# ---- mem_wb_stage ----
mem_wb_stage/met1.png
Bar = 50 um. Supply wires on this layer in grey.
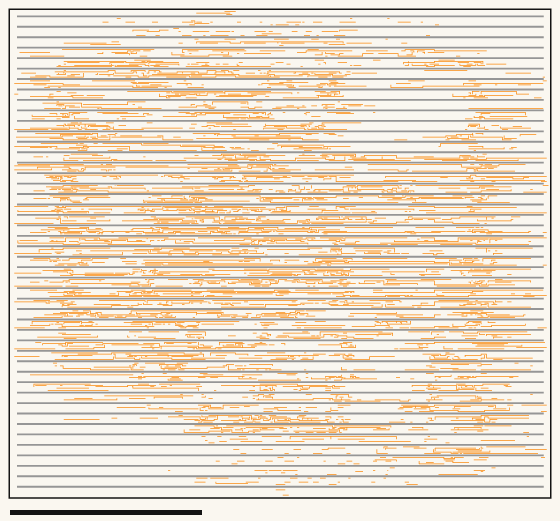

$ cat src/rtl/mem_wb_stage.sv
// mem_wb_stage: one-entry register between the data-memory stage and the
// register file. Formats the load (byte/half/word/double, signed/unsigned),
// picks the write-back value, flags misaligned/illegal loads and counts
// retired entries. The output side uses a valid/ready handshake.
//
// Ports
//   clk, reset            rising-edge clock, async active-high reset
//   in_valid / in_ready   upstream handshake (in_ready = !out_valid || out_ready)
//   alu_result, mem_data  ALU result / effective address, raw memory doubleword
//   rd, regwrite          destination register and its write request
//   memtoreg, funct3      write-back source select and load size/sign
//   flush                 squash held entry and any same-cycle capture
//   out_valid / out_ready write-back handshake
//   wb_rd, wb_regwrite, wb_data, load_fault   registered write-back entry
//   retire_count          output handshakes since reset (wraps)
module mem_wb_stage #(
  parameter int XLEN  = 64,
  parameter int CNT_W = 32
) (
  input  logic             clk,
  input  logic             reset,
  input  logic             in_valid,
  output logic             in_ready,
  input  logic [XLEN-1:0]  alu_result,
  input  logic [XLEN-1:0]  mem_data,
  input  logic [4:0]       rd,
  input  logic             regwrite,
  input  logic             memtoreg,
  input  logic [2:0]       funct3,
  input  logic             flush,
  output logic             out_valid,
  input  logic             out_ready,
  output logic [4:0]       wb_rd,
  output logic             wb_regwrite,
  output logic [XLEN-1:0]  wb_data,
  output logic             load_fault,
  output logic [CNT_W-1:0] retire_count
);

  logic             r_valid;
  logic [4:0]       r_rd;
  logic             r_regwrite;
  logic [XLEN-1:0]  r_data;
  logic             r_fault;
  logic [CNT_W-1:0] r_retire;

  logic [2:0]       w_off;
  logic [7:0]       w_byte;
  logic [15:0]      w_half;
  logic [31:0]      w_word;
  logic [XLEN-1:0]  w_load;
  logic             w_misalign;
  logic             w_illegal;
  logic             w_fault;
  logic [XLEN-1:0]  w_data;
  logic             w_regwrite;
  logic             w_capture;
  logic             w_drain;

  // Little-endian lane selection from the low address bits.
  assign w_off  = alu_result[2:0];
  assign w_byte = mem_data[{w_off, 3'b000} +: 8];
  assign w_half = mem_data[{w_off[2:1], 4'b0000} +: 16];
  assign w_word = mem_data[{w_off[2], 5'b00000} +: 32];

  always_comb begin
    w_load     = '0;
    w_misalign = 1'b0;
    w_illegal  = 1'b0;
    case (funct3)
      3'b000: w_load = {{56{w_byte[7]}}, w_byte};
      3'b001: begin
        w_load     = {{48{w_half[15]}}, w_half};
        w_misalign = w_off[0];
      end
      3'b010: begin
        w_load     = {{32{w_word[31]}}, w_word};
        w_misalign = (w_off[1:0] != 2'b00);
      end
      3'b011: begin
        w_load     = mem_data;
        w_misalign = (w_off != 3'b000);
      end
      3'b100: w_load = {56'd0, w_byte};
      3'b101: begin
        w_load     = {48'd0, w_half};
        w_misalign = w_off[0];
      end
      3'b110: begin
        w_load     = {32'd0, w_word};
        w_misalign = (w_off[1:0] != 2'b00);
      end
      default: w_illegal = 1'b1;
    endcase
  end

  // funct3 only matters for loads; ALU results never fault.
  assign w_fault    = memtoreg && (w_misalign || w_illegal);
  assign w_data     = !memtoreg ? alu_result : (w_fault ? '0 : w_load);
  assign w_regwrite = regwrite && (rd != 5'd0) && !w_fault;

  assign in_ready  = !r_valid || out_ready;
  assign w_capture = in_valid && in_ready && !flush;
  assign w_drain   = r_valid && out_ready;

  always_ff @(posedge clk or posedge reset) begin
    if (reset) begin
      r_valid    <= 1'b0;
      r_rd       <= '0;
      r_regwrite <= 1'b0;
      r_data     <= '0;
      r_fault    <= 1'b0;
    end else if (flush) begin
      // Flush beats capture; the wb_* payload is left stale (don't-care).
      r_valid <= 1'b0;
    end else if (w_capture) begin
      r_valid    <= 1'b1;
      r_rd       <= rd;
      r_regwrite <= w_regwrite;
      r_data     <= w_data;
      r_fault    <= w_fault;
    end else if (w_drain) begin
      r_valid <= 1'b0;
    end
  end

  // A handshake completed under flush still counts as retired.
  always_ff @(posedge clk or posedge reset) begin
    if (reset)        r_retire <= '0;
    else if (w_drain) r_retire <= r_retire + {{(CNT_W-1){1'b0}}, 1'b1};
  end

  assign out_valid    = r_valid;
  assign wb_rd        = r_rd;
  assign wb_regwrite  = r_regwrite;
  assign wb_data      = r_data;
  assign load_fault   = r_fault;
  assign retire_count = r_retire;

endmodule
$ cat config.mk
export PLATFORM = sky130hd
export DESIGN_NAME = mem_wb_stage
export DESIGN_NICKNAME = d
export VERILOG_FILES = /design/src/rtl/mem_wb_stage.sv
export SDC_FILE = /design/constraint.sdc
export NUM_CORES = 1
export LEC_CHECK = 0
export CORE_ASPECT_RATIO = 0.9
export CORE_MARGIN = 1.5
export CORE_UTILIZATION = 38
export DETAILED_ROUTE_END_ITERATION = 8
export PLACE_DENSITY = 0.71
export SLEW_MARGIN = 20
export SYNTH_ARGS = -nofsm -noshare
export SYNTH_HDL_FRONTEND = slang
export SYNTH_SLANG_ARGS = --single-unit
$ cat constraint.sdc
create_clock -name clk -period 5.8 [get_ports clk]
set_input_delay 1.16 -clock clk [delete_from_list [all_inputs] [get_ports clk]]
set_output_delay 1.16 -clock clk [all_outputs]
set_load 0.05 [all_outputs]
# ---- vls_sequencer ----
### config.mk
export PLATFORM = sky130hd
export DESIGN_NAME = vls_sequencer
export DESIGN_NICKNAME = d
export VERILOG_FILES = /design/src/rtl/isa_pkg.sv /design/src/rtl/vls_elem_ctr.sv /design/src/rtl/vls_sequencer.sv
export SDC_FILE = /design/constraint.sdc
export NUM_CORES = 1
export LEC_CHECK = 0
export CORE_MARGIN = 2
export CORE_UTILIZATION = 40
export DETAILED_ROUTE_END_ITERATION = 16
export PLACE_DENSITY = 0.76
export SYNTH_ARGS = -nofsm -noshare
export SYNTH_HDL_FRONTEND = slang
export SYNTH_SLANG_ARGS = --single-unit
### constraint.sdc
create_clock -name clk -period 2 [get_ports clk]
set_input_delay 0.4 -clock clk [delete_from_list [all_inputs] [get_ports clk]]
set_output_delay 0.4 -clock clk [all_outputs]
set_load 0.01 [all_outputs]
### src/rtl/isa_pkg.sv
// Shared ISA constants for the vector load/store sequencer: opcodes, lane count,
// element-instruction field offsets and the sequencer state encoding.
package isa_pkg;

  localparam logic [5:0] OP_LW   = 6'h23;
  localparam logic [5:0] OP_SW   = 6'h2B;
  localparam logic [5:0] OP_LW_V = 6'h33;
  localparam logic [5:0] OP_SW_V = 6'h3B;

  localparam int unsigned LANES = 8;

  localparam int unsigned OPC_LSB   = 26;
  localparam int unsigned VEC_BIT   = 30;
  localparam int unsigned SHAMT_MSB = 10;
  localparam int unsigned SHAMT_LSB = 6;

  typedef enum logic [1:0] {
    IDLE = 2'd0,
    BUSY = 2'd1,
    DONE = 2'd2
  } vls_state_e;

endpackage

### src/rtl/vls_elem_ctr.sv
// Element counter for a vector expansion: latches the clamped length, steps the
// lane index, and flags the final element.
module vls_elem_ctr #(
  parameter int unsigned IDX_W = 3
) (
  input  logic             clk,
  input  logic             rst_n,
  input  logic             load_i,
  input  logic [IDX_W:0]   len_i,
  input  logic             inc_i,
  input  logic             clr_i,
  output logic [IDX_W-1:0] idx_o,
  output logic             last_o
);

  logic [IDX_W:0]   len_q;
  logic [IDX_W-1:0] idx_q;

  always_ff @(posedge clk or negedge rst_n) begin
    if (!rst_n) begin
      len_q <= '0;
      idx_q <= '0;
    end else if (load_i) begin
      len_q <= len_i;
      idx_q <= '0;
    end else if (clr_i) begin
      idx_q <= '0;
    end else if (inc_i) begin
      idx_q <= idx_q + IDX_W'(1);
    end
  end

  // A zero length never reaches BUSY, so the wrapped len-1 compare is harmless.
  assign last_o = ({1'b0, idx_q} == (len_q - (IDX_W+1)'(1)));
  assign idx_o  = idx_q;

endmodule

### src/rtl/vls_sequencer.sv
// Expands LW_V/SW_V into per-lane scalar LW/SW element accesses, stalling IF while
// elements issue; scalar instructions pass through with one cycle of latency.
module vls_sequencer import isa_pkg::*; #(
  parameter int unsigned LANES   = isa_pkg::LANES,
  parameter int unsigned IDX_W   = 3,
  parameter logic [5:0]  OP_LW_V = isa_pkg::OP_LW_V,
  parameter logic [5:0]  OP_SW_V = isa_pkg::OP_SW_V
) (
  input  logic             clk,
  input  logic             rst_n,
  input  logic             instn_valid,
  input  logic [31:0]      instn_in,
  input  logic [31:0]      vlen,
  input  logic             flush,
  input  logic             mem_ack,
  output logic [31:0]      instn_out,
  output logic             elem_valid,
  output logic [IDX_W-1:0] elem_idx,
  output logic             mem_req,
  output logic             stall_if,
  output logic             vdone
);

  vls_state_e       state_q;
  logic [31:0]      instn_q;
  logic [31:0]      instn_out_q;
  logic             elem_valid_q;
  logic             mem_req_q;
  logic             vdone_q;

  logic [5:0]       opcode;
  logic             is_vec;
  logic             detect;
  logic [IDX_W:0]   vlen_lo;
  logic [IDX_W:0]   len_d;
  logic [IDX_W-1:0] idx_cur;
  logic [IDX_W-1:0] idx_inc;
  logic             idx_last;
  logic             ctr_inc;
  logic             ctr_clr;
  logic             unused_vlen_hi;

  function automatic logic [31:0] elem_instn(input logic [31:0]      base,
                                             input logic [IDX_W-1:0] idx);
    logic [31:0] r;
    r                      = base;
    r[VEC_BIT]             = 1'b0;
    r[SHAMT_MSB:SHAMT_LSB] = 5'(idx);
    return r;
  endfunction

  assign opcode  = instn_in[31:OPC_LSB];
  assign is_vec  = (opcode == OP_LW_V) || (opcode == OP_SW_V);
  assign detect  = (state_q == IDLE) && instn_valid && is_vec && !flush;
  assign vlen_lo = vlen[IDX_W:0];
  assign len_d   = (vlen_lo > (IDX_W+1)'(LANES)) ? (IDX_W+1)'(LANES) : vlen_lo;
  assign idx_inc = idx_cur + IDX_W'(1);
  assign unused_vlen_hi = ^vlen[31:IDX_W+1];

  assign ctr_inc = (state_q == BUSY) && mem_ack && !flush && !idx_last;
  assign ctr_clr = ((state_q == BUSY) && flush) || (state_q == DONE);

  vls_elem_ctr #(.IDX_W(IDX_W)) u_ctr (
    .clk    (clk),
    .rst_n  (rst_n),
    .load_i (detect),
    .len_i  (len_d),
    .inc_i  (ctr_inc),
    .clr_i  (ctr_clr),
    .idx_o  (idx_cur),
    .last_o (idx_last)
  );

  always_ff @(posedge clk or negedge rst_n) begin
    if (!rst_n) begin
      state_q      <= IDLE;
      instn_q      <= '0;
      instn_out_q  <= '0;
      elem_valid_q <= 1'b0;
      mem_req_q    <= 1'b0;
      vdone_q      <= 1'b0;
    end else begin
      case (state_q)
        IDLE: begin
          vdone_q <= 1'b0;
          if (detect) begin
            instn_q <= instn_in;
            if (len_d == '0) begin
              state_q      <= DONE;
              instn_out_q  <= '0;
              elem_valid_q <= 1'b0;
              mem_req_q    <= 1'b0;
              vdone_q      <= 1'b1;
            end else begin
              state_q      <= BUSY;
              instn_out_q  <= elem_instn(instn_in, '0);
              elem_valid_q <= 1'b1;
              mem_req_q    <= 1'b1;
            end
          end else begin
            instn_out_q  <= instn_in;
            elem_valid_q <= 1'b0;
            mem_req_q    <= 1'b0;
          end
        end
        BUSY: begin
          // Flush wins over completion: an ack on the flush cycle is taken but no vdone follows.
          if (flush) begin
            state_q      <= IDLE;
            instn_out_q  <= '0;
            elem_valid_q <= 1'b0;
            mem_req_q    <= 1'b0;
          end else if (mem_ack) begin
            if (idx_last) begin
              state_q      <= DONE;
              instn_out_q  <= '0;
              elem_valid_q <= 1'b0;
              mem_req_q    <= 1'b0;
              vdone_q      <= 1'b1;
            end else begin
              instn_out_q <= elem_instn(instn_q, idx_inc);
            end
          end
        end
        DONE: begin
          state_q      <= IDLE;
          instn_out_q  <= '0;
          elem_valid_q <= 1'b0;
          mem_req_q    <= 1'b0;
          vdone_q      <= 1'b0;
        end
        default: begin
          state_q      <= IDLE;
          instn_out_q  <= '0;
          elem_valid_q <= 1'b0;
          mem_req_q    <= 1'b0;
          vdone_q      <= 1'b0;
        end
      endcase
    end
  end

  assign instn_out  = instn_out_q;
  assign elem_valid = elem_valid_q;
  assign elem_idx   = idx_cur;
  assign mem_req    = mem_req_q;
  assign vdone      = vdone_q;
  assign stall_if   = detect || (state_q == BUSY);

endmodule

# ---- bcd_to_binary_signed ----
<file path="src/rtl/bcd_to_binary_signed.sv">
// Sequential reverse double-dabble: 10-digit packed BCD plus sign to 32-bit binary, with range/digit error flag.
// Define BCD2BIN_SAT_EN to saturate bin_o on overflow; otherwise the overflowed result wraps.
module bcd_to_binary_signed (
  input  logic        clk,
  input  logic        resetn,
  input  logic        stb_i,
  input  logic        sign_en,
  input  logic        sign_neg_i,
  input  logic [39:0] bcd_i,
  output logic [31:0] bin_o,
  output logic        done_o,
  output logic        busy_o,
  output logic        err_o
);

  typedef enum logic [1:0] {IDLE, CONV, FIN} state_t;

  state_t      state, state_nxt;
  logic [39:0] r_bcd, bcd_shift;
  logic [33:0] r_bin;
  logic [5:0]  r_cnt;
  logic        r_signed, r_neg, r_bad;
  logic        any_bad, neg, ovf;
  logic [31:0] wrap_val, ovf_val;

  always_comb begin
    any_bad = 1'b0;
    for (int i = 0; i < 10; i++)
      if (bcd_i[4*i +: 4] > 4'd9) any_bad = 1'b1;
  end

  // Halving a digit that received the upper digit's low bit adds 8 where 5 is meant.
  always_comb begin
    bcd_shift = {1'b0, r_bcd[39:1]};
    for (int i = 0; i < 10; i++)
      if (bcd_shift[4*i +: 4] >= 4'd8) bcd_shift[4*i +: 4] = bcd_shift[4*i +: 4] - 4'd3;
  end

  assign neg      = r_signed & r_neg;
  assign wrap_val = neg ? (32'd0 - r_bin[31:0]) : r_bin[31:0];

  always_comb begin
    if (!r_signed)  ovf = (r_bin[33:32] != 2'b00);
    else if (neg)   ovf = (r_bin > 34'd2147483648);
    else            ovf = (r_bin > 34'd2147483647);
  end

`ifdef BCD2BIN_SAT_EN
  always_comb begin
    if (!r_signed)  ovf_val = 32'hFFFF_FFFF;
    else if (neg)   ovf_val = 32'h8000_0000;
    else            ovf_val = 32'h7FFF_FFFF;
  end
`else
  assign ovf_val = wrap_val;
`endif

  always_ff @(posedge clk or negedge resetn) begin
    if (!resetn) state <= IDLE;
    else         state <= state_nxt;
  end

  always_comb begin
    state_nxt = state;
    case (state)
      IDLE:    if (stb_i) state_nxt = CONV;
      CONV:    if (r_cnt == 6'd33) state_nxt = FIN;
      FIN:     state_nxt = IDLE;
      default: state_nxt = IDLE;
    endcase
  end

  always_comb begin
    busy_o = (state != IDLE);
  end

  always_ff @(posedge clk or negedge resetn) begin
    if (!resetn) begin
      r_bcd    <= '0;
      r_bin    <= '0;
      r_cnt    <= '0;
      r_signed <= 1'b0;
      r_neg    <= 1'b0;
      r_bad    <= 1'b0;
      bin_o    <= '0;
      err_o    <= 1'b0;
      done_o   <= 1'b0;
    end else begin
      done_o <= 1'b0;
      case (state)
        IDLE: begin
          if (stb_i) begin
            r_bcd    <= bcd_i;
            r_bin    <= '0;
            r_signed <= sign_en;
            r_neg    <= sign_neg_i;
            r_bad    <= any_bad;
            r_cnt    <= '0;
          end
        end
        CONV: begin
          r_bin <= {r_bcd[0], r_bin[33:1]};
          r_bcd <= bcd_shift;
          r_cnt <= r_cnt + 6'd1;
        end
        FIN: begin
          done_o <= 1'b1;
          if (r_bad) begin
            bin_o <= '0;
            err_o <= 1'b1;
          end else if (ovf) begin
            bin_o <= ovf_val;
            err_o <= 1'b1;
          end else begin
            bin_o <= wrap_val;
            err_o <= 1'b0;
          end
        end
        default: ;
      endcase
    end
  end

endmodule

</file>
<file path="config.mk">
export PLATFORM = sky130hd
export DESIGN_NAME = bcd_to_binary_signed
export DESIGN_NICKNAME = d
export VERILOG_FILES = /design/src/rtl/bcd_to_binary_signed.sv
export SDC_FILE = /design/constraint.sdc
export NUM_CORES = 1
export LEC_CHECK = 0
export CORE_ASPECT_RATIO = 0.7
export CORE_UTILIZATION = 64
export CTS_CLUSTER_SIZE = 25
export DETAILED_ROUTE_END_ITERATION = 7
export DONT_BUFFER_PORTS = 1
export PLACE_DENSITY_LB_ADDON = 0.25
export SLEW_MARGIN = 10
export SYNTH_ARGS = -nofsm -noshare
export SYNTH_HDL_FRONTEND = slang
export SYNTH_SLANG_ARGS = --single-unit
</file>
<file path="constraint.sdc">
create_clock -name clk -period 2.55 [get_ports clk]
set_clock_uncertainty 0.15 [all_clocks]
set_input_delay 0.3825 -clock clk [delete_from_list [all_inputs] [get_ports clk]]
set_output_delay 0.3825 -clock clk [all_outputs]
set_load 0.05 [all_outputs]
</file>
vls_sequencer/met2.png
Bar = 20 um.
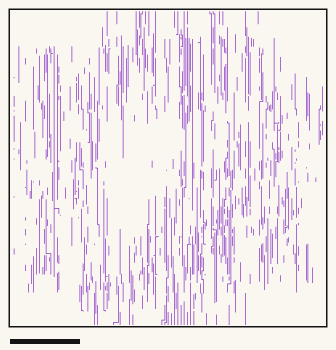
- nets with wire on the layer: 343
- share of all routed wire: 49%
WL final: 6920 um
met2 usage: 29.4%
Vias: 2262

==> flow_summary_export.csv, vls_sequencer <==
group,metric,value,unit
route,topRoutingLayerUsed,"met4",
placed_design,pre_cts_slack,-0.379,ns
global_route,grt-ovfl-total,0,
pwr,powerDensity,741,mW/mm2
route,avgViaCountPerCell,5.19,
sta,setup_tns,0,ns
final_layout,comb_area_share,28.0,%
synthesis,syn-cell-area,0.00299,mm2
final_layout,final_layout_size_suffix_gt1_share,22.0,%
final_layout,final_area,0.00425,mm2
sta,hold_viol,0,
worst_setup_path,cp_max_fo,2,
final_layout,largest_class,"registers",
synthesis,synth-async-reset-ratio,100,%
worst_setup_path,slowest_stage,"clkdlybuf4s50_1",
status,status,"complete, no violations",
synthesis,synth_warnings,0,
synthesis,synth_xor_xnor_area_share,1.46,%
final_layout,largest_reg_flops,32,
clock_network,cts_root_buffer,"clkbuf_8",
sta,slew_headroom,69.9,%
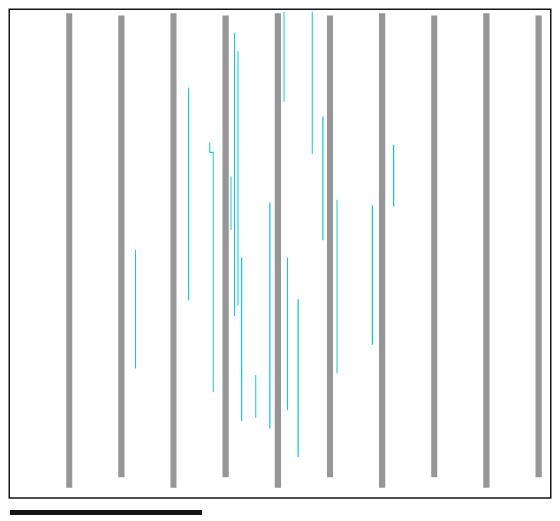
mem_wb_stage/met4.png
Bar = 50 um. Supply wires on this layer in grey.
- wire length on this layer: 684 um
- share of all routed wire: 2.9%
- main direction: vertical
- nets with wire on the layer: 15
WL final: 23900 um
Vias: 6616

mem_wb_stage/final_congestion.png
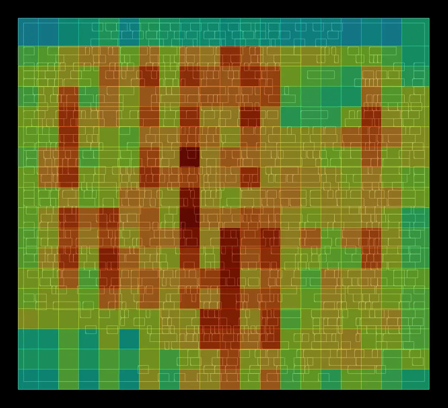
Most Crowded Layer GR: met2
end-of-flow core utilization: 55.3%
met2 usage: 42.5%
GRT Resource Usage Total: 26.9%

## Picture notes: mem_wb_stage/met1.png
- longest straight run: 40.9 um
- share of all routed wire: 43%
- nets with wire on the layer: 951
GR Layer Usage met1: 36.5%

==> flow_summary_export.csv, mem_wb_stage <==
group,metric,value,unit
sta,fin_skew,0.00699,ns
pwr,comb-power,1.01,mW
global_route,grt-ovfl-total,0,
die,core,0.0168,mm2
clock_network,cts_buffer_depth,2,
worst_setup_path,crit_cells,6,
placed_design,pre_cts_slack,1.54,ns
die,rows,45,
sta,fmax,0.253,GHz
worst_setup_path,critPathBufInv,2,
global_route,grtUsageMet3,6.30,%
pwr,intPower,1.51,mW
final_layout,comb_area_share,38.4,%
final_layout,final_layout_size_suffix_gt1_share,6.14,%
status,status,"complete, no violations",
bcd_to_binary_signed/met4.png
Bar = 20 um. Supply wires on this layer in grey.
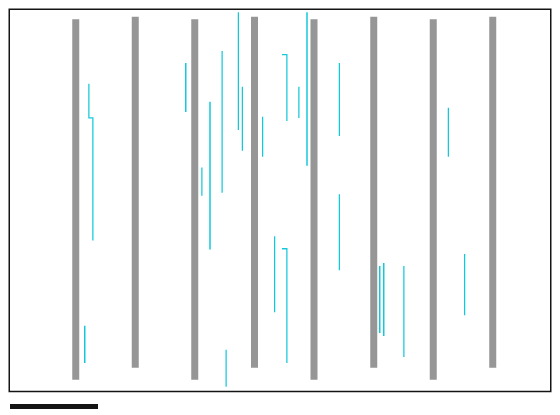
- longest straight run: 34.7 um
- wire length on this layer: 395 um
- nets with wire on the layer: 18
Vias: 5812
WL final: 17100 um

bcd_to_binary_signed/met2.png
Bar = 20 um.
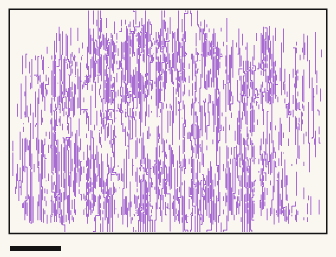
- main direction: vertical
- share of all routed wire: 46%
- longest straight run: 32.1 um
met2 usage: 52.3%

==> flow_summary_export.csv, bcd_to_binary_signed <==
group,metric,value,unit
worst_setup_path,critPathCaptureType,"flop",
synthesis,syn-cell-area,0.00655,mm2
final_layout,clock_buffers,23,
pwr,p_comb_share,41.2,%
synthesis,enable_flop_cells,0,
die,dieWidth,123,um
route,first_pass_iters,7,
final_layout,largest_reg_flops,40,
final_layout,seq_share,39.2,%
sta,worst_hold_slack,-0.486,ns
synthesis,synth_xor_xnor_area_share,4.14,%
synthesis,synthAoiAreaFrac,20.9,%
worst_hold_path,hold_path_class,"input pin to async pin",
global_route,grtUsageTotal,34.7,%
worst_setup_path,slowest_stage,"or4_4",
status,violations,"negative hold slack",
final_layout,buffers,59,
pwr,pwr-share-seq,37.2,%
route,final_antenna_net_count,0,
sta,hold_viol,119,
pwr,power.share.clock,21.5,%
final_layout,n_fill_cell,653,
clock_network,cts_hold_buf,33,
sta,finalWorstSetupSlack,0.253,ns
worst_setup_path,arrival,2.44,ns
final_layout,flop_area,0.00298,mm2
synthesis,synth_top_cell_by_area,"dfrtp_1",
sta,finalSetupViolCount,0,
status,status,"finished with violations",

## Gallery

M3 wires.
picture 1
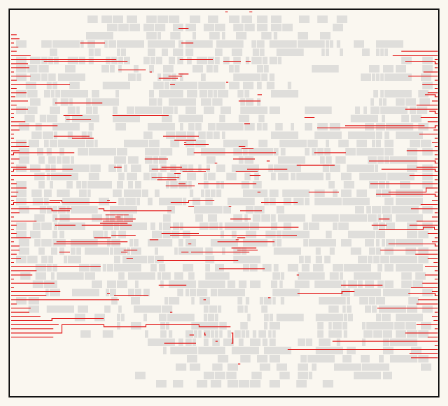
picture 2
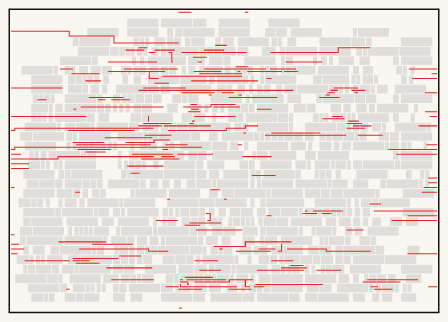
picture 3
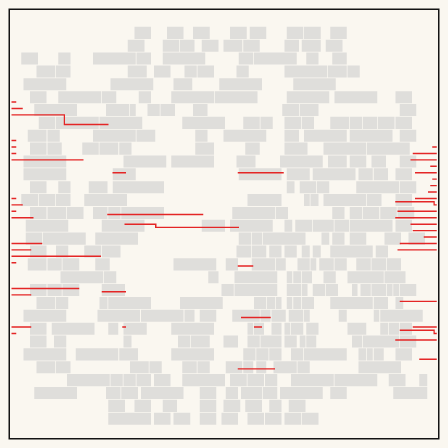
picture 3 -> vls_sequencer
picture 1 -> mem_wb_stage
picture 2 -> bcd_to_binary_signed

Key to picture 2:
- longest straight run: 53.6 um
- wire length on this layer: 1540 um
- share of all routed wire: 9.0%
- nets with wire on the layer: 124


# ---- ir_queue ----
ir_queue/met1.png
Bar = 20 um. Supply wires on this layer in grey.
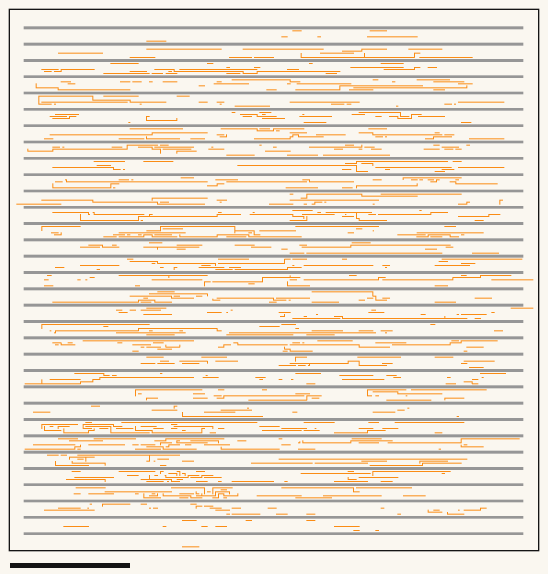

$ cat config.mk
export PLATFORM = sky130hd
export DESIGN_NAME = ir_queue
export DESIGN_NICKNAME = d
export VERILOG_FILES = /design/src/rtl/ir_queue.sv
export SDC_FILE = /design/constraint.sdc
export NUM_CORES = 1
export LEC_CHECK = 0
export CAP_MARGIN = 20
export CORE_AREA = 2 2 86 88
export CTS_CLUSTER_DIAMETER = 60
export DETAILED_ROUTE_END_ITERATION = 12
export DIE_AREA = 0 0 88 90
export GPL_ROUTABILITY_DRIVEN = 0
export HOLD_SLACK_MARGIN = 0.15
export PLACE_DENSITY_LB_ADDON = 0.3
export SLEW_MARGIN = 10
export SYNTH_ARGS = -nofsm -noshare
export SYNTH_HDL_FRONTEND = slang
export SYNTH_SLANG_ARGS = --single-unit
$ cat constraint.sdc
create_clock -name clock_50 -period 2.8 [get_ports clock_50]
set_clock_uncertainty 0.1 [all_clocks]
set_input_delay 0.56 -clock clock_50 [delete_from_list [all_inputs] [get_ports clock_50]]
set_output_delay 0.56 -clock clock_50 [all_outputs]
set_load 0.01 [all_outputs]
$ cat src/rtl/ir_queue.sv
// ir_queue: circular instruction queue feeding LC-3b decode.
// Fetch can run up to DEPTH words ahead of decode. The head word is held on
// a registered output, and its opcode field is broken out for the control store.
// Optional feature macro: IR_FLUSH_EN adds a flush input that empties the
// queue on a taken branch.
module ir_queue #(
  parameter int WIDTH = 16,
  parameter int DEPTH = 4,
  localparam int CW = $clog2(DEPTH + 1)
) (
  input  logic             clock_50,
  input  logic             reset,
  input  logic [WIDTH-1:0] in,
  input  logic             load,
  input  logic             advance,
`ifdef IR_FLUSH_EN
  input  logic             flush,
`endif
  output logic [WIDTH-1:0] out,
  output logic [3:0]       opcode,
  output logic             valid,
  output logic             empty,
  output logic             full,
  output logic [CW-1:0]    count,
  output logic             overflow
);

  localparam int AW = $clog2(DEPTH);

  logic [WIDTH-1:0] mem_r [DEPTH];
  logic [AW-1:0]    rd_ptr_r;
  logic [AW-1:0]    wr_ptr_r;
  logic [CW-1:0]    count_r;
  logic [WIDTH-1:0] out_r;
  logic             valid_r;
  logic             overflow_r;

  logic             empty_s;
  logic             full_s;
  logic             load_ok_s;
  logic             adv_ok_s;
  logic             drop_s;
  logic [AW-1:0]    rd_next_s;
  logic [CW-1:0]    count_next_s;
  logic [WIDTH-1:0] out_next_s;
  logic             valid_next_s;

  // Status flags come straight from the count register.
  always_comb begin
    empty_s = (count_r == CW'(0));
    full_s  = (count_r == CW'(DEPTH));
  end

  // Accept/drop decisions. A flush discards the same-cycle load and advance.
  always_comb begin
`ifdef IR_FLUSH_EN
    load_ok_s = load & (~full_s | advance) & ~flush;
    adv_ok_s  = advance & ~empty_s & ~flush;
    drop_s    = load & full_s & ~advance & ~flush;
`else
    load_ok_s = load & (~full_s | advance);
    adv_ok_s  = advance & ~empty_s;
    drop_s    = load & full_s & ~advance;
`endif
    rd_next_s = rd_ptr_r + AW'(1);
  end

  // The occupancy change is +1 for an accepted load and -1 for an accepted advance.
  always_comb begin
    count_next_s = count_r;
    case ({load_ok_s, adv_ok_s})
      2'b10:   count_next_s = count_r + CW'(1);
      2'b01:   count_next_s = count_r - CW'(1);
      2'b11:   count_next_s = count_r;
      2'b00:   count_next_s = count_r;
      default: count_next_s = count_r;
    endcase
  end

  // Next head word. When the queue is empty, an incoming word bypasses to the head.
  // When the head retires, the entry behind it is promoted.
  always_comb begin
    out_next_s   = out_r;
    valid_next_s = valid_r;
    if (adv_ok_s) begin
      if (count_r == CW'(1)) begin
        if (load_ok_s) begin
          out_next_s   = in;
          valid_next_s = 1'b1;
        end else begin
          out_next_s   = out_r;
          valid_next_s = 1'b0;
        end
      end else begin
        out_next_s   = mem_r[rd_next_s];
        valid_next_s = 1'b1;
      end
    end else if (load_ok_s && empty_s) begin
      out_next_s   = in;
      valid_next_s = 1'b1;
    end else begin
      out_next_s   = out_r;
      valid_next_s = valid_r;
    end
  end

  // Entry storage. It has no reset because its contents are unused until written.
  always_ff @(posedge clock_50) begin
    if (load_ok_s) begin
      mem_r[wr_ptr_r] <= in;
    end else begin
      mem_r[wr_ptr_r] <= mem_r[wr_ptr_r];
    end
  end

  // Pointers, occupancy, head register and sticky overflow flag.
  always_ff @(posedge clock_50 or posedge reset) begin
    if (reset) begin
      rd_ptr_r   <= AW'(0);
      wr_ptr_r   <= AW'(0);
      count_r    <= CW'(0);
      out_r      <= WIDTH'(0);
      valid_r    <= 1'b0;
      overflow_r <= 1'b0;
`ifdef IR_FLUSH_EN
    end else if (flush) begin
      rd_ptr_r   <= AW'(0);
      wr_ptr_r   <= AW'(0);
      count_r    <= CW'(0);
      valid_r    <= 1'b0;
`endif
    end else begin
      if (load_ok_s) begin
        wr_ptr_r <= wr_ptr_r + AW'(1);
      end
      if (adv_ok_s) begin
        rd_ptr_r <= rd_next_s;
      end
      if (drop_s) begin
        overflow_r <= 1'b1;
      end
      count_r <= count_next_s;
      out_r   <= out_next_s;
      valid_r <= valid_next_s;
    end
  end

  assign out      = out_r;
  assign opcode   = out_r[WIDTH-1 -: 4];
  assign valid    = valid_r;
  assign empty    = empty_s;
  assign full     = full_s;
  assign count    = count_r;
  assign overflow = overflow_r;

endmodule

# ---- dt_coef_gen ----
<file path="config.mk">
export PLATFORM = sky130hd
export DESIGN_NAME = dt_coef_gen
export DESIGN_NICKNAME = d
export VERILOG_FILES = /design/src/rtl/dt_coef_gen.sv
export SDC_FILE = /design/constraint.sdc
export NUM_CORES = 2
export LEC_CHECK = 0
export CAP_MARGIN = 20
export CORE_ASPECT_RATIO = 0.5
export CORE_UTILIZATION = 37
export DETAILED_ROUTE_END_ITERATION = 16
export PLACE_DENSITY = 0.67
export SLEW_MARGIN = 30
export SYNTH_ARGS = -nofsm -noshare
export SYNTH_HDL_FRONTEND = slang
export SYNTH_SLANG_ARGS = --single-unit
</file>
<file path="constraint.sdc">
create_clock -name clk -period 46.1 [get_ports clk]
set_clock_uncertainty 0.05 [all_clocks]
set_input_delay 13.83 -clock clk [delete_from_list [all_inputs] [get_ports clk]]
set_output_delay 13.83 -clock clk [all_outputs]
set_load 0.01 [all_outputs]
</file>
<file path="src/rtl/dt_coef_gen.sv">
// Time-coefficient generator: turns one sampled dt into delta_t, dt^2/2, dt^3/6, 5*dt^4/12 and dt^5/12.
// All products come from one shared, externally supplied multiplier, driven one operation at a time.
module dt_coef_gen #(
    parameter int DBL_WIDTH   = 64,
    parameter int TIMEOUT_CYC = 64,
    parameter bit CACHE_EN    = 1'b1
) (
    input  logic                 clk,
    input  logic                 rst,
    input  logic                 dt_valid,
    input  logic [DBL_WIDTH-1:0] dt_in,
    output logic                 dt_ready,
    output logic [DBL_WIDTH-1:0] delta_t,
    output logic [DBL_WIDTH-1:0] half_dt2,
    output logic [DBL_WIDTH-1:0] sixth_dt3,
    output logic [DBL_WIDTH-1:0] five12_dt4,
    output logic [DBL_WIDTH-1:0] one12_dt5,
    output logic                 coef_valid,
    output logic                 coef_done,
    output logic                 err_timeout,
    output logic                 mul_valid,
    output logic [DBL_WIDTH-1:0] mul_a,
    output logic [DBL_WIDTH-1:0] mul_b,
    input  logic                 mul_finish,
    input  logic [DBL_WIDTH-1:0] mul_result,
    output logic [1:0]           dbg_state
);

    // Handshakes: dt is taken on a rising edge where dt_valid & dt_ready; mul_valid is a
    // single-cycle request, and mul_finish/mul_result are honoured only while waiting on it.

    localparam logic [DBL_WIDTH-1:0] K_HALF   = 64'h3FE0000000000000;
    localparam logic [DBL_WIDTH-1:0] K_SIXTH  = 64'h3FC5555555555555;
    localparam logic [DBL_WIDTH-1:0] K_FIVE12 = 64'h3FDAAAAAAAAAAAAB;
    localparam logic [DBL_WIDTH-1:0] K_ONE12  = 64'h3FB5555555555555;
    localparam int                   CW       = $clog2(TIMEOUT_CYC + 1);

    typedef enum logic [1:0] {
        S_IDLE    = 2'd0,
        S_ISSUE   = 2'd1,
        S_WAIT    = 2'd2,
        S_PUBLISH = 2'd3
    } state_t;

    state_t               state_q, state_d;
    logic [3:0]           op_q;
    logic [CW-1:0]        wait_cnt_q;
    logic [DBL_WIDTH-1:0] dt_q;
    logic [DBL_WIDTH-1:0] p2_q, p3_q, p4_q, p5_q;
    logic [DBL_WIDTH-1:0] c2_q, c3_q, c4_q, c5_q;
    logic                 accept;
    logic                 cache_hit;
    logic                 capture;
    logic                 timeout;

    assign dbg_state = state_q;

    // Operand selection depends only on the op index, so it is stable across ISSUE.
    always_comb begin
        mul_a = '0;
        mul_b = '0;
        case (op_q)
            4'd0: begin mul_a = dt_q; mul_b = dt_q;     end
            4'd1: begin mul_a = p2_q; mul_b = dt_q;     end
            4'd2: begin mul_a = p3_q; mul_b = dt_q;     end
            4'd3: begin mul_a = p4_q; mul_b = dt_q;     end
            4'd4: begin mul_a = p2_q; mul_b = K_HALF;   end
            4'd5: begin mul_a = p3_q; mul_b = K_SIXTH;  end
            4'd6: begin mul_a = p4_q; mul_b = K_FIVE12; end
            4'd7: begin mul_a = p5_q; mul_b = K_ONE12;  end
            default: begin mul_a = '0; mul_b = '0;      end
        endcase
    end

    always_comb begin
        state_d   = state_q;
        dt_ready  = (state_q == S_IDLE);
        mul_valid = 1'b0;
        accept    = 1'b0;
        cache_hit = 1'b0;
        capture   = 1'b0;
        timeout   = 1'b0;
        case (state_q)
            S_IDLE: begin
                if (dt_valid) begin
                    if (CACHE_EN && coef_valid && (dt_in == delta_t)) begin
                        cache_hit = 1'b1;
                    end else begin
                        accept  = 1'b1;
                        state_d = S_ISSUE;
                    end
                end
            end
            S_ISSUE: begin
                mul_valid = 1'b1;
                state_d   = S_WAIT;
            end
            S_WAIT: begin
                if (mul_finish) begin
                    capture = 1'b1;
                    state_d = (op_q == 4'd7) ? S_PUBLISH : S_ISSUE;
                end else if (wait_cnt_q == CW'(TIMEOUT_CYC - 1)) begin
                    timeout = 1'b1;
                    state_d = S_IDLE;
                end
            end
            S_PUBLISH: state_d = S_IDLE;
            default:   state_d = S_IDLE;
        endcase
    end

    always_ff @(posedge clk or posedge rst) begin
        if (rst) begin
            state_q    <= S_IDLE;
            op_q       <= '0;
            wait_cnt_q <= '0;
            dt_q       <= '0;
        end else begin
            state_q <= state_d;
            if (accept) begin
                dt_q <= dt_in;
                op_q <= '0;
            end else if (capture) begin
                op_q <= op_q + 4'd1;
            end
            if (state_q == S_WAIT) begin
                wait_cnt_q <= wait_cnt_q + CW'(1);
            end else begin
                wait_cnt_q <= '0;
            end
        end
    end

    // Partial powers and scaled coefficients, one register per op.
    always_ff @(posedge clk or posedge rst) begin
        if (rst) begin
            p2_q <= '0; p3_q <= '0; p4_q <= '0; p5_q <= '0;
            c2_q <= '0; c3_q <= '0; c4_q <= '0; c5_q <= '0;
        end else if (capture) begin
            case (op_q)
                4'd0: p2_q <= mul_result;
                4'd1: p3_q <= mul_result;
                4'd2: p4_q <= mul_result;
                4'd3: p5_q <= mul_result;
                4'd4: c2_q <= mul_result;
                4'd5: c3_q <= mul_result;
                4'd6: c4_q <= mul_result;
                4'd7: c5_q <= mul_result;
                default: ;
            endcase
        end
    end

    // The published set only moves in PUBLISH, so consumers see the old set during a recompute.
    always_ff @(posedge clk or posedge rst) begin
        if (rst) begin
            delta_t     <= '0;
            half_dt2    <= '0;
            sixth_dt3   <= '0;
            five12_dt4  <= '0;
            one12_dt5   <= '0;
            coef_valid  <= 1'b0;
            coef_done   <= 1'b0;
            err_timeout <= 1'b0;
        end else begin
            coef_done <= cache_hit;
            if (accept) begin
                coef_valid  <= 1'b0;
                err_timeout <= 1'b0;
            end
            if (timeout) begin
                err_timeout <= 1'b1;
            end
            if (state_q == S_PUBLISH) begin
                delta_t    <= dt_q;
                half_dt2   <= c2_q;
                sixth_dt3  <= c3_q;
                five12_dt4 <= c4_q;
                one12_dt5  <= c5_q;
                coef_valid <= 1'b1;
                coef_done  <= 1'b1;
            end
        end
    end

endmodule
</file>
# ---- dmem_access_arbiter_flat ----
[src/rtl/dmem_access_arbiter_if.sv]
// Requester-side bus of the data-memory arbiter: request/write payload in,
// grant and read-return out. One instance per requester.
interface dmem_access_arbiter_if #(
    parameter int unsigned DATA_W = 64
);
    logic              req;
    logic              we;
    logic [63:0]       addr;
    logic [DATA_W-1:0] wdata;
    logic              gnt;
    logic              rvalid;
    logic [DATA_W-1:0] rdata;

    modport master (output req, we, addr, wdata, input gnt, rvalid, rdata);
    modport slave  (input req, we, addr, wdata, output gnt, rvalid, rdata);
endinterface

[src/rtl/dmem_access_arbiter.sv]
// Round-robin arbiter sharing one single-port data memory between the MEM stage
// (p0) and the loader/debug port (p1); one multi-cycle transaction in flight.
module dmem_access_arbiter #(
    parameter int unsigned DATA_W = 64,
    parameter int unsigned ADDR_W = 8,
    parameter int unsigned RD_LAT = 1
) (
    input  logic                 clk,
    input  logic                 rst_n,
    dmem_access_arbiter_if.slave p0,
    dmem_access_arbiter_if.slave p1,
    output logic                 mem_read,
    output logic                 mem_write,
    output logic [ADDR_W-1:0]    mem_addr,
    output logic [DATA_W-1:0]    mem_wdata,
    input  logic [DATA_W-1:0]    mem_rdata,
    output logic                 addr_err,
    output logic                 busy
);
    localparam int unsigned PADDR_W = 64;
    localparam int unsigned CNT_W   = 3;

    typedef enum logic [1:0] {IDLE, ACCESS, RDWAIT} state_t;

    state_t             state;
    logic               rr_ptr;   // 1: p1 wins a simultaneous request
    logic               owner;
    logic               lat_we;
    logic               lat_ok;
    logic [CNT_W-1:0]   cnt;

    logic               gnt0;
    logic               gnt1;
    logic               sel_we;
    logic [PADDR_W-1:0] sel_addr;
    logic [DATA_W-1:0]  sel_wdata;
    logic               sel_ok;
    logic               complete;
    logic [DATA_W-1:0]  cap_data;

    // Grant is combinational so the requester sees it in its request cycle
    always_comb begin
        gnt0 = 1'b0;
        gnt1 = 1'b0;
        if (state == IDLE) begin
            gnt1 = p1.req && (!p0.req || rr_ptr);
            gnt0 = p0.req && !gnt1;
        end
    end

    assign p0.gnt = gnt0;
    assign p1.gnt = gnt1;
    assign busy   = (state != IDLE);

    always_comb begin
        sel_we    = gnt1 ? p1.we    : p0.we;
        sel_addr  = gnt1 ? p1.addr  : p0.addr;
        sel_wdata = gnt1 ? p1.wdata : p0.wdata;
        sel_ok    = (sel_addr[PADDR_W-1:ADDR_W] == '0);
    end

    // A read finishes either from memory or short-circuited by a range error
    always_comb begin
        complete = 1'b0;
        cap_data = '0;
        if (state == ACCESS && !lat_we && !lat_ok) begin
            complete = 1'b1;
        end else if (state == RDWAIT && cnt == CNT_W'(1)) begin
            complete = 1'b1;
            cap_data = mem_rdata;
        end
    end

    always_ff @(posedge clk or negedge rst_n) begin
        if (!rst_n) begin
            state     <= IDLE;
            rr_ptr    <= 1'b0;
            owner     <= 1'b0;
            lat_we    <= 1'b0;
            lat_ok    <= 1'b0;
            cnt       <= '0;
            mem_read  <= 1'b0;
            mem_write <= 1'b0;
            mem_addr  <= '0;
            mem_wdata <= '0;
            addr_err  <= 1'b0;
            p0.rvalid <= 1'b0;
            p1.rvalid <= 1'b0;
            p0.rdata  <= '0;
            p1.rdata  <= '0;
        end else begin
            mem_read  <= 1'b0;
            mem_write <= 1'b0;
            addr_err  <= 1'b0;
            p0.rvalid <= 1'b0;
            p1.rvalid <= 1'b0;

            case (state)
                IDLE: begin
                    if (gnt0 || gnt1) begin
                        owner     <= gnt1;
                        rr_ptr    <= !gnt1;
                        lat_we    <= sel_we;
                        lat_ok    <= sel_ok;
                        mem_addr  <= sel_addr[ADDR_W-1:0];
                        mem_wdata <= sel_wdata;
                        mem_write <= sel_we && sel_ok;
                        mem_read  <= !sel_we && sel_ok;
                        addr_err  <= !sel_ok;
                        state     <= ACCESS;
                    end
                end
                ACCESS: begin
                    if (!lat_we && lat_ok) begin
                        cnt   <= CNT_W'(RD_LAT);
                        state <= RDWAIT;
                    end else begin
                        state <= IDLE;
                    end
                end
                RDWAIT: begin
                    cnt <= cnt - CNT_W'(1);
                    if (cnt == CNT_W'(1)) begin
                        state <= IDLE;
                    end
                end
                default: state <= IDLE;
            endcase

            if (complete) begin
                if (owner) begin
                    p1.rdata  <= cap_data;
                    p1.rvalid <= 1'b1;
                end else begin
                    p0.rdata  <= cap_data;
                    p0.rvalid <= 1'b1;
                end
            end
        end
    end
endmodule

[src/flat_wrapper.sv]
// flat-port wrapper written by rule: the top's interface ports become plain ports
module dmem_access_arbiter_flat 
#(
    parameter int unsigned DATA_W = 64,
    parameter int unsigned ADDR_W = 8,
    parameter int unsigned RD_LAT = 1
)
  (clk, rst_n, mem_read, mem_write, mem_addr, mem_wdata, mem_rdata, addr_err, busy, p0_req, p0_we, p0_addr, p0_wdata, p0_gnt, p0_rvalid, p0_rdata, p1_req, p1_we, p1_addr, p1_wdata, p1_gnt, p1_rvalid, p1_rdata);
  dmem_access_arbiter_if #(.DATA_W(DATA_W)) p0_i ();
  dmem_access_arbiter_if #(.DATA_W(DATA_W)) p1_i ();
  input  logic clk;
  input  logic rst_n;
  output logic mem_read;
  output logic mem_write;
  output logic [ADDR_W-1:0] mem_addr;
  output logic [DATA_W-1:0] mem_wdata;
  input  logic [DATA_W-1:0] mem_rdata;
  output logic addr_err;
  output logic busy;
  input wire logic [$bits(p0_i.req)-1:0] p0_req;
  input wire logic [$bits(p0_i.we)-1:0] p0_we;
  input wire logic [$bits(p0_i.addr)-1:0] p0_addr;
  input wire logic [$bits(p0_i.wdata)-1:0] p0_wdata;
  output wire logic [$bits(p0_i.gnt)-1:0] p0_gnt;
  output wire logic [$bits(p0_i.rvalid)-1:0] p0_rvalid;
  output wire logic [$bits(p0_i.rdata)-1:0] p0_rdata;
  input wire logic [$bits(p1_i.req)-1:0] p1_req;
  input wire logic [$bits(p1_i.we)-1:0] p1_we;
  input wire logic [$bits(p1_i.addr)-1:0] p1_addr;
  input wire logic [$bits(p1_i.wdata)-1:0] p1_wdata;
  output wire logic [$bits(p1_i.gnt)-1:0] p1_gnt;
  output wire logic [$bits(p1_i.rvalid)-1:0] p1_rvalid;
  output wire logic [$bits(p1_i.rdata)-1:0] p1_rdata;
  assign p0_i.req = p0_req;
  assign p0_i.we = p0_we;
  assign p0_i.addr = p0_addr;
  assign p0_i.wdata = p0_wdata;
  assign p0_gnt = p0_i.gnt;
  assign p0_rvalid = p0_i.rvalid;
  assign p0_rdata = p0_i.rdata;
  assign p1_i.req = p1_req;
  assign p1_i.we = p1_we;
  assign p1_i.addr = p1_addr;
  assign p1_i.wdata = p1_wdata;
  assign p1_gnt = p1_i.gnt;
  assign p1_rvalid = p1_i.rvalid;
  assign p1_rdata = p1_i.rdata;
  dmem_access_arbiter #(.DATA_W(DATA_W), .ADDR_W(ADDR_W), .RD_LAT(RD_LAT)) u_core (.clk(clk), .rst_n(rst_n), .p0(p0_i), .p1(p1_i), .mem_read(mem_read), .mem_write(mem_write), .mem_addr(mem_addr), .mem_wdata(mem_wdata), .mem_rdata(mem_rdata), .addr_err(addr_err), .busy(busy));
endmodule
[config.mk]
export PLATFORM = sky130hd
export DESIGN_NAME = dmem_access_arbiter_flat
export DESIGN_NICKNAME = d
export VERILOG_FILES = /design/src/rtl/dmem_access_arbiter_if.sv /design/src/rtl/dmem_access_arbiter.sv /design/src/flat_wrapper.sv
export SDC_FILE = /design/constraint.sdc
export NUM_CORES = 1
export LEC_CHECK = 0
export ABC_AREA = 0
export CORE_AREA = 2 2 205 207
export DETAILED_ROUTE_END_ITERATION = 7
export DIE_AREA = 0 0 207 209
export GPL_TIMING_DRIVEN = 0
export PLACE_DENSITY = 0.56
export SYNTH_ARGS = -nofsm -noshare
export SYNTH_HDL_FRONTEND = slang
export SYNTH_SLANG_ARGS = --single-unit
[constraint.sdc]
create_clock -name clk -period 1.9 [get_ports clk]
set_input_delay 0.285 -clock clk [delete_from_list [all_inputs] [get_ports clk]]
set_output_delay 0.285 -clock clk [all_outputs]
set_load 0.02 [all_outputs]
# ---- bus_deserializer ----
[src/rtl/bus_deserializer.sv]
// Collects BUS_SIZE-bit words into an IDX_COUNT-slot registered frame and hands the frame downstream.
// Optional macro BUS_DESERIALIZER_PARTIAL_EN: when defined, a flushed partial frame is emitted instead of discarded.
module bus_deserializer #(
  parameter int BUS_SIZE  = 16,
  parameter int IDX_COUNT = 16,
  parameter int IDX_SIZE  = 4
) (
  input  logic                          clk,
  input  logic                          rst_n,
  input  logic                          in_valid,
  output logic                          in_ready,
  input  logic [BUS_SIZE-1:0]           in_data,
  input  logic                          flush,
  output logic                          out_valid,
  input  logic                          out_ready,
  output logic [IDX_COUNT*BUS_SIZE-1:0] out_bus,
  output logic [IDX_SIZE:0]             out_words
);

  typedef enum logic {FILL, HOLD} state_t;

  state_t              state, state_next;
  logic [IDX_SIZE-1:0] idx, idx_next;
  logic [IDX_SIZE:0]   words_next;
  logic [IDX_SIZE:0]   count_after;
  logic                hs_in;
  logic                last_slot;
  logic                write_en;
  logic                clear_bus;

  // Ready depends only on registered state, and is forced low while reset is held.
  assign in_ready    = rst_n && (state == FILL);
  assign out_valid   = (state == HOLD);
  assign hs_in       = in_valid && in_ready;
  assign last_slot   = (idx == IDX_SIZE'(IDX_COUNT - 1));
  assign count_after = {1'b0, idx} + {{IDX_SIZE{1'b0}}, hs_in};

  always_comb begin
    state_next = state;
    idx_next   = idx;
    words_next = out_words;
    write_en   = 1'b0;
    clear_bus  = 1'b0;
    case (state)
      FILL: begin
        write_en = hs_in;
        if (hs_in && last_slot) begin
          state_next = HOLD;
          words_next = (IDX_SIZE+1)'(IDX_COUNT);
          idx_next   = '0;
        end else if (flush && (count_after != '0)) begin
`ifdef BUS_DESERIALIZER_PARTIAL_EN
          state_next = HOLD;
          words_next = count_after;
          idx_next   = '0;
`else
          // Discarding also drops a word accepted in the flush cycle.
          clear_bus  = 1'b1;
          idx_next   = '0;
`endif
        end else if (hs_in) begin
          idx_next = idx + IDX_SIZE'(1);
        end
      end
      HOLD: begin
        if (out_ready) begin
          state_next = FILL;
          clear_bus  = 1'b1;
          words_next = '0;
        end
      end
      default: state_next = FILL;
    endcase
  end

  always_ff @(posedge clk or negedge rst_n) begin
    if (!rst_n) begin
      state     <= FILL;
      idx       <= '0;
      out_words <= '0;
    end else begin
      state     <= state_next;
      idx       <= idx_next;
      out_words <= words_next;
    end
  end

  // Clearing on release keeps every unwritten slot at zero for the next frame.
  always_ff @(posedge clk or negedge rst_n) begin
    if (!rst_n) begin
      out_bus <= '0;
    end else if (clear_bus) begin
      out_bus <= '0;
    end else if (write_en) begin
      out_bus[idx*BUS_SIZE +: BUS_SIZE] <= in_data;
    end
  end

endmodule

[config.mk]
export PLATFORM = sky130hd
export DESIGN_NAME = bus_deserializer
export DESIGN_NICKNAME = d
export VERILOG_FILES = /design/src/rtl/bus_deserializer.sv
export SDC_FILE = /design/constraint.sdc
export NUM_CORES = 1
export LEC_CHECK = 0
export CAP_MARGIN = 10
export CORE_MARGIN = 2
export CORE_UTILIZATION = 53
export DETAILED_ROUTE_END_ITERATION = 16
export PLACE_DENSITY = 0.95
export SETUP_SLACK_MARGIN = 0.3
export SYNTH_ARGS = -nofsm -noshare
export SYNTH_HDL_FRONTEND = slang
export SYNTH_SLANG_ARGS = --single-unit
export TNS_END_PERCENT = 50
[constraint.sdc]
create_clock -name clk -period 5.75 [get_ports clk]
set_input_delay 1.4375 -clock clk [delete_from_list [all_inputs] [get_ports clk]]
set_output_delay 1.4375 -clock clk [all_outputs]
set_load 0.03 [all_outputs]
# ---- alu_share_arbiter ----
[config.mk]
export PLATFORM = sky130hd
export DESIGN_NAME = alu_share_arbiter
export DESIGN_NICKNAME = d
export VERILOG_FILES = /design/src/rtl/alu_pkg.sv /design/src/rtl/alu_core.sv /design/src/rtl/alu_share_arbiter.sv
export SDC_FILE = /design/constraint.sdc
export NUM_CORES = 1
export LEC_CHECK = 0
export ABC_CLOCK_PERIOD_IN_PS = 6400
export CAP_MARGIN = 20
export CORE_ASPECT_RATIO = 0.9
export CORE_MARGIN = 2
export CORE_UTILIZATION = 58
export CTS_CLUSTER_DIAMETER = 80
export CTS_CLUSTER_SIZE = 30
export DETAILED_ROUTE_END_ITERATION = 8
export GPL_ROUTABILITY_DRIVEN = 0
export PLACE_DENSITY = 0.88
export SLEW_MARGIN = 25
export SYNTH_ARGS = -nofsm -noshare
export SYNTH_HDL_FRONTEND = slang
export SYNTH_SLANG_ARGS = --single-unit
[constraint.sdc]
create_clock -name clk -period 6.4 [get_ports clk]
set_clock_uncertainty 0.15 [all_clocks]
set_input_delay 1.92 -clock clk [delete_from_list [all_inputs] [get_ports clk]]
set_output_delay 1.92 -clock clk [all_outputs]
set_load 0.005 [all_outputs]
[src/rtl/alu_pkg.sv]
// alu_pkg: opcode constants, FSM state type and default widths for the shared ALU
package alu_pkg;
    localparam int ALU_WIDTH = 32;
    localparam int ALU_OPW = 3;
    localparam logic [2:0] OP_AND = 3'd0;
    localparam logic [2:0] OP_OR  = 3'd1;
    localparam logic [2:0] OP_XOR = 3'd2;
    localparam logic [2:0] OP_ADD = 3'd3;
    localparam logic [2:0] OP_SUB = 3'd4;
    localparam logic [2:0] OP_SLT = 3'd5;
    typedef enum logic [1:0] {IDLE, EXEC, RESP} state_t;
endpackage

[src/rtl/alu_core.sv]
// alu_core: stateless ALU; opcodes above OP_SLT are unsupported and flag err
module alu_core
    import alu_pkg::*;
#(
    parameter int WIDTH = ALU_WIDTH,
    parameter int OPW = ALU_OPW
) (
    input  logic [WIDTH-1:0] a,
    input  logic [WIDTH-1:0] b,
    input  logic [OPW-1:0]   op,
    output logic [WIDTH-1:0] result,
    output logic             err
);
    always_comb begin
        err = op > OPW'(OP_SLT);
        result = op == OPW'(OP_AND) ? a & b :
                 op == OPW'(OP_OR)  ? a | b :
                 op == OPW'(OP_XOR) ? a ^ b :
                 op == OPW'(OP_ADD) ? a + b :
                 op == OPW'(OP_SUB) ? a - b :
                 op == OPW'(OP_SLT) ? WIDTH'($signed(a) < $signed(b)) : '0;
    end
endmodule

[src/rtl/alu_share_arbiter.sv]
// alu_share_arbiter: two requesters share one ALU through a round-robin IDLE/EXEC/RESP FSM
module alu_share_arbiter
    import alu_pkg::*;
#(
    parameter int WIDTH = ALU_WIDTH,
    parameter int OPW = ALU_OPW
) (
    input  logic               clk,
    input  logic               rst,
    input  logic [1:0]         req_valid,
    output logic [1:0]         req_ready,
    input  logic [2*OPW-1:0]   req_op,
    input  logic [2*WIDTH-1:0] req_a,
    input  logic [2*WIDTH-1:0] req_b,
    output logic               resp_valid,
    input  logic               resp_ready,
    output logic [WIDTH-1:0]   resp_data,
    output logic               resp_id,
    output logic               resp_err
);
    state_t state, state_nx;
    logic prio, grant_id, fire, lat_id, core_err;
    logic [OPW-1:0] lat_op;
    logic [WIDTH-1:0] lat_a, lat_b, core_res;

    // prio only matters when both requesters contend
    assign grant_id = &req_valid ? prio : req_valid[1];
    assign fire = |(req_valid & req_ready);

    always_ff @(posedge clk) begin
        if (rst) state <= IDLE;
        else state <= state_nx;
    end

    always_comb begin
        state_nx = state == IDLE ? (fire ? EXEC : IDLE) :
                   state == EXEC ? RESP :
                   (state == RESP && !resp_ready) ? RESP : IDLE;
    end

    always_comb begin
        req_ready = (state == IDLE && !rst && |req_valid) ? 2'b01 << grant_id : 2'b00;
        resp_valid = state == RESP;
    end

    always_ff @(posedge clk) begin
        if (rst) begin
            prio <= 1'b0;
            lat_op <= '0;
            lat_a <= '0;
            lat_b <= '0;
            lat_id <= 1'b0;
            resp_data <= '0;
            resp_id <= 1'b0;
            resp_err <= 1'b0;
        end else begin
            if (fire) begin
                lat_op <= grant_id ? req_op[2*OPW-1:OPW] : req_op[OPW-1:0];
                lat_a <= grant_id ? req_a[2*WIDTH-1:WIDTH] : req_a[WIDTH-1:0];
                lat_b <= grant_id ? req_b[2*WIDTH-1:WIDTH] : req_b[WIDTH-1:0];
                lat_id <= grant_id;
                prio <= ~grant_id;
            end
            if (state == EXEC) begin
                resp_data <= core_res;
                resp_id <= lat_id;
                resp_err <= core_err;
            end
        end
    end

    alu_core #(.WIDTH(WIDTH), .OPW(OPW)) u_core (
        .a(lat_a),
        .b(lat_b),
        .op(lat_op),
        .result(core_res),
        .err(core_err)
    );
endmodule

alu_share_arbiter/met4.png
Bar = 50 um. Supply wires on this layer in grey.
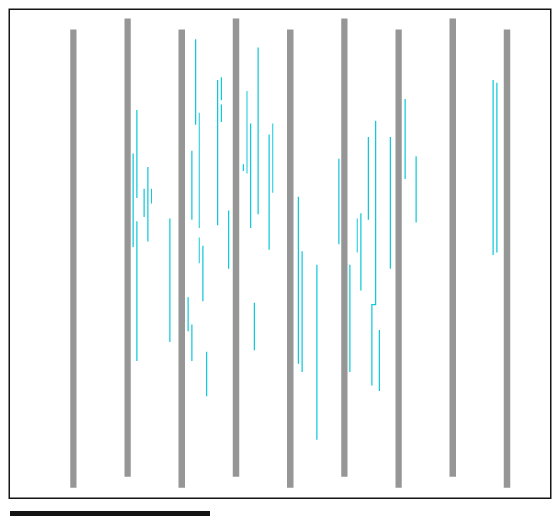
- nets with wire on the layer: 36
- wire length on this layer: 905 um
- longest straight run: 45.9 um
- main direction: vertical
Vias: 9700
WL final: 28500 um

==> flow_summary_export.csv, alu_share_arbiter <==
group,metric,value,unit
global_route,use_met1,44.8,%
pwr,leakage,4.28,nW
final_layout,final_core_util,72.7,%
route,wl_met3,3240,um
sta,finalWorstSetupSlack,0.783,ns
status,status,"complete, no violations",
final_layout,seq_share,18.9,%
synthesis,fp_nets,1402,
pwr,maxPowerGroup,"combinational cells",
global_route,grt_max_degree,87,
worst_setup_path,cp_cell_sequence,"clkdlybuf4s50_1 > inv_1 > o21ai_2 > buf_4 > nor2_4 > clkdlybuf4s50_1",
placed_design,io_buffer_count,175,
clock_network,cts_root_buffer,"clkbuf_16",
clock_network,cts.sinks,105,
die,rows,43,
worst_setup_path,crit_top_cell,"clkdlybuf4s50_1",
pwr,pwr-share-seq,31.6,%
worst_setup_path,critPathCaptureType,"output pin",
global_route,grt_use_met2,54.0,%
worst_setup_path,startpoint,"req_valid[0]",
clock_network,cts-htree-levels,3,
final_layout,nonClkBufAreaFrac,16.7,%
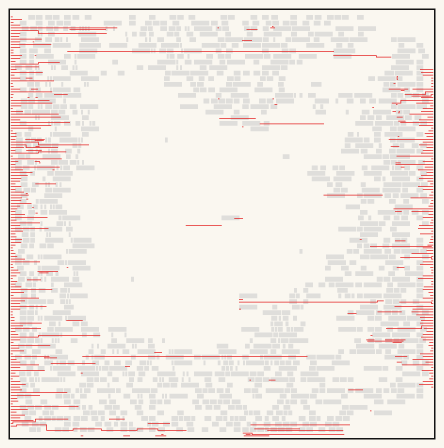
dmem_access_arbiter_flat/met3.png
- share of all routed wire: 8.3%
- longest straight run: 130 um
- nets with wire on the layer: 314
global routing usage on met3: 4.51%
Vias: 8123
WL final: 35400 um

==> flow_summary_export.csv, dmem_access_arbiter_flat <==
group,metric,value,unit
job,drv_cap,0,
sta,slew_headroom,48.0,%
sta,finalWorstSetupSlack,-0.0537,ns
sta,finalSetupViolCount,54,
synthesis,logic_family,"AND-OR/OR-AND gates",
synthesis,synth_cells,694,
pwr,intPower,15.3,mW
die,io_pins,534,
final_layout,buffers,606,
route,wl_met2,16300,um
synthesis,fp_nets,1022,
worst_setup_path,cp_cell_sequence,"inv_2 > ha_1 > nor2b_4 > nand2_4 > o41a_1 > or2_4 > buf_12 > clkbuf_16 > a22o_1",
clock_network,cts-htree-levels,1,
status,status,"finished with violations",
clock_network,cts_buffers,24,
global_route,grt_pass1_wl,53000,um
status,violations,"negative setup slack",
worst_setup_path,startpoint,"u_core.cnt[1]",
synthesis,top_cell,"dfrtp_1",
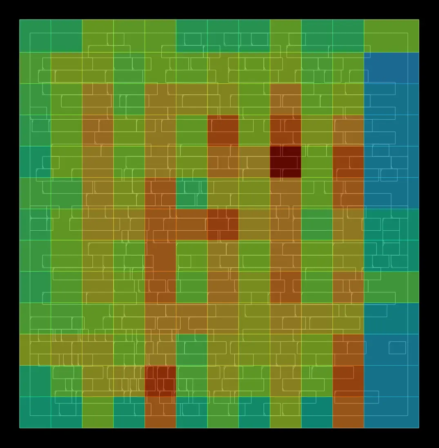
ir_queue/final_congestion.png
Avg WL per Cell: 17.5 um
global routing usage on met3: 4.41%

Notes on ir_queue/met1.png above:
- longest straight run: 31.3 um
- share of all routed wire: 46%
- nets with wire on the layer: 251
GR Layer Usage met1: 26.6%
Vias: 1911
WL final: 6410 um

==> flow_summary_export.csv, ir_queue <==
group,metric,value,unit
status,status,"complete, no violations",
synthesis,avgSynthCellArea,18.6,um2
sta,finalSetupViolCount,0,
clock_network,insertion_delay,0.34,ns
clock_network,cts_buffer_depth,2,
route,topRoutingLayerUsed,"met4",
synthesis,yosys.area.top_type_share,50.9,%
worst_setup_path,cp-start-kind,"flop",
pwr,switching_share,29.4,%
final_layout,num-nonclk-inverters,8,
synthesis,fp_nets,233,
placed_design,placedCellCount,350,
pwr,seq_cell_power,2.02,mW
final_layout,final_area,0.00464,mm2
sta,hold_viol,0,
final_layout,syn2layout_area_growth,23.0,%
dt_coef_gen/met2.png
Bar = 100 um.
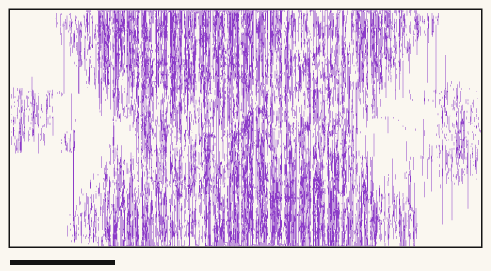
- wire length on this layer: 58.0 mm
- main direction: vertical
- longest straight run: 137 um
- nets with wire on the layer: 2983
Vias: 23100
WL final: 114000 um
met2 usage: 38.3%

==> flow_summary_export.csv, dt_coef_gen <==
group,metric,value,unit
final_layout,seq_share,48.4,%
route,first_pass_iters,8,
sta,post-route-period-util,38.6,%
clock_network,cts_root_buffer,"clkbuf_16",
die,io_pins,587,
sta,grt_setup_unrepaired,"false",
final_layout,final_area,0.0472,mm2
worst_setup_path,critPathBufInv,4,
pwr,p_sw,0.977,mW
synthesis,synth_flops,912,
final_layout,final_core_util,48.2,%
synthesis,yosys_area,0.0366,mm2
final_layout,n_fill_cell,8546,
synthesis,yosys-top-cells-count,"dfrtp_1, mux2_2, clkbuf_1",
clock_network,clkSlewWorstSetupHoldPaths,0.07,ns
route,wl_met2,58000,um
global_route,grtUsageMet3,3.22,%
global_route,grt_max_degree,186,
global_route,use_met1,28.2,%
worst_setup_path,cp_max_fo,32,
route,drc,0,
final_layout,ff_count,912,
pwr,intPower,1.94,mW
synthesis,avgSynthCellArea,15.3,um2
final_layout,clockNetworkAreaShare,6.36,%
clock_network,cts_buffer_depth,3,
synthesis,top_cell,"dfrtp_1",
status,status,"complete, no violations",
bus_deserializer/met4.png
Bar = 50 um. Supply wires on this layer in grey.
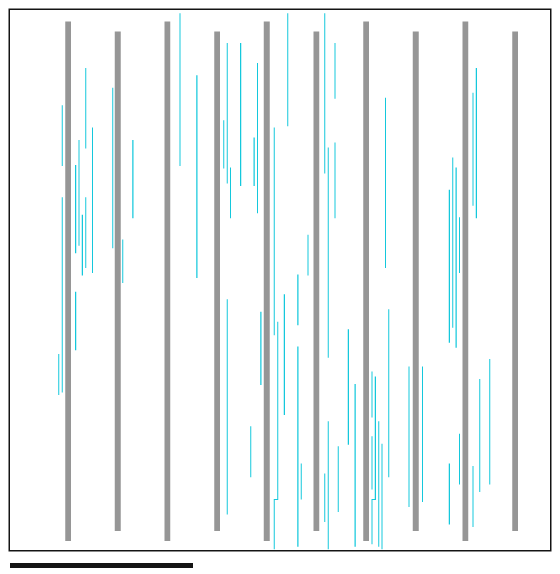
- longest straight run: 58.5 um
- wire length on this layer: 1850 um
- nets with wire on the layer: 43
WL final: 36600 um
Vias: 9639

==> flow_summary_export.csv, bus_deserializer <==
group,metric,value,unit
status,status,"complete, no violations",
final_layout,layoutNonFillerInstCount,1523,
pwr,pg_clk,1.84,mW
sta,slew_headroom,17.1,%
final_layout,final_core_util,72.3,%
pwr,pwr-share-seq,40.1,%
worst_setup_path,cp_top_family,"AND-OR/OR-AND gates",
final_layout,syn2layout_area_growth,34.0,%
pwr,intPower,3.28,mW
final_layout,fin_nets,1261,
synthesis,synth_xor_xnor_area_share,0.241,%
final_layout,num-multi-input-gates,649,
sta,finalSetupViolCount,0,
synthesis,synth_warnings,0,
global_route,grtUsageMet3,6.08,%
synthesis,synthAoiAreaFrac,18.9,%
route,final_antenna_net_count,0,
pwr,leakage,6.07,nW
placed_design,place_hpwl,22700,um
final_layout,final_area,0.0146,mm2
pwr,power.share.clock,37.9,%
clock_network,cts-htree-levels,1,
placed_design,pre_cts_slack,0.899,ns
clock_network,clkSlewWorstSetupHoldPaths,0.06,ns
die,die_area,0.0218,mm2
synthesis,yosys_cells,1025,

# ---- load_store_unit ----
**src/rtl/my_pkg.sv**
```systemverilog
// rtl/my_pkg.sv - shared types, byte-enable constants and load-extension helper for the load/store unit
package my_pkg;

  typedef enum logic [3:0] {
    OP0 = 4'd0,  // LB
    OP1 = 4'd1,  // LBU
    OP2 = 4'd2,  // LH
    OP3 = 4'd3,  // LHU
    OP4 = 4'd4,  // LW
    OP5 = 4'd5,  // SW
    OP6 = 4'd6,  // SH
    OP7 = 4'd7   // SB
  } instruction_type;

  typedef enum logic [1:0] {
    IDLE = 2'd0,
    REQ  = 2'd1,
    WAIT = 2'd2
  } lsu_state_t;

  localparam logic [3:0] BE_BYTE = 4'b0001;
  localparam logic [3:0] BE_HALF = 4'b0011;
  localparam logic [3:0] BE_WORD = 4'b1111;

  function automatic logic [31:0] load_extend(input instruction_type op,
                                              input logic [1:0]      ea_lo,
                                              input logic [31:0]     rdata);
    logic [7:0]  b;
    logic [15:0] h;
    b = rdata[{ea_lo, 3'b000} +: 8];
    h = rdata[{ea_lo[1], 4'b0000} +: 16];
    case (op)
      OP0:     load_extend = {{24{b[7]}}, b};
      OP1:     load_extend = {24'd0, b};
      OP2:     load_extend = {{16{h[15]}}, h};
      OP3:     load_extend = {16'd0, h};
      default: load_extend = rdata;
    endcase
  endfunction

endpackage

```
**src/rtl/lsu_resp_fifo.sv**
```systemverilog
// rtl/lsu_resp_fifo.sv - response FIFO; simultaneous push and pop allowed even when full
// Head reads as zero while empty so the write-back outputs idle at zero.
module lsu_resp_fifo #(
  parameter int DEPTH = 2,
  parameter int WIDTH = 33
) (
  input  logic                         clk,
  input  logic                         reset_n,
  input  logic                         push,
  input  logic [WIDTH-1:0]             push_data,
  input  logic                         pop,
  output logic [WIDTH-1:0]             pop_data,
  output logic [$clog2(DEPTH+1)-1:0]   count
);
  localparam int CNT_W = $clog2(DEPTH + 1);
  localparam int PTR_W = (DEPTH > 1) ? $clog2(DEPTH) : 1;

  logic [WIDTH-1:0] mem_q [DEPTH];
  logic [PTR_W-1:0] wr_ptr_q, wr_ptr_d, rd_ptr_q, rd_ptr_d;
  logic [CNT_W-1:0] count_q, count_d;
  logic             do_push, do_pop;

  function automatic logic [PTR_W-1:0] next_ptr(input logic [PTR_W-1:0] p);
    next_ptr = (p == PTR_W'(DEPTH - 1)) ? '0 : p + 1'b1;
  endfunction

  always_comb begin
    do_pop   = pop && (count_q != '0);
    do_push  = push && ((count_q != CNT_W'(DEPTH)) || do_pop);
    wr_ptr_d = do_push ? next_ptr(wr_ptr_q) : wr_ptr_q;
    rd_ptr_d = do_pop  ? next_ptr(rd_ptr_q) : rd_ptr_q;
    count_d  = count_q;
    if (do_push && !do_pop) count_d = count_q + 1'b1;
    if (do_pop && !do_push) count_d = count_q - 1'b1;
  end

  always_ff @(posedge clk or negedge reset_n) begin
    if (!reset_n) begin
      wr_ptr_q <= '0;
      rd_ptr_q <= '0;
      count_q  <= '0;
    end else begin
      wr_ptr_q <= wr_ptr_d;
      rd_ptr_q <= rd_ptr_d;
      count_q  <= count_d;
    end
  end

  always_ff @(posedge clk) begin
    if (do_push) mem_q[wr_ptr_q] <= push_data;
  end

  assign pop_data = (count_q == '0) ? '0 : mem_q[rd_ptr_q];
  assign count    = count_q;

endmodule

```
**src/rtl/load_store_unit.sv**
```systemverilog
// rtl/load_store_unit.sv - load/store unit: one memory op in flight, lane steering, load extension, result FIFO
module load_store_unit
  import my_pkg::*;
#(
  parameter int DEPTH  = 2,
  parameter int ADDR_W = 32
) (
  input  logic              clk,
  input  logic              reset_n,
  input  logic              req_valid,
  output logic              req_ready,
  input  logic [31:0]       opA,
  input  logic [31:0]       opB,
  input  logic [31:0]       data,
  input  instruction_type   i,
  output logic              mem_req,
  output logic              mem_we,
  output logic [ADDR_W-1:0] mem_addr,
  output logic [3:0]        mem_be,
  output logic [31:0]       mem_wdata,
  input  logic              mem_gnt,
  input  logic              mem_rvalid,
  input  logic [31:0]       mem_rdata,
  output logic              wb_valid,
  input  logic              wb_ready,
  output logic [31:0]       DATA_wb,
  output logic              misalign
);
  localparam int CNT_W = $clog2(DEPTH + 1);

  lsu_state_t        state_q, state_d;
  logic              mem_req_q, mem_req_d, mem_we_q, mem_we_d;
  logic [ADDR_W-1:0] mem_addr_q, mem_addr_d;
  logic [3:0]        mem_be_q, mem_be_d;
  logic [31:0]       mem_wdata_q, mem_wdata_d;
  instruction_type   op_q, op_d;
  logic [1:0]        ea_lo_q, ea_lo_d;
  logic [31:0]       data_q, data_d;

  logic [31:0]       ea;
  logic              is_mem, is_store, mis, accept, push;
  logic [32:0]       push_data, head;
  logic [CNT_W-1:0]  fifo_count;

  assign ea        = opA + opB;
  assign is_mem    = (i <= OP7);
  assign is_store  = (i == OP5) || (i == OP6) || (i == OP7);
  assign req_ready = (state_q == IDLE) && (fifo_count < CNT_W'(DEPTH));
  assign accept    = req_valid && req_ready;

  always_comb begin
    case (i)
      OP2, OP3, OP6: mis = ea[0];
      OP4, OP5:      mis = (ea[1:0] != 2'b00);
      default:       mis = 1'b0;
    endcase
  end

  always_comb begin
    state_d     = state_q;
    mem_req_d   = mem_req_q;
    mem_we_d    = mem_we_q;
    mem_addr_d  = mem_addr_q;
    mem_be_d    = mem_be_q;
    mem_wdata_d = mem_wdata_q;
    op_d        = op_q;
    ea_lo_d     = ea_lo_q;
    data_d      = data_q;
    push        = 1'b0;
    push_data   = '0;
    case (state_q)
      IDLE: begin
        if (accept) begin
          if (is_mem && !mis) begin
            state_d    = REQ;
            mem_req_d  = 1'b1;
            mem_we_d   = is_store;
            mem_addr_d = ea[ADDR_W-1:0];
            op_d       = i;
            ea_lo_d    = ea[1:0];
            data_d     = data;
            case (i)
              OP7: begin
                mem_be_d    = BE_BYTE << ea[1:0];
                mem_wdata_d = {4{data[7:0]}};
              end
              OP6: begin
                mem_be_d    = BE_HALF << ea[1:0];
                mem_wdata_d = {2{data[15:0]}};
              end
              OP5: begin
                mem_be_d    = BE_WORD;
                mem_wdata_d = data;
              end
              default: begin
                mem_be_d    = BE_WORD;
                mem_wdata_d = '0;
              end
            endcase
          end else begin
            // Misaligned accesses report the faulting address instead of data.
            push      = 1'b1;
            push_data = mis ? {1'b1, ea} : {1'b0, data};
          end
        end
      end
      REQ: begin
        if (mem_gnt) begin
          mem_req_d   = 1'b0;
          mem_we_d    = 1'b0;
          mem_addr_d  = '0;
          mem_be_d    = '0;
          mem_wdata_d = '0;
          if (mem_we_q) begin
            state_d   = IDLE;
            push      = 1'b1;
            push_data = {1'b0, data_q};
          end else begin
            state_d = WAIT;
          end
        end
      end
      WAIT: begin
        if (mem_rvalid) begin
          state_d   = IDLE;
          push      = 1'b1;
          push_data = {1'b0, load_extend(op_q, ea_lo_q, mem_rdata)};
        end
      end
      default: state_d = IDLE;
    endcase
  end

  always_ff @(posedge clk or negedge reset_n) begin
    if (!reset_n) begin
      state_q     <= IDLE;
      mem_req_q   <= 1'b0;
      mem_we_q    <= 1'b0;
      mem_addr_q  <= '0;
      mem_be_q    <= '0;
      mem_wdata_q <= '0;
      op_q        <= OP0;
      ea_lo_q     <= '0;
      data_q      <= '0;
    end else begin
      state_q     <= state_d;
      mem_req_q   <= mem_req_d;
      mem_we_q    <= mem_we_d;
      mem_addr_q  <= mem_addr_d;
      mem_be_q    <= mem_be_d;
      mem_wdata_q <= mem_wdata_d;
      op_q        <= op_d;
      ea_lo_q     <= ea_lo_d;
      data_q      <= data_d;
    end
  end

  lsu_resp_fifo #(
    .DEPTH (DEPTH),
    .WIDTH (33)
  ) u_resp_fifo (
    .clk       (clk),
    .reset_n   (reset_n),
    .push      (push),
    .push_data (push_data),
    .pop       (wb_valid && wb_ready),
    .pop_data  (head),
    .count     (fifo_count)
  );

  assign mem_req   = mem_req_q;
  assign mem_we    = mem_we_q;
  assign mem_addr  = mem_addr_q;
  assign mem_be    = mem_be_q;
  assign mem_wdata = mem_wdata_q;
  assign wb_valid  = (fifo_count != '0);
  assign DATA_wb   = head[31:0];
  assign misalign  = head[32];

endmodule

```
**config.mk**
```make
export PLATFORM = sky130hd
export DESIGN_NAME = load_store_unit
export DESIGN_NICKNAME = d
export VERILOG_FILES = /design/src/rtl/my_pkg.sv /design/src/rtl/lsu_resp_fifo.sv /design/src/rtl/load_store_unit.sv
export SDC_FILE = /design/constraint.sdc
export NUM_CORES = 1
export LEC_CHECK = 0
export CAP_MARGIN = 25
export CORE_ASPECT_RATIO = 1.5
export CORE_MARGIN = 5
export CORE_UTILIZATION = 55
export DETAILED_ROUTE_END_ITERATION = 6
export PLACE_DENSITY = 0.95
export REMOVE_ABC_BUFFERS = 1
export SETUP_SLACK_MARGIN = 0.5
export SYNTH_ARGS = -nofsm -noshare
export SYNTH_HDL_FRONTEND = slang
export SYNTH_HIERARCHICAL = 1
export SYNTH_SLANG_ARGS = --single-unit
```
**constraint.sdc**
```tcl
create_clock -name clk -period 10 [get_ports clk]
set_input_delay 2 -clock clk [delete_from_list [all_inputs] [get_ports clk]]
set_output_delay 2 -clock clk [all_outputs]
set_load 0.05 [all_outputs]
```
# ---- watchdog2 ----
==> src/rtl/watchdog2_pkg.sv <==
// watchdog2_pkg: register offsets, CTRL/STATUS bit positions and the watchdog state type.
package watchdog2_pkg;
  localparam logic [4:0] R_CTRL   = 5'd0;
  localparam logic [4:0] R_TOUT_L = 5'd1;
  localparam logic [4:0] R_TOUT_H = 5'd2;
  localparam logic [4:0] R_KICK   = 5'd3;
  localparam logic [4:0] R_CNT_L  = 5'd4;
  localparam logic [4:0] R_CNT_H  = 5'd5;
  localparam logic [4:0] R_PRE    = 5'd6;
  localparam logic [4:0] R_STATUS = 5'd7;
  localparam logic [4:0] R_WIN    = 5'd8;
  localparam int C_EN   = 0;
  localparam int C_LOCK = 2;
  localparam int C_IRQ  = 3;
  localparam int C_OE   = 6;
  localparam int S_PEND = 0;
  localparam int S_BIT  = 1;
  typedef enum logic [1:0] {DISABLED, RUNNING, PRETIMEOUT, BITTEN} wdt_state_t;
endpackage

==> src/rtl/wdt_down_counter.sv <==
// wdt_down_counter: loadable saturating down-counter; hold_rst keeps the count through rst.
module wdt_down_counter #(
  parameter int CNT_W = 16,
  parameter logic [CNT_W-1:0] RST_VAL = {CNT_W{1'b1}}
) (
  input  logic             clk,
  input  logic             rst,
  input  logic             hold_rst,
  input  logic             load,
  input  logic [CNT_W-1:0] load_val,
  input  logic             ce,
  input  logic [CNT_W-1:0] thr,
  output logic [CNT_W-1:0] cnt,
  output logic             zero,
  output logic             nxt_zero,
  output logic             nxt_le_thr
);
  logic [CNT_W-1:0] cnt_q, cnt_d, dec;
  always_comb begin
    zero       = cnt_q == '0;
    dec        = zero ? '0 : cnt_q - 1'b1;
    nxt_zero   = dec == '0;
    nxt_le_thr = dec <= thr;
    cnt_d      = rst ? (hold_rst ? cnt_q : RST_VAL) : load ? load_val : ce ? dec : cnt_q;
  end
  always_ff @(posedge clk) cnt_q <= cnt_d;
  assign cnt = cnt_q;
endmodule

==> src/rtl/watchdog2.sv <==
// watchdog2: CSR-mapped watchdog with pretimeout irq, counter snapshot and failsafe reset.
// Optional kick window enabled by defining WATCHDOG2_WINDOW_EN.
module watchdog2 import watchdog2_pkg::*; #(
  parameter logic [4:0]       BASE_ADDR   = 5'h0,
  parameter int               CNT_W       = 16,
  parameter logic [CNT_W-1:0] DFL_TIMEOUT = {CNT_W{1'b1}},
  parameter logic [1:0]       DFL_OE      = 2'b00,
  parameter logic [7:0]       KICK_VALUE  = 8'h6b
) (
  input  logic       clk,
  input  logic       rst,
  input  logic [4:0] csr_a,
  input  logic [7:0] csr_di,
  input  logic       csr_we,
  input  logic       csr_re,
  output logic [7:0] csr_do,
  input  logic       wdt_ce,
  output logic [1:0] wdt_out,
  output logic       force_recovery_mode,
  output logic       irq_out
);
  logic [1:0] oe_q, oe_d, en_q, en_d;
  logic irq_en_q, irq_en_d, locked_q, locked_d, pre_pend_q, pre_pend_d;
  logic [CNT_W-1:0] tout_q, tout_d, cnt, load_val;
  logic [7:0] pre_q, pre_d, snap_q, snap_d, rdata, status;
  wdt_state_t state_q, state_d;
  logic [5:0] diff;
  logic [4:0] off;
  logic hit, wr, cfg_wr, ctrl_wr, kick, en_load, dis_wr, counting, cnt_load, cnt_ce;
  logic crossing, early, zero, nxt_zero, nxt_le;
`ifdef WATCHDOG2_WINDOW_EN
  logic [7:0] win_q, win_d;
`endif
  wdt_down_counter #(.CNT_W(CNT_W), .RST_VAL(DFL_TIMEOUT)) u_cnt (
    .clk(clk), .rst(rst), .hold_rst(en_q[1]), .load(cnt_load), .load_val(load_val),
    .ce(cnt_ce), .thr(CNT_W'(pre_q)), .cnt(cnt), .zero(zero), .nxt_zero(nxt_zero),
    .nxt_le_thr(nxt_le)
  );
  always_comb begin
    diff     = {1'b0, csr_a} - {1'b0, BASE_ADDR};
    off      = diff[4:0];
    hit      = diff <= 6'd8;
    wr       = csr_we && hit;
    cfg_wr   = wr && !locked_q;
    ctrl_wr  = cfg_wr && off == R_CTRL;
    kick     = wr && off == R_KICK && csr_di == KICK_VALUE && en_q != 2'b00;
    en_load  = ctrl_wr && en_q == 2'b00 && csr_di[C_EN+:2] != 2'b00;
    dis_wr   = ctrl_wr && csr_di[C_EN+:2] == 2'b00;
    counting = state_q == RUNNING || state_q == PRETIMEOUT;
    cnt_load = kick || en_load;
    cnt_ce   = wdt_ce && counting && !cnt_load && !dis_wr;
    crossing = nxt_le && pre_q != 8'd0;
`ifdef WATCHDOG2_WINDOW_EN
    early    = cnt[CNT_W-1:CNT_W-8] > win_q;
    win_d    = cfg_wr && off == R_WIN ? csr_di : win_q;
`else
    early    = 1'b0;
`endif
    load_val = kick && early ? '0 : tout_q;
    oe_d     = ctrl_wr ? csr_di[C_OE+:2] : oe_q;
    irq_en_d = ctrl_wr ? csr_di[C_IRQ] : irq_en_q;
    locked_d = ctrl_wr ? csr_di[C_LOCK] : locked_q;
    en_d     = ctrl_wr ? csr_di[C_EN+:2] : en_q;
    pre_d    = cfg_wr && off == R_PRE ? csr_di : pre_q;
    tout_d   = tout_q;
    if (cfg_wr && off == R_TOUT_L) tout_d[7:0] = csr_di;
    if (cfg_wr && off == R_TOUT_H) tout_d[CNT_W-1:8] = csr_di[CNT_W-9:0];
    // a fresh crossing outranks a simultaneous write-1-to-clear
    pre_pend_d = (cnt_ce && state_q == RUNNING && crossing) ||
                 (pre_pend_q && !(wr && off == R_STATUS && csr_di[S_PEND]));
    state_d = dis_wr ? DISABLED : kick ? (early ? BITTEN : RUNNING) : en_load ? RUNNING :
              !cnt_ce ? state_q : nxt_zero ? BITTEN :
              (state_q == RUNNING && crossing) ? PRETIMEOUT : state_q;
    snap_d  = csr_re && hit && off == R_CNT_L ? 8'(cnt[CNT_W-1:8]) : snap_q;
    status  = 8'd0;
    status[S_BIT]  = zero;
    status[S_PEND] = pre_pend_q;
    rdata = 8'd0;
    if (hit)
      case (off)
        R_CTRL:   rdata = {oe_q, 2'b00, irq_en_q, locked_q, en_q};
        R_TOUT_L: rdata = tout_q[7:0];
        R_TOUT_H: rdata = 8'(tout_q[CNT_W-1:8]);
        R_CNT_L:  rdata = cnt[7:0];
        R_CNT_H:  rdata = snap_q;
        R_PRE:    rdata = pre_q;
        R_STATUS: rdata = status;
`ifdef WATCHDOG2_WINDOW_EN
        R_WIN:    rdata = win_q;
`endif
        default:  rdata = 8'd0;
      endcase
  end
  always_ff @(posedge clk) begin
    if (rst) begin
      oe_q       <= DFL_OE;
      irq_en_q   <= 1'b0;
      locked_q   <= 1'b0;
      en_q       <= 2'b00;
      tout_q     <= DFL_TIMEOUT;
      pre_q      <= 8'd0;
      pre_pend_q <= 1'b0;
      snap_q     <= 8'd0;
      state_q    <= DISABLED;
`ifdef WATCHDOG2_WINDOW_EN
      win_q      <= 8'hff;
`endif
    end else begin
      oe_q       <= oe_d;
      irq_en_q   <= irq_en_d;
      locked_q   <= locked_d;
      en_q       <= en_d;
      tout_q     <= tout_d;
      pre_q      <= pre_d;
      pre_pend_q <= pre_pend_d;
      snap_q     <= snap_d;
      state_q    <= state_d;
`ifdef WATCHDOG2_WINDOW_EN
      win_q      <= win_d;
`endif
    end
  end
  assign csr_do              = rdata;
  assign wdt_out             = oe_q & {2{zero}};
  assign force_recovery_mode = en_q[1];
  assign irq_out             = pre_pend_q & irq_en_q;
endmodule

==> config.mk <==
export PLATFORM = sky130hd
export DESIGN_NAME = watchdog2
export DESIGN_NICKNAME = d
export VERILOG_FILES = /design/src/rtl/watchdog2_pkg.sv /design/src/rtl/wdt_down_counter.sv /design/src/rtl/watchdog2.sv
export SDC_FILE = /design/constraint.sdc
export NUM_CORES = 1
export LEC_CHECK = 0
export CAP_MARGIN = 20
export CORE_MARGIN = 3
export CORE_UTILIZATION = 60
export CTS_CLUSTER_SIZE = 12
export DETAILED_ROUTE_END_ITERATION = 10
export PLACE_DENSITY = 0.83
export REMOVE_ABC_BUFFERS = 1
export SYNTH_ARGS = -nofsm -noshare
export SYNTH_HDL_FRONTEND = slang
export SYNTH_SLANG_ARGS = --single-unit
==> constraint.sdc <==
create_clock -name clk -period 5.1 [get_ports clk]
set_input_delay 0.765 -clock clk [delete_from_list [all_inputs] [get_ports clk]]
set_output_delay 0.765 -clock clk [all_outputs]
set_load 0.01 [all_outputs]
# ---- video_dram_arb ----
`src/rtl/video_dram_arb.sv`:
```
// Slot-based DRAM arbiter sharing one DRAM between video fetch, CPU and refresh.
// Each slot ends on cend; the owner of the following slot is registered on that edge.
module video_dram_arb #(
    parameter int RFSH_SLOTS = 32
) (
    input  logic        clk,
    input  logic        rst_n,
    input  logic        cend,
    input  logic        video_go,
    input  logic [1:0]  video_bw,
    input  logic [20:0] video_addr,
    output logic        video_next,
    output logic        video_strobe,
    output logic [15:0] video_data,
    input  logic        cpu_req,
    input  logic        cpu_rnw,
    input  logic [20:0] cpu_addr,
    input  logic [15:0] cpu_wrdata,
    input  logic [1:0]  cpu_bsel,
    output logic        cpu_next,
    output logic        cpu_strobe,
    output logic [15:0] cpu_rddata,
    output logic        dram_req,
    output logic        dram_rnw,
    output logic        dram_rfsh,
    output logic [20:0] dram_addr,
    output logic [15:0] dram_wrdata,
    output logic [1:0]  dram_bsel,
    input  logic [15:0] dram_rddata
);

    typedef enum logic [1:0] {
        OWN_IDLE,
        OWN_VID,
        OWN_CPU,
        OWN_RFSH
    } own_t;

    own_t        r_own;
    own_t        w_own;
    logic [2:0]  r_phase;
    logic [2:0]  w_phase;
    logic [7:0]  r_rcnt;
    logic [7:0]  w_rcnt;
    logic [1:0]  r_pend;
    logic [1:0]  w_pend;
    logic [2:0]  w_psum;
    logic        w_resv;
    logic        w_wrap;
    logic        w_dec;

    logic        w_req;
    logic        w_rnw;
    logic        w_rfsh;
    logic [20:0] w_addr;
    logic [15:0] w_wdata;
    logic [1:0]  w_bsel;

    logic        r_video_next;
    logic        r_video_strobe;
    logic [15:0] r_video_data;
    logic        r_cpu_next;
    logic        r_cpu_strobe;
    logic [15:0] r_cpu_rddata;
    logic        r_dram_req;
    logic        r_dram_rnw;
    logic        r_dram_rfsh;
    logic [20:0] r_dram_addr;
    logic [15:0] r_dram_wrdata;
    logic [1:0]  r_dram_bsel;

    always_comb begin
        w_phase = r_phase + 3'd1;
        w_resv  = 1'b0;
        case (video_bw)
            2'b01:   w_resv = (w_phase == 3'd0);
            2'b10:   w_resv = (w_phase[1:0] == 2'd0);
            2'b11:   w_resv = ~w_phase[0];
            default: w_resv = 1'b0;
        endcase
        w_resv = w_resv & video_go;

        // urgent refresh beats the CPU, a merely pending one only fills idle slots
        if (w_resv)
            w_own = OWN_VID;
        else if (r_pend >= 2'd2)
            w_own = OWN_RFSH;
        else if (cpu_req)
            w_own = OWN_CPU;
        else if (r_pend != 2'd0)
            w_own = OWN_RFSH;
        else
            w_own = OWN_IDLE;

        w_wrap = (r_rcnt == 8'(RFSH_SLOTS - 1));
        w_rcnt = w_wrap ? 8'd0 : r_rcnt + 8'd1;
        w_dec  = (w_own == OWN_RFSH);
        w_psum = {1'b0, r_pend} + {2'b00, w_wrap} - {2'b00, w_dec};
        w_pend = (w_psum > 3'd3) ? 2'd3 : w_psum[1:0];

        w_req   = 1'b0;
        w_rnw   = 1'b0;
        w_rfsh  = 1'b0;
        w_addr  = '0;
        w_wdata = '0;
        w_bsel  = '0;
        unique case (w_own)
            OWN_VID: begin
                w_req  = 1'b1;
                w_rnw  = 1'b1;
                w_bsel = 2'b11;
                w_addr = video_addr;
            end
            OWN_CPU: begin
                w_req   = 1'b1;
                w_rnw   = cpu_rnw;
                w_addr  = cpu_addr;
                w_wdata = cpu_wrdata;
                w_bsel  = cpu_bsel;
            end
            OWN_RFSH: begin
                w_req  = 1'b1;
                w_rnw  = 1'b1;
                w_rfsh = 1'b1;
            end
            default: begin
                w_req = 1'b0;
            end
        endcase
    end

    always_ff @(posedge clk or negedge rst_n) begin
        if (!rst_n) begin
            r_own          <= OWN_IDLE;
            r_phase        <= '0;
            r_rcnt         <= '0;
            r_pend         <= '0;
            r_video_next   <= 1'b0;
            r_video_strobe <= 1'b0;
            r_video_data   <= '0;
            r_cpu_next     <= 1'b0;
            r_cpu_strobe   <= 1'b0;
            r_cpu_rddata   <= '0;
            r_dram_req     <= 1'b0;
            r_dram_rnw     <= 1'b0;
            r_dram_rfsh    <= 1'b0;
            r_dram_addr    <= '0;
            r_dram_wrdata  <= '0;
            r_dram_bsel    <= '0;
        end else begin
            r_video_next   <= 1'b0;
            r_cpu_next     <= 1'b0;
            r_video_strobe <= 1'b0;
            r_cpu_strobe   <= 1'b0;
            if (cend) begin
                // read data of the slot that is ending
                if (r_own == OWN_VID) begin
                    r_video_data   <= dram_rddata;
                    r_video_strobe <= 1'b1;
                end
                if (r_own == OWN_CPU && r_dram_rnw) begin
                    r_cpu_rddata <= dram_rddata;
                    r_cpu_strobe <= 1'b1;
                end
                r_own         <= w_own;
                r_phase       <= w_phase;
                r_rcnt        <= w_rcnt;
                r_pend        <= w_pend;
                r_video_next  <= (w_own == OWN_VID);
                r_cpu_next    <= (w_own == OWN_CPU);
                r_dram_req    <= w_req;
                r_dram_rnw    <= w_rnw;
                r_dram_rfsh   <= w_rfsh;
                r_dram_addr   <= w_addr;
                r_dram_wrdata <= w_wdata;
                r_dram_bsel   <= w_bsel;
            end
        end
    end

    assign video_next   = r_video_next;
    assign video_strobe = r_video_strobe;
    assign video_data   = r_video_data;
    assign cpu_next     = r_cpu_next;
    assign cpu_strobe   = r_cpu_strobe;
    assign cpu_rddata   = r_cpu_rddata;
    assign dram_req     = r_dram_req;
    assign dram_rnw     = r_dram_rnw;
    assign dram_rfsh    = r_dram_rfsh;
    assign dram_addr    = r_dram_addr;
    assign dram_wrdata  = r_dram_wrdata;
    assign dram_bsel    = r_dram_bsel;

endmodule

```
`config.mk`:
```
export PLATFORM = sky130hd
export DESIGN_NAME = video_dram_arb
export DESIGN_NICKNAME = d
export VERILOG_FILES = /design/src/rtl/video_dram_arb.sv
export SDC_FILE = /design/constraint.sdc
export NUM_CORES = 1
export LEC_CHECK = 0
export ABC_CLOCK_PERIOD_IN_PS = 3400
export CAP_MARGIN = 20
export CORE_MARGIN = 2
export CORE_UTILIZATION = 31
export DETAILED_ROUTE_END_ITERATION = 7
export PLACE_DENSITY_LB_ADDON = 0.1
export SETUP_SLACK_MARGIN = 0.5
export SLEW_MARGIN = 20
export SYNTH_ARGS = -nofsm -noshare
export SYNTH_HDL_FRONTEND = slang
export SYNTH_SLANG_ARGS = --single-unit
```
`constraint.sdc`:
```
create_clock -name clk -period 3.4 [get_ports clk]
set_input_delay 0.34 -clock clk [delete_from_list [all_inputs] [get_ports clk]]
set_output_delay 0.34 -clock clk [all_outputs]
set_load 0.01 [all_outputs]
```
# ---- gen_stream_collector ----
[src/rtl/gen_stream_collector.sv]
`default_nettype none
// ============================================================================
// Module   : gen_stream_collector
// Brief    : Launches one generator run, captures every yielded beat into a
//            FIFO and replays it downstream, closed by a terminator beat.
//            Optional statistics outputs: define GEN_COLLECT_STATS_EN.
// Revision : 1.0 - initial release
// ============================================================================
module gen_stream_collector #(
    parameter int WIDTH = 32,
    parameter int DEPTH = 4
) (
    input  logic             __clock,
    input  logic             __reset,
    input  logic             req_valid,
    input  logic [WIDTH-1:0] req_n,
    output logic             req_ready,
    output logic [WIDTH-1:0] gen_n,
    output logic             gen_start,
    output logic             gen_ready,
    input  logic             gen_valid,
    input  logic             gen_done,
    input  logic [WIDTH-1:0] gen_data,
    output logic             out_valid,
    input  logic             out_ready,
    output logic [WIDTH-1:0] out_data,
    output logic             out_last,
    output logic             overflow,
    output logic             busy
`ifdef GEN_COLLECT_STATS_EN
    ,
    output logic [WIDTH-1:0] stat_count,
    output logic [WIDTH-1:0] stat_sum
`endif
);

    localparam int c_AW = $clog2(DEPTH);
    localparam int c_PW = c_AW + 1;

    localparam logic [1:0] c_IDLE    = 2'd0;
    localparam logic [1:0] c_START   = 2'd1;
    localparam logic [1:0] c_COLLECT = 2'd2;
    localparam logic [1:0] c_DRAIN   = 2'd3;

    logic [1:0]       r_state;
    logic [1:0]       w_next;
    logic [c_PW-1:0]  r_wr_ptr;
    logic [c_PW-1:0]  r_rd_ptr;
    logic [WIDTH-1:0] r_mem_data [DEPTH];
    logic             r_mem_last [DEPTH];
    logic [WIDTH-1:0] r_gen_n;
    logic             r_overflow;

    logic [c_PW-1:0]  w_count;
    logic [c_PW-1:0]  w_free;
    logic             w_empty;
    logic             w_full;
    logic             w_pop;
    logic             w_beat;
    logic             w_push;
    logic             w_drop;
    logic             w_launch;

    assign w_count  = r_wr_ptr - r_rd_ptr;
    assign w_free   = c_PW'(DEPTH) - w_count;
    assign w_empty  = (r_wr_ptr == r_rd_ptr);
    assign w_full   = (r_wr_ptr[c_AW] != r_rd_ptr[c_AW]) &&
                      (r_wr_ptr[c_AW-1:0] == r_rd_ptr[c_AW-1:0]);
    assign w_pop    = !w_empty && out_ready;
    // Beats are taken whenever presented: the producer never holds valid.
    assign w_beat   = (r_state == c_COLLECT) && gen_valid;
    // A same-cycle pop frees the slot before the push lands.
    assign w_push   = w_beat && (!w_full || w_pop);
    assign w_drop   = w_beat && w_full && !w_pop;
    assign w_launch = (r_state == c_IDLE) && req_valid;

    // State register
    always_ff @(posedge __clock) begin
        if (!__reset) begin
            r_state <= c_IDLE;
        end else begin
            r_state <= w_next;
        end
    end

    // Next-state logic
    always_comb begin
        w_next = r_state;
        case (r_state)
            c_IDLE:    if (req_valid) w_next = c_START;
            c_START:   w_next = c_COLLECT;
            c_COLLECT: if (w_beat && gen_done) w_next = c_DRAIN;
            c_DRAIN:   if (w_empty) w_next = c_IDLE;
            default:   w_next = c_IDLE;
        endcase
    end

    // Output logic
    always_comb begin
        req_ready = (r_state == c_IDLE);
        busy      = (r_state != c_IDLE);
        gen_start = (r_state == c_START);
        gen_ready = (r_state == c_START) ||
                    ((r_state == c_COLLECT) && (w_free >= c_PW'(2)));
    end

    always_ff @(posedge __clock) begin
        if (!__reset) begin
            r_wr_ptr   <= '0;
            r_rd_ptr   <= '0;
            r_gen_n    <= '0;
            r_overflow <= 1'b0;
        end else begin
            if (w_push) r_wr_ptr <= r_wr_ptr + c_PW'(1);
            if (w_pop)  r_rd_ptr <= r_rd_ptr + c_PW'(1);
            if (w_launch) begin
                r_gen_n    <= req_n;
                r_overflow <= 1'b0;
            end else if (w_drop) begin
                r_overflow <= 1'b1;
            end
        end
    end

    // Storage needs no reset; the pointers define what is valid.
    always_ff @(posedge __clock) begin
        if (w_push) begin
            r_mem_data[r_wr_ptr[c_AW-1:0]] <= gen_done ? '0 : gen_data;
            r_mem_last[r_wr_ptr[c_AW-1:0]] <= gen_done;
        end
    end

    assign gen_n     = r_gen_n;
    assign overflow  = r_overflow;
    assign out_valid = !w_empty;
    assign out_data  = r_mem_data[r_rd_ptr[c_AW-1:0]];
    assign out_last  = r_mem_last[r_rd_ptr[c_AW-1:0]];

`ifdef GEN_COLLECT_STATS_EN
    logic [WIDTH-1:0] r_stat_count;
    logic [WIDTH-1:0] r_stat_sum;

    always_ff @(posedge __clock) begin
        if (!__reset || w_launch) begin
            r_stat_count <= '0;
            r_stat_sum   <= '0;
        end else if (w_push && !gen_done) begin
            r_stat_count <= r_stat_count + WIDTH'(1);
            r_stat_sum   <= r_stat_sum + gen_data;
        end
    end

    assign stat_count = r_stat_count;
    assign stat_sum   = r_stat_sum;
`endif

endmodule
`default_nettype wire

[config.mk]
export PLATFORM = sky130hd
export DESIGN_NAME = gen_stream_collector
export DESIGN_NICKNAME = d
export VERILOG_FILES = /design/src/rtl/gen_stream_collector.sv
export SDC_FILE = /design/constraint.sdc
export NUM_CORES = 1
export LEC_CHECK = 0
export ABC_AREA = 1
export CORE_MARGIN = 1
export CORE_UTILIZATION = 43
export DETAILED_ROUTE_END_ITERATION = 7
export PLACE_DENSITY = 0.69
export SLEW_MARGIN = 20
export SYNTH_ARGS = -nofsm -noshare
export SYNTH_HDL_FRONTEND = slang
export SYNTH_SLANG_ARGS = --single-unit
[constraint.sdc]
create_clock -name __clock -period 3.25 [get_ports __clock]
set_input_delay 0.975 -clock __clock [delete_from_list [all_inputs] [get_ports __clock]]
set_output_delay 0.975 -clock __clock [all_outputs]
set_load 0.05 [all_outputs]
watchdog2/met2.png
Bar = 20 um.
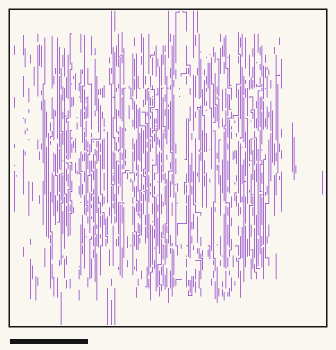
- main direction: vertical
- share of all routed wire: 44%
- nets with wire on the layer: 366
- longest straight run: 31.3 um
Vias: 3216
WL final: 9670 um

==> flow_summary_export.csv, watchdog2 <==
group,metric,value,unit
status,status,"complete, no violations",
synthesis,synth_top_cell_by_area,"dfxtp_1",
worst_setup_path,worst_ep_required_time,4.34,ns
pwr,pg_clk,0.506,mW
pwr,pwr-share-seq,44.3,%
synthesis,synth_cells,378,
worst_setup_path,endpoint,"csr_do[1]",
die,die_h,81.1,um
global_route,grtUsageTotal,31.2,%
final_layout,n_fill_cell,392,
synthesis,yosys_area,0.00338,mm2
synthesis,simple_gate_share,22.7,%
placed_design,placedCellCount,462,
synthesis,yosys.area.top_type_share,24.3,%
placed_design,io_buffer_count,29,
final_layout,lay_top_cells,"nor2_1, dfxtp_1, clkdlybuf4s50_1, a211o_1, mux2i_1",
synthesis,synthAoiAreaFrac,18.0,%
final_layout,comb_area_share,48.7,%
placed_design,place_area,0.00369,mm2
synthesis,yosysUniqueCellTypes,54,
pwr,switching_share,22.7,%
worst_setup_path,critical-path-max-stage-delay,0.95,ns
die,fp-utilization,64.2,%
global_route,grt_pass1_vias,2989,
synthesis,ys_sh_mux,8.35,%
synthesis,syn-cell-area,0.00338,mm2
final_layout,buffers,35,
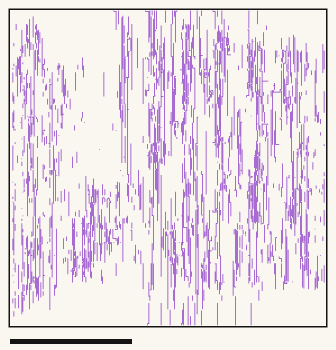
gen_stream_collector/met2.png
Bar = 50 um.
- share of all routed wire: 49%
- longest straight run: 52.4 um
- main direction: vertical
- wire length on this layer: 7330 um
Vias: 5001
met2 usage: 32.4%
WL final: 14900 um

==> flow_summary_export.csv, gen_stream_collector <==
group,metric,value,unit
status,status,"complete, no violations",
worst_setup_path,cp_cell_sequence,"inv_2 > buf_12 > o21ai_0 > o22ai_1 > buf_4",
placed_design,placedCellCount,967,
global_route,grt-ovfl-total,0,
worst_setup_path,slowest_stage,"dfxtp_2",
pwr,switching_share,36.0,%
worst_setup_path,crit_cells,5,
job,tool_warnings,33,
clock_network,cts_buffer_depth,2,
synthesis,logic_family,"simple AND/OR/NAND/NOR gates",
global_route,grtUsageMet3,6.19,%
worst_setup_path,cp_top_family,"buffers and inverters",
route,topRoutingLayerUsed,"met4",
sta,finalMaxSlewViolations,0,
final_layout,lay_top_cells,"nor2_1, edfxtp_1, clkdlybuf4s50_1, o21ai_0, inv_1",
worst_hold_path,min_to,"overflow",
final_layout,lay_top_count,"nor2_1",
sta,post-route-period-util,94.5,%
synthesis,yosys_cells,630,
final_layout,fin_nets,853,
clock_network,insertion_delay,0.42,ns
die,core,0.0159,mm2
sta,worst_hold_slack,0.478,ns
final_layout,buffers,154,
sta,fmax,0.326,GHz
worst_setup_path,critPathCaptureType,"output pin",
worst_setup_path,crit_type,"flop to output pin",
load_store_unit/met3.png
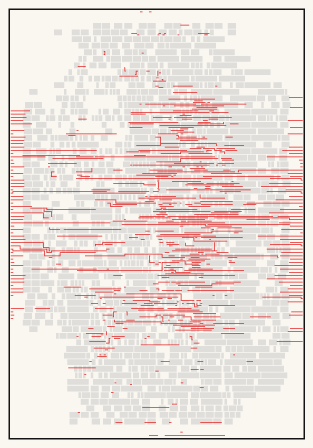
- nets with wire on the layer: 326
- main direction: horizontal
- longest straight run: 55.7 um
- wire length on this layer: 3970 um
- share of all routed wire: 11%
WL final: 35600 um
Vias: 9955

==> flow_summary_export.csv, load_store_unit <==
group,metric,value,unit
status,status,"finished with violations",
status,violations,"design-rule violations",
worst_setup_path,startpoint,"opA[0]",
sta,setup_tns,0,ns
synthesis,synth_xor_xnor_area_share,2.84,%
worst_hold_path,min_to,"mem_wdata[23]",
pwr,powerDensity,291,mW/mm2
placed_design,placedCellCount,1530,
sta,fmax,0.169,GHz
placed_design,pre_cts_slack,3.79,ns
final_layout,ff_count,180,
pwr,p_sw,1.86,mW
pwr,seq_cell_power,1.25,mW
final_layout,num-multi-input-gates,825,
synthesis,avgSynthCellArea,9.39,um2
synthesis,flop_cell,"dfrtp_1",
global_route,grt-ovfl-total,0,
route,drc,9,
final_layout,num_antenna_cells,1,
clock_network,cts_setup_buffers,0,
video_dram_arb/met1.png
Bar = 20 um. Supply wires on this layer in grey.
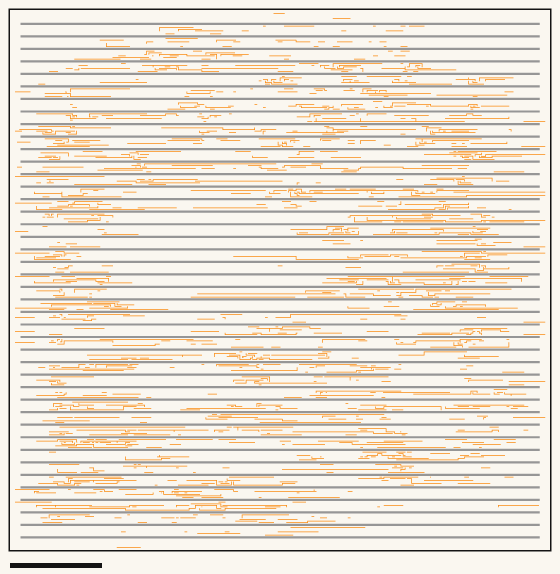
- main direction: horizontal
- longest straight run: 35.4 um
- nets with wire on the layer: 545
- wire length on this layer: 5100 um
- share of all routed wire: 47%
GR Layer Usage met1: 22.3%
Vias: 3304
WL final: 10900 um

==> flow_summary_export.csv, video_dram_arb <==
group,metric,value,unit
route,topRoutingLayerUsed,"met4",
status,status,"complete, no violations",
final_layout,clockNetworkAreaShare,4.33,%
synthesis,logic_family,"simple AND/OR/NAND/NOR gates",
synthesis,yosys-top-cells-count,"nand2_1, dfrtp_1, o2bb2ai_1",
synthesis,synthTopCellsByArea,"dfrtp_1, nand2_1, o2bb2ai_1",
die,fp-utilization,31.6,%
die,rows,41,
pwr,pg_clk,0.917,mW
pwr,maxPowerGroup,"combinational cells",
synthesis,enable_flop_cells,0,
pwr,powerDensity,736,mW/mm2
synthesis,avgSynthCellArea,10.5,um2
pwr,seq_cell_power,1.73,mW
global_route,grt_pass1_wl,17100,um


==> gallery <==
M3 wires.
(a)
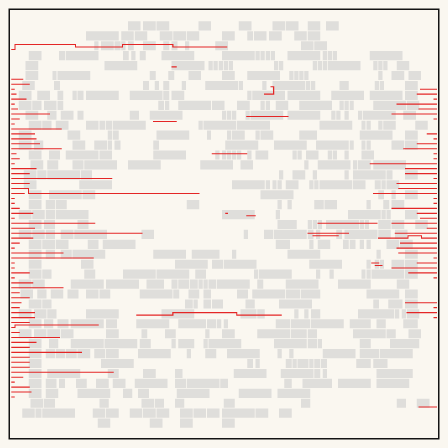
(b)
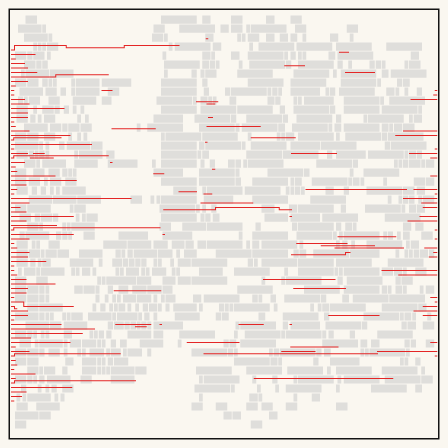
(c)
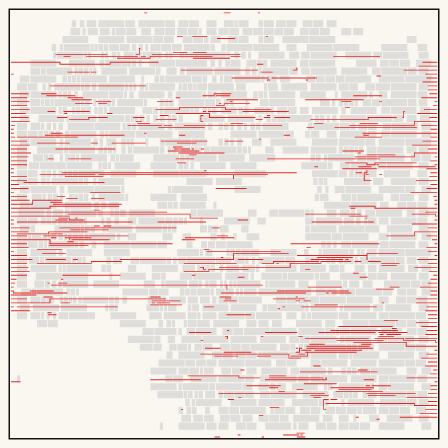
(d)
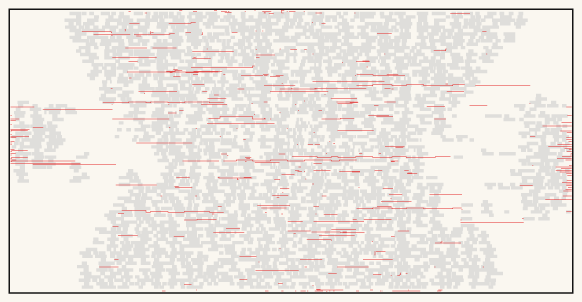
(e)
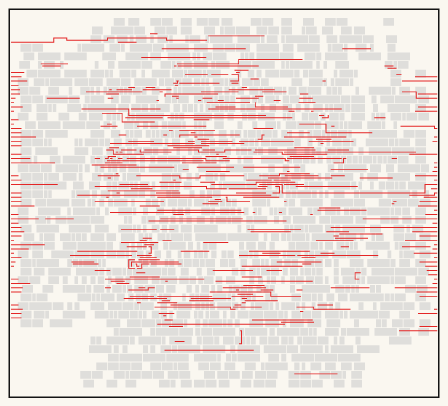
(f)
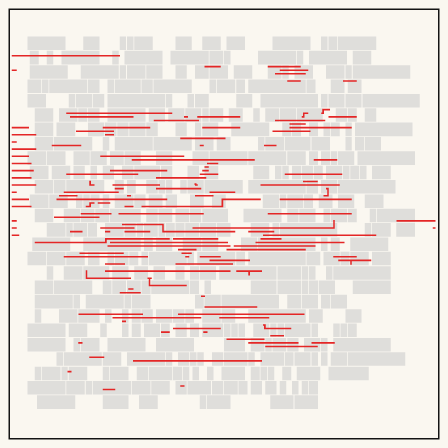
- bus_deserializer = (c)
- video_dram_arb = (a)
- alu_share_arbiter = (e)
- watchdog2 = (f)
- dt_coef_gen = (d)
- gen_stream_collector = (b)

Key to (e):
- longest straight run: 61.0 um
- main direction: horizontal
- nets with wire on the layer: 241
- wire length on this layer: 3240 um
- share of all routed wire: 11%


==> gallery <==
The metal 2 layer.
shot_01.png
Bar = 50 um.
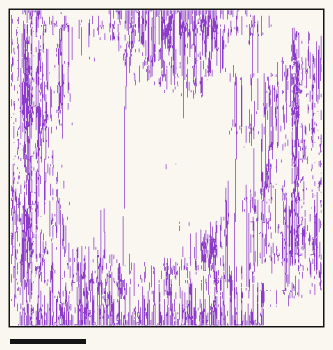
shot_02.png
Bar = 50 um.
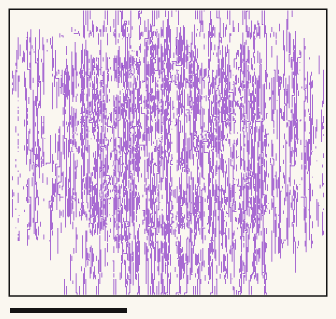
shot_03.png
Bar = 50 um.
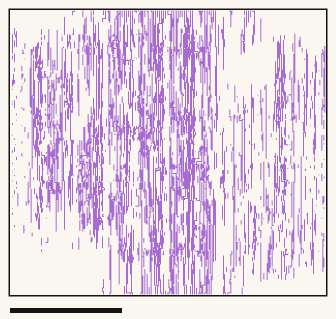
shot_04.png
Bar = 20 um.
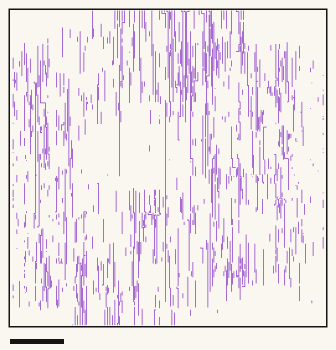
shot_05.png
Bar = 20 um.
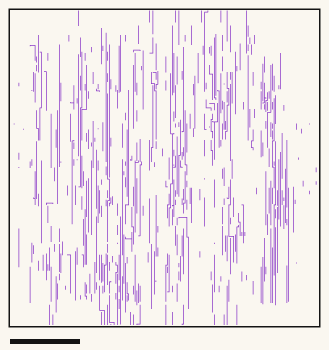
shot_06.png
Bar = 50 um.
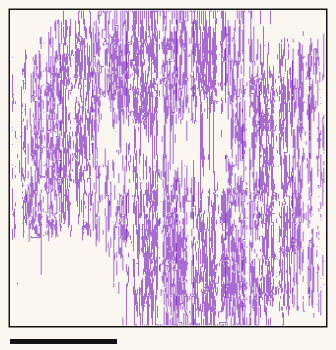
| picture | from |
|---|---|
| shot_02.png | alu_share_arbiter |
| shot_01.png | dmem_access_arbiter_flat |
| shot_06.png | bus_deserializer |
| shot_04.png | video_dram_arb |
| shot_05.png | ir_queue |
| shot_03.png | mem_wb_stage |
Of these, smallest die: shot_05.png
Of these, largest die: shot_01.png

Key to shot_05.png:
- longest straight run: 37.7 um
- wire length on this layer: 3150 um
- share of all routed wire: 49%

Power and IR drop assume default switching activity.
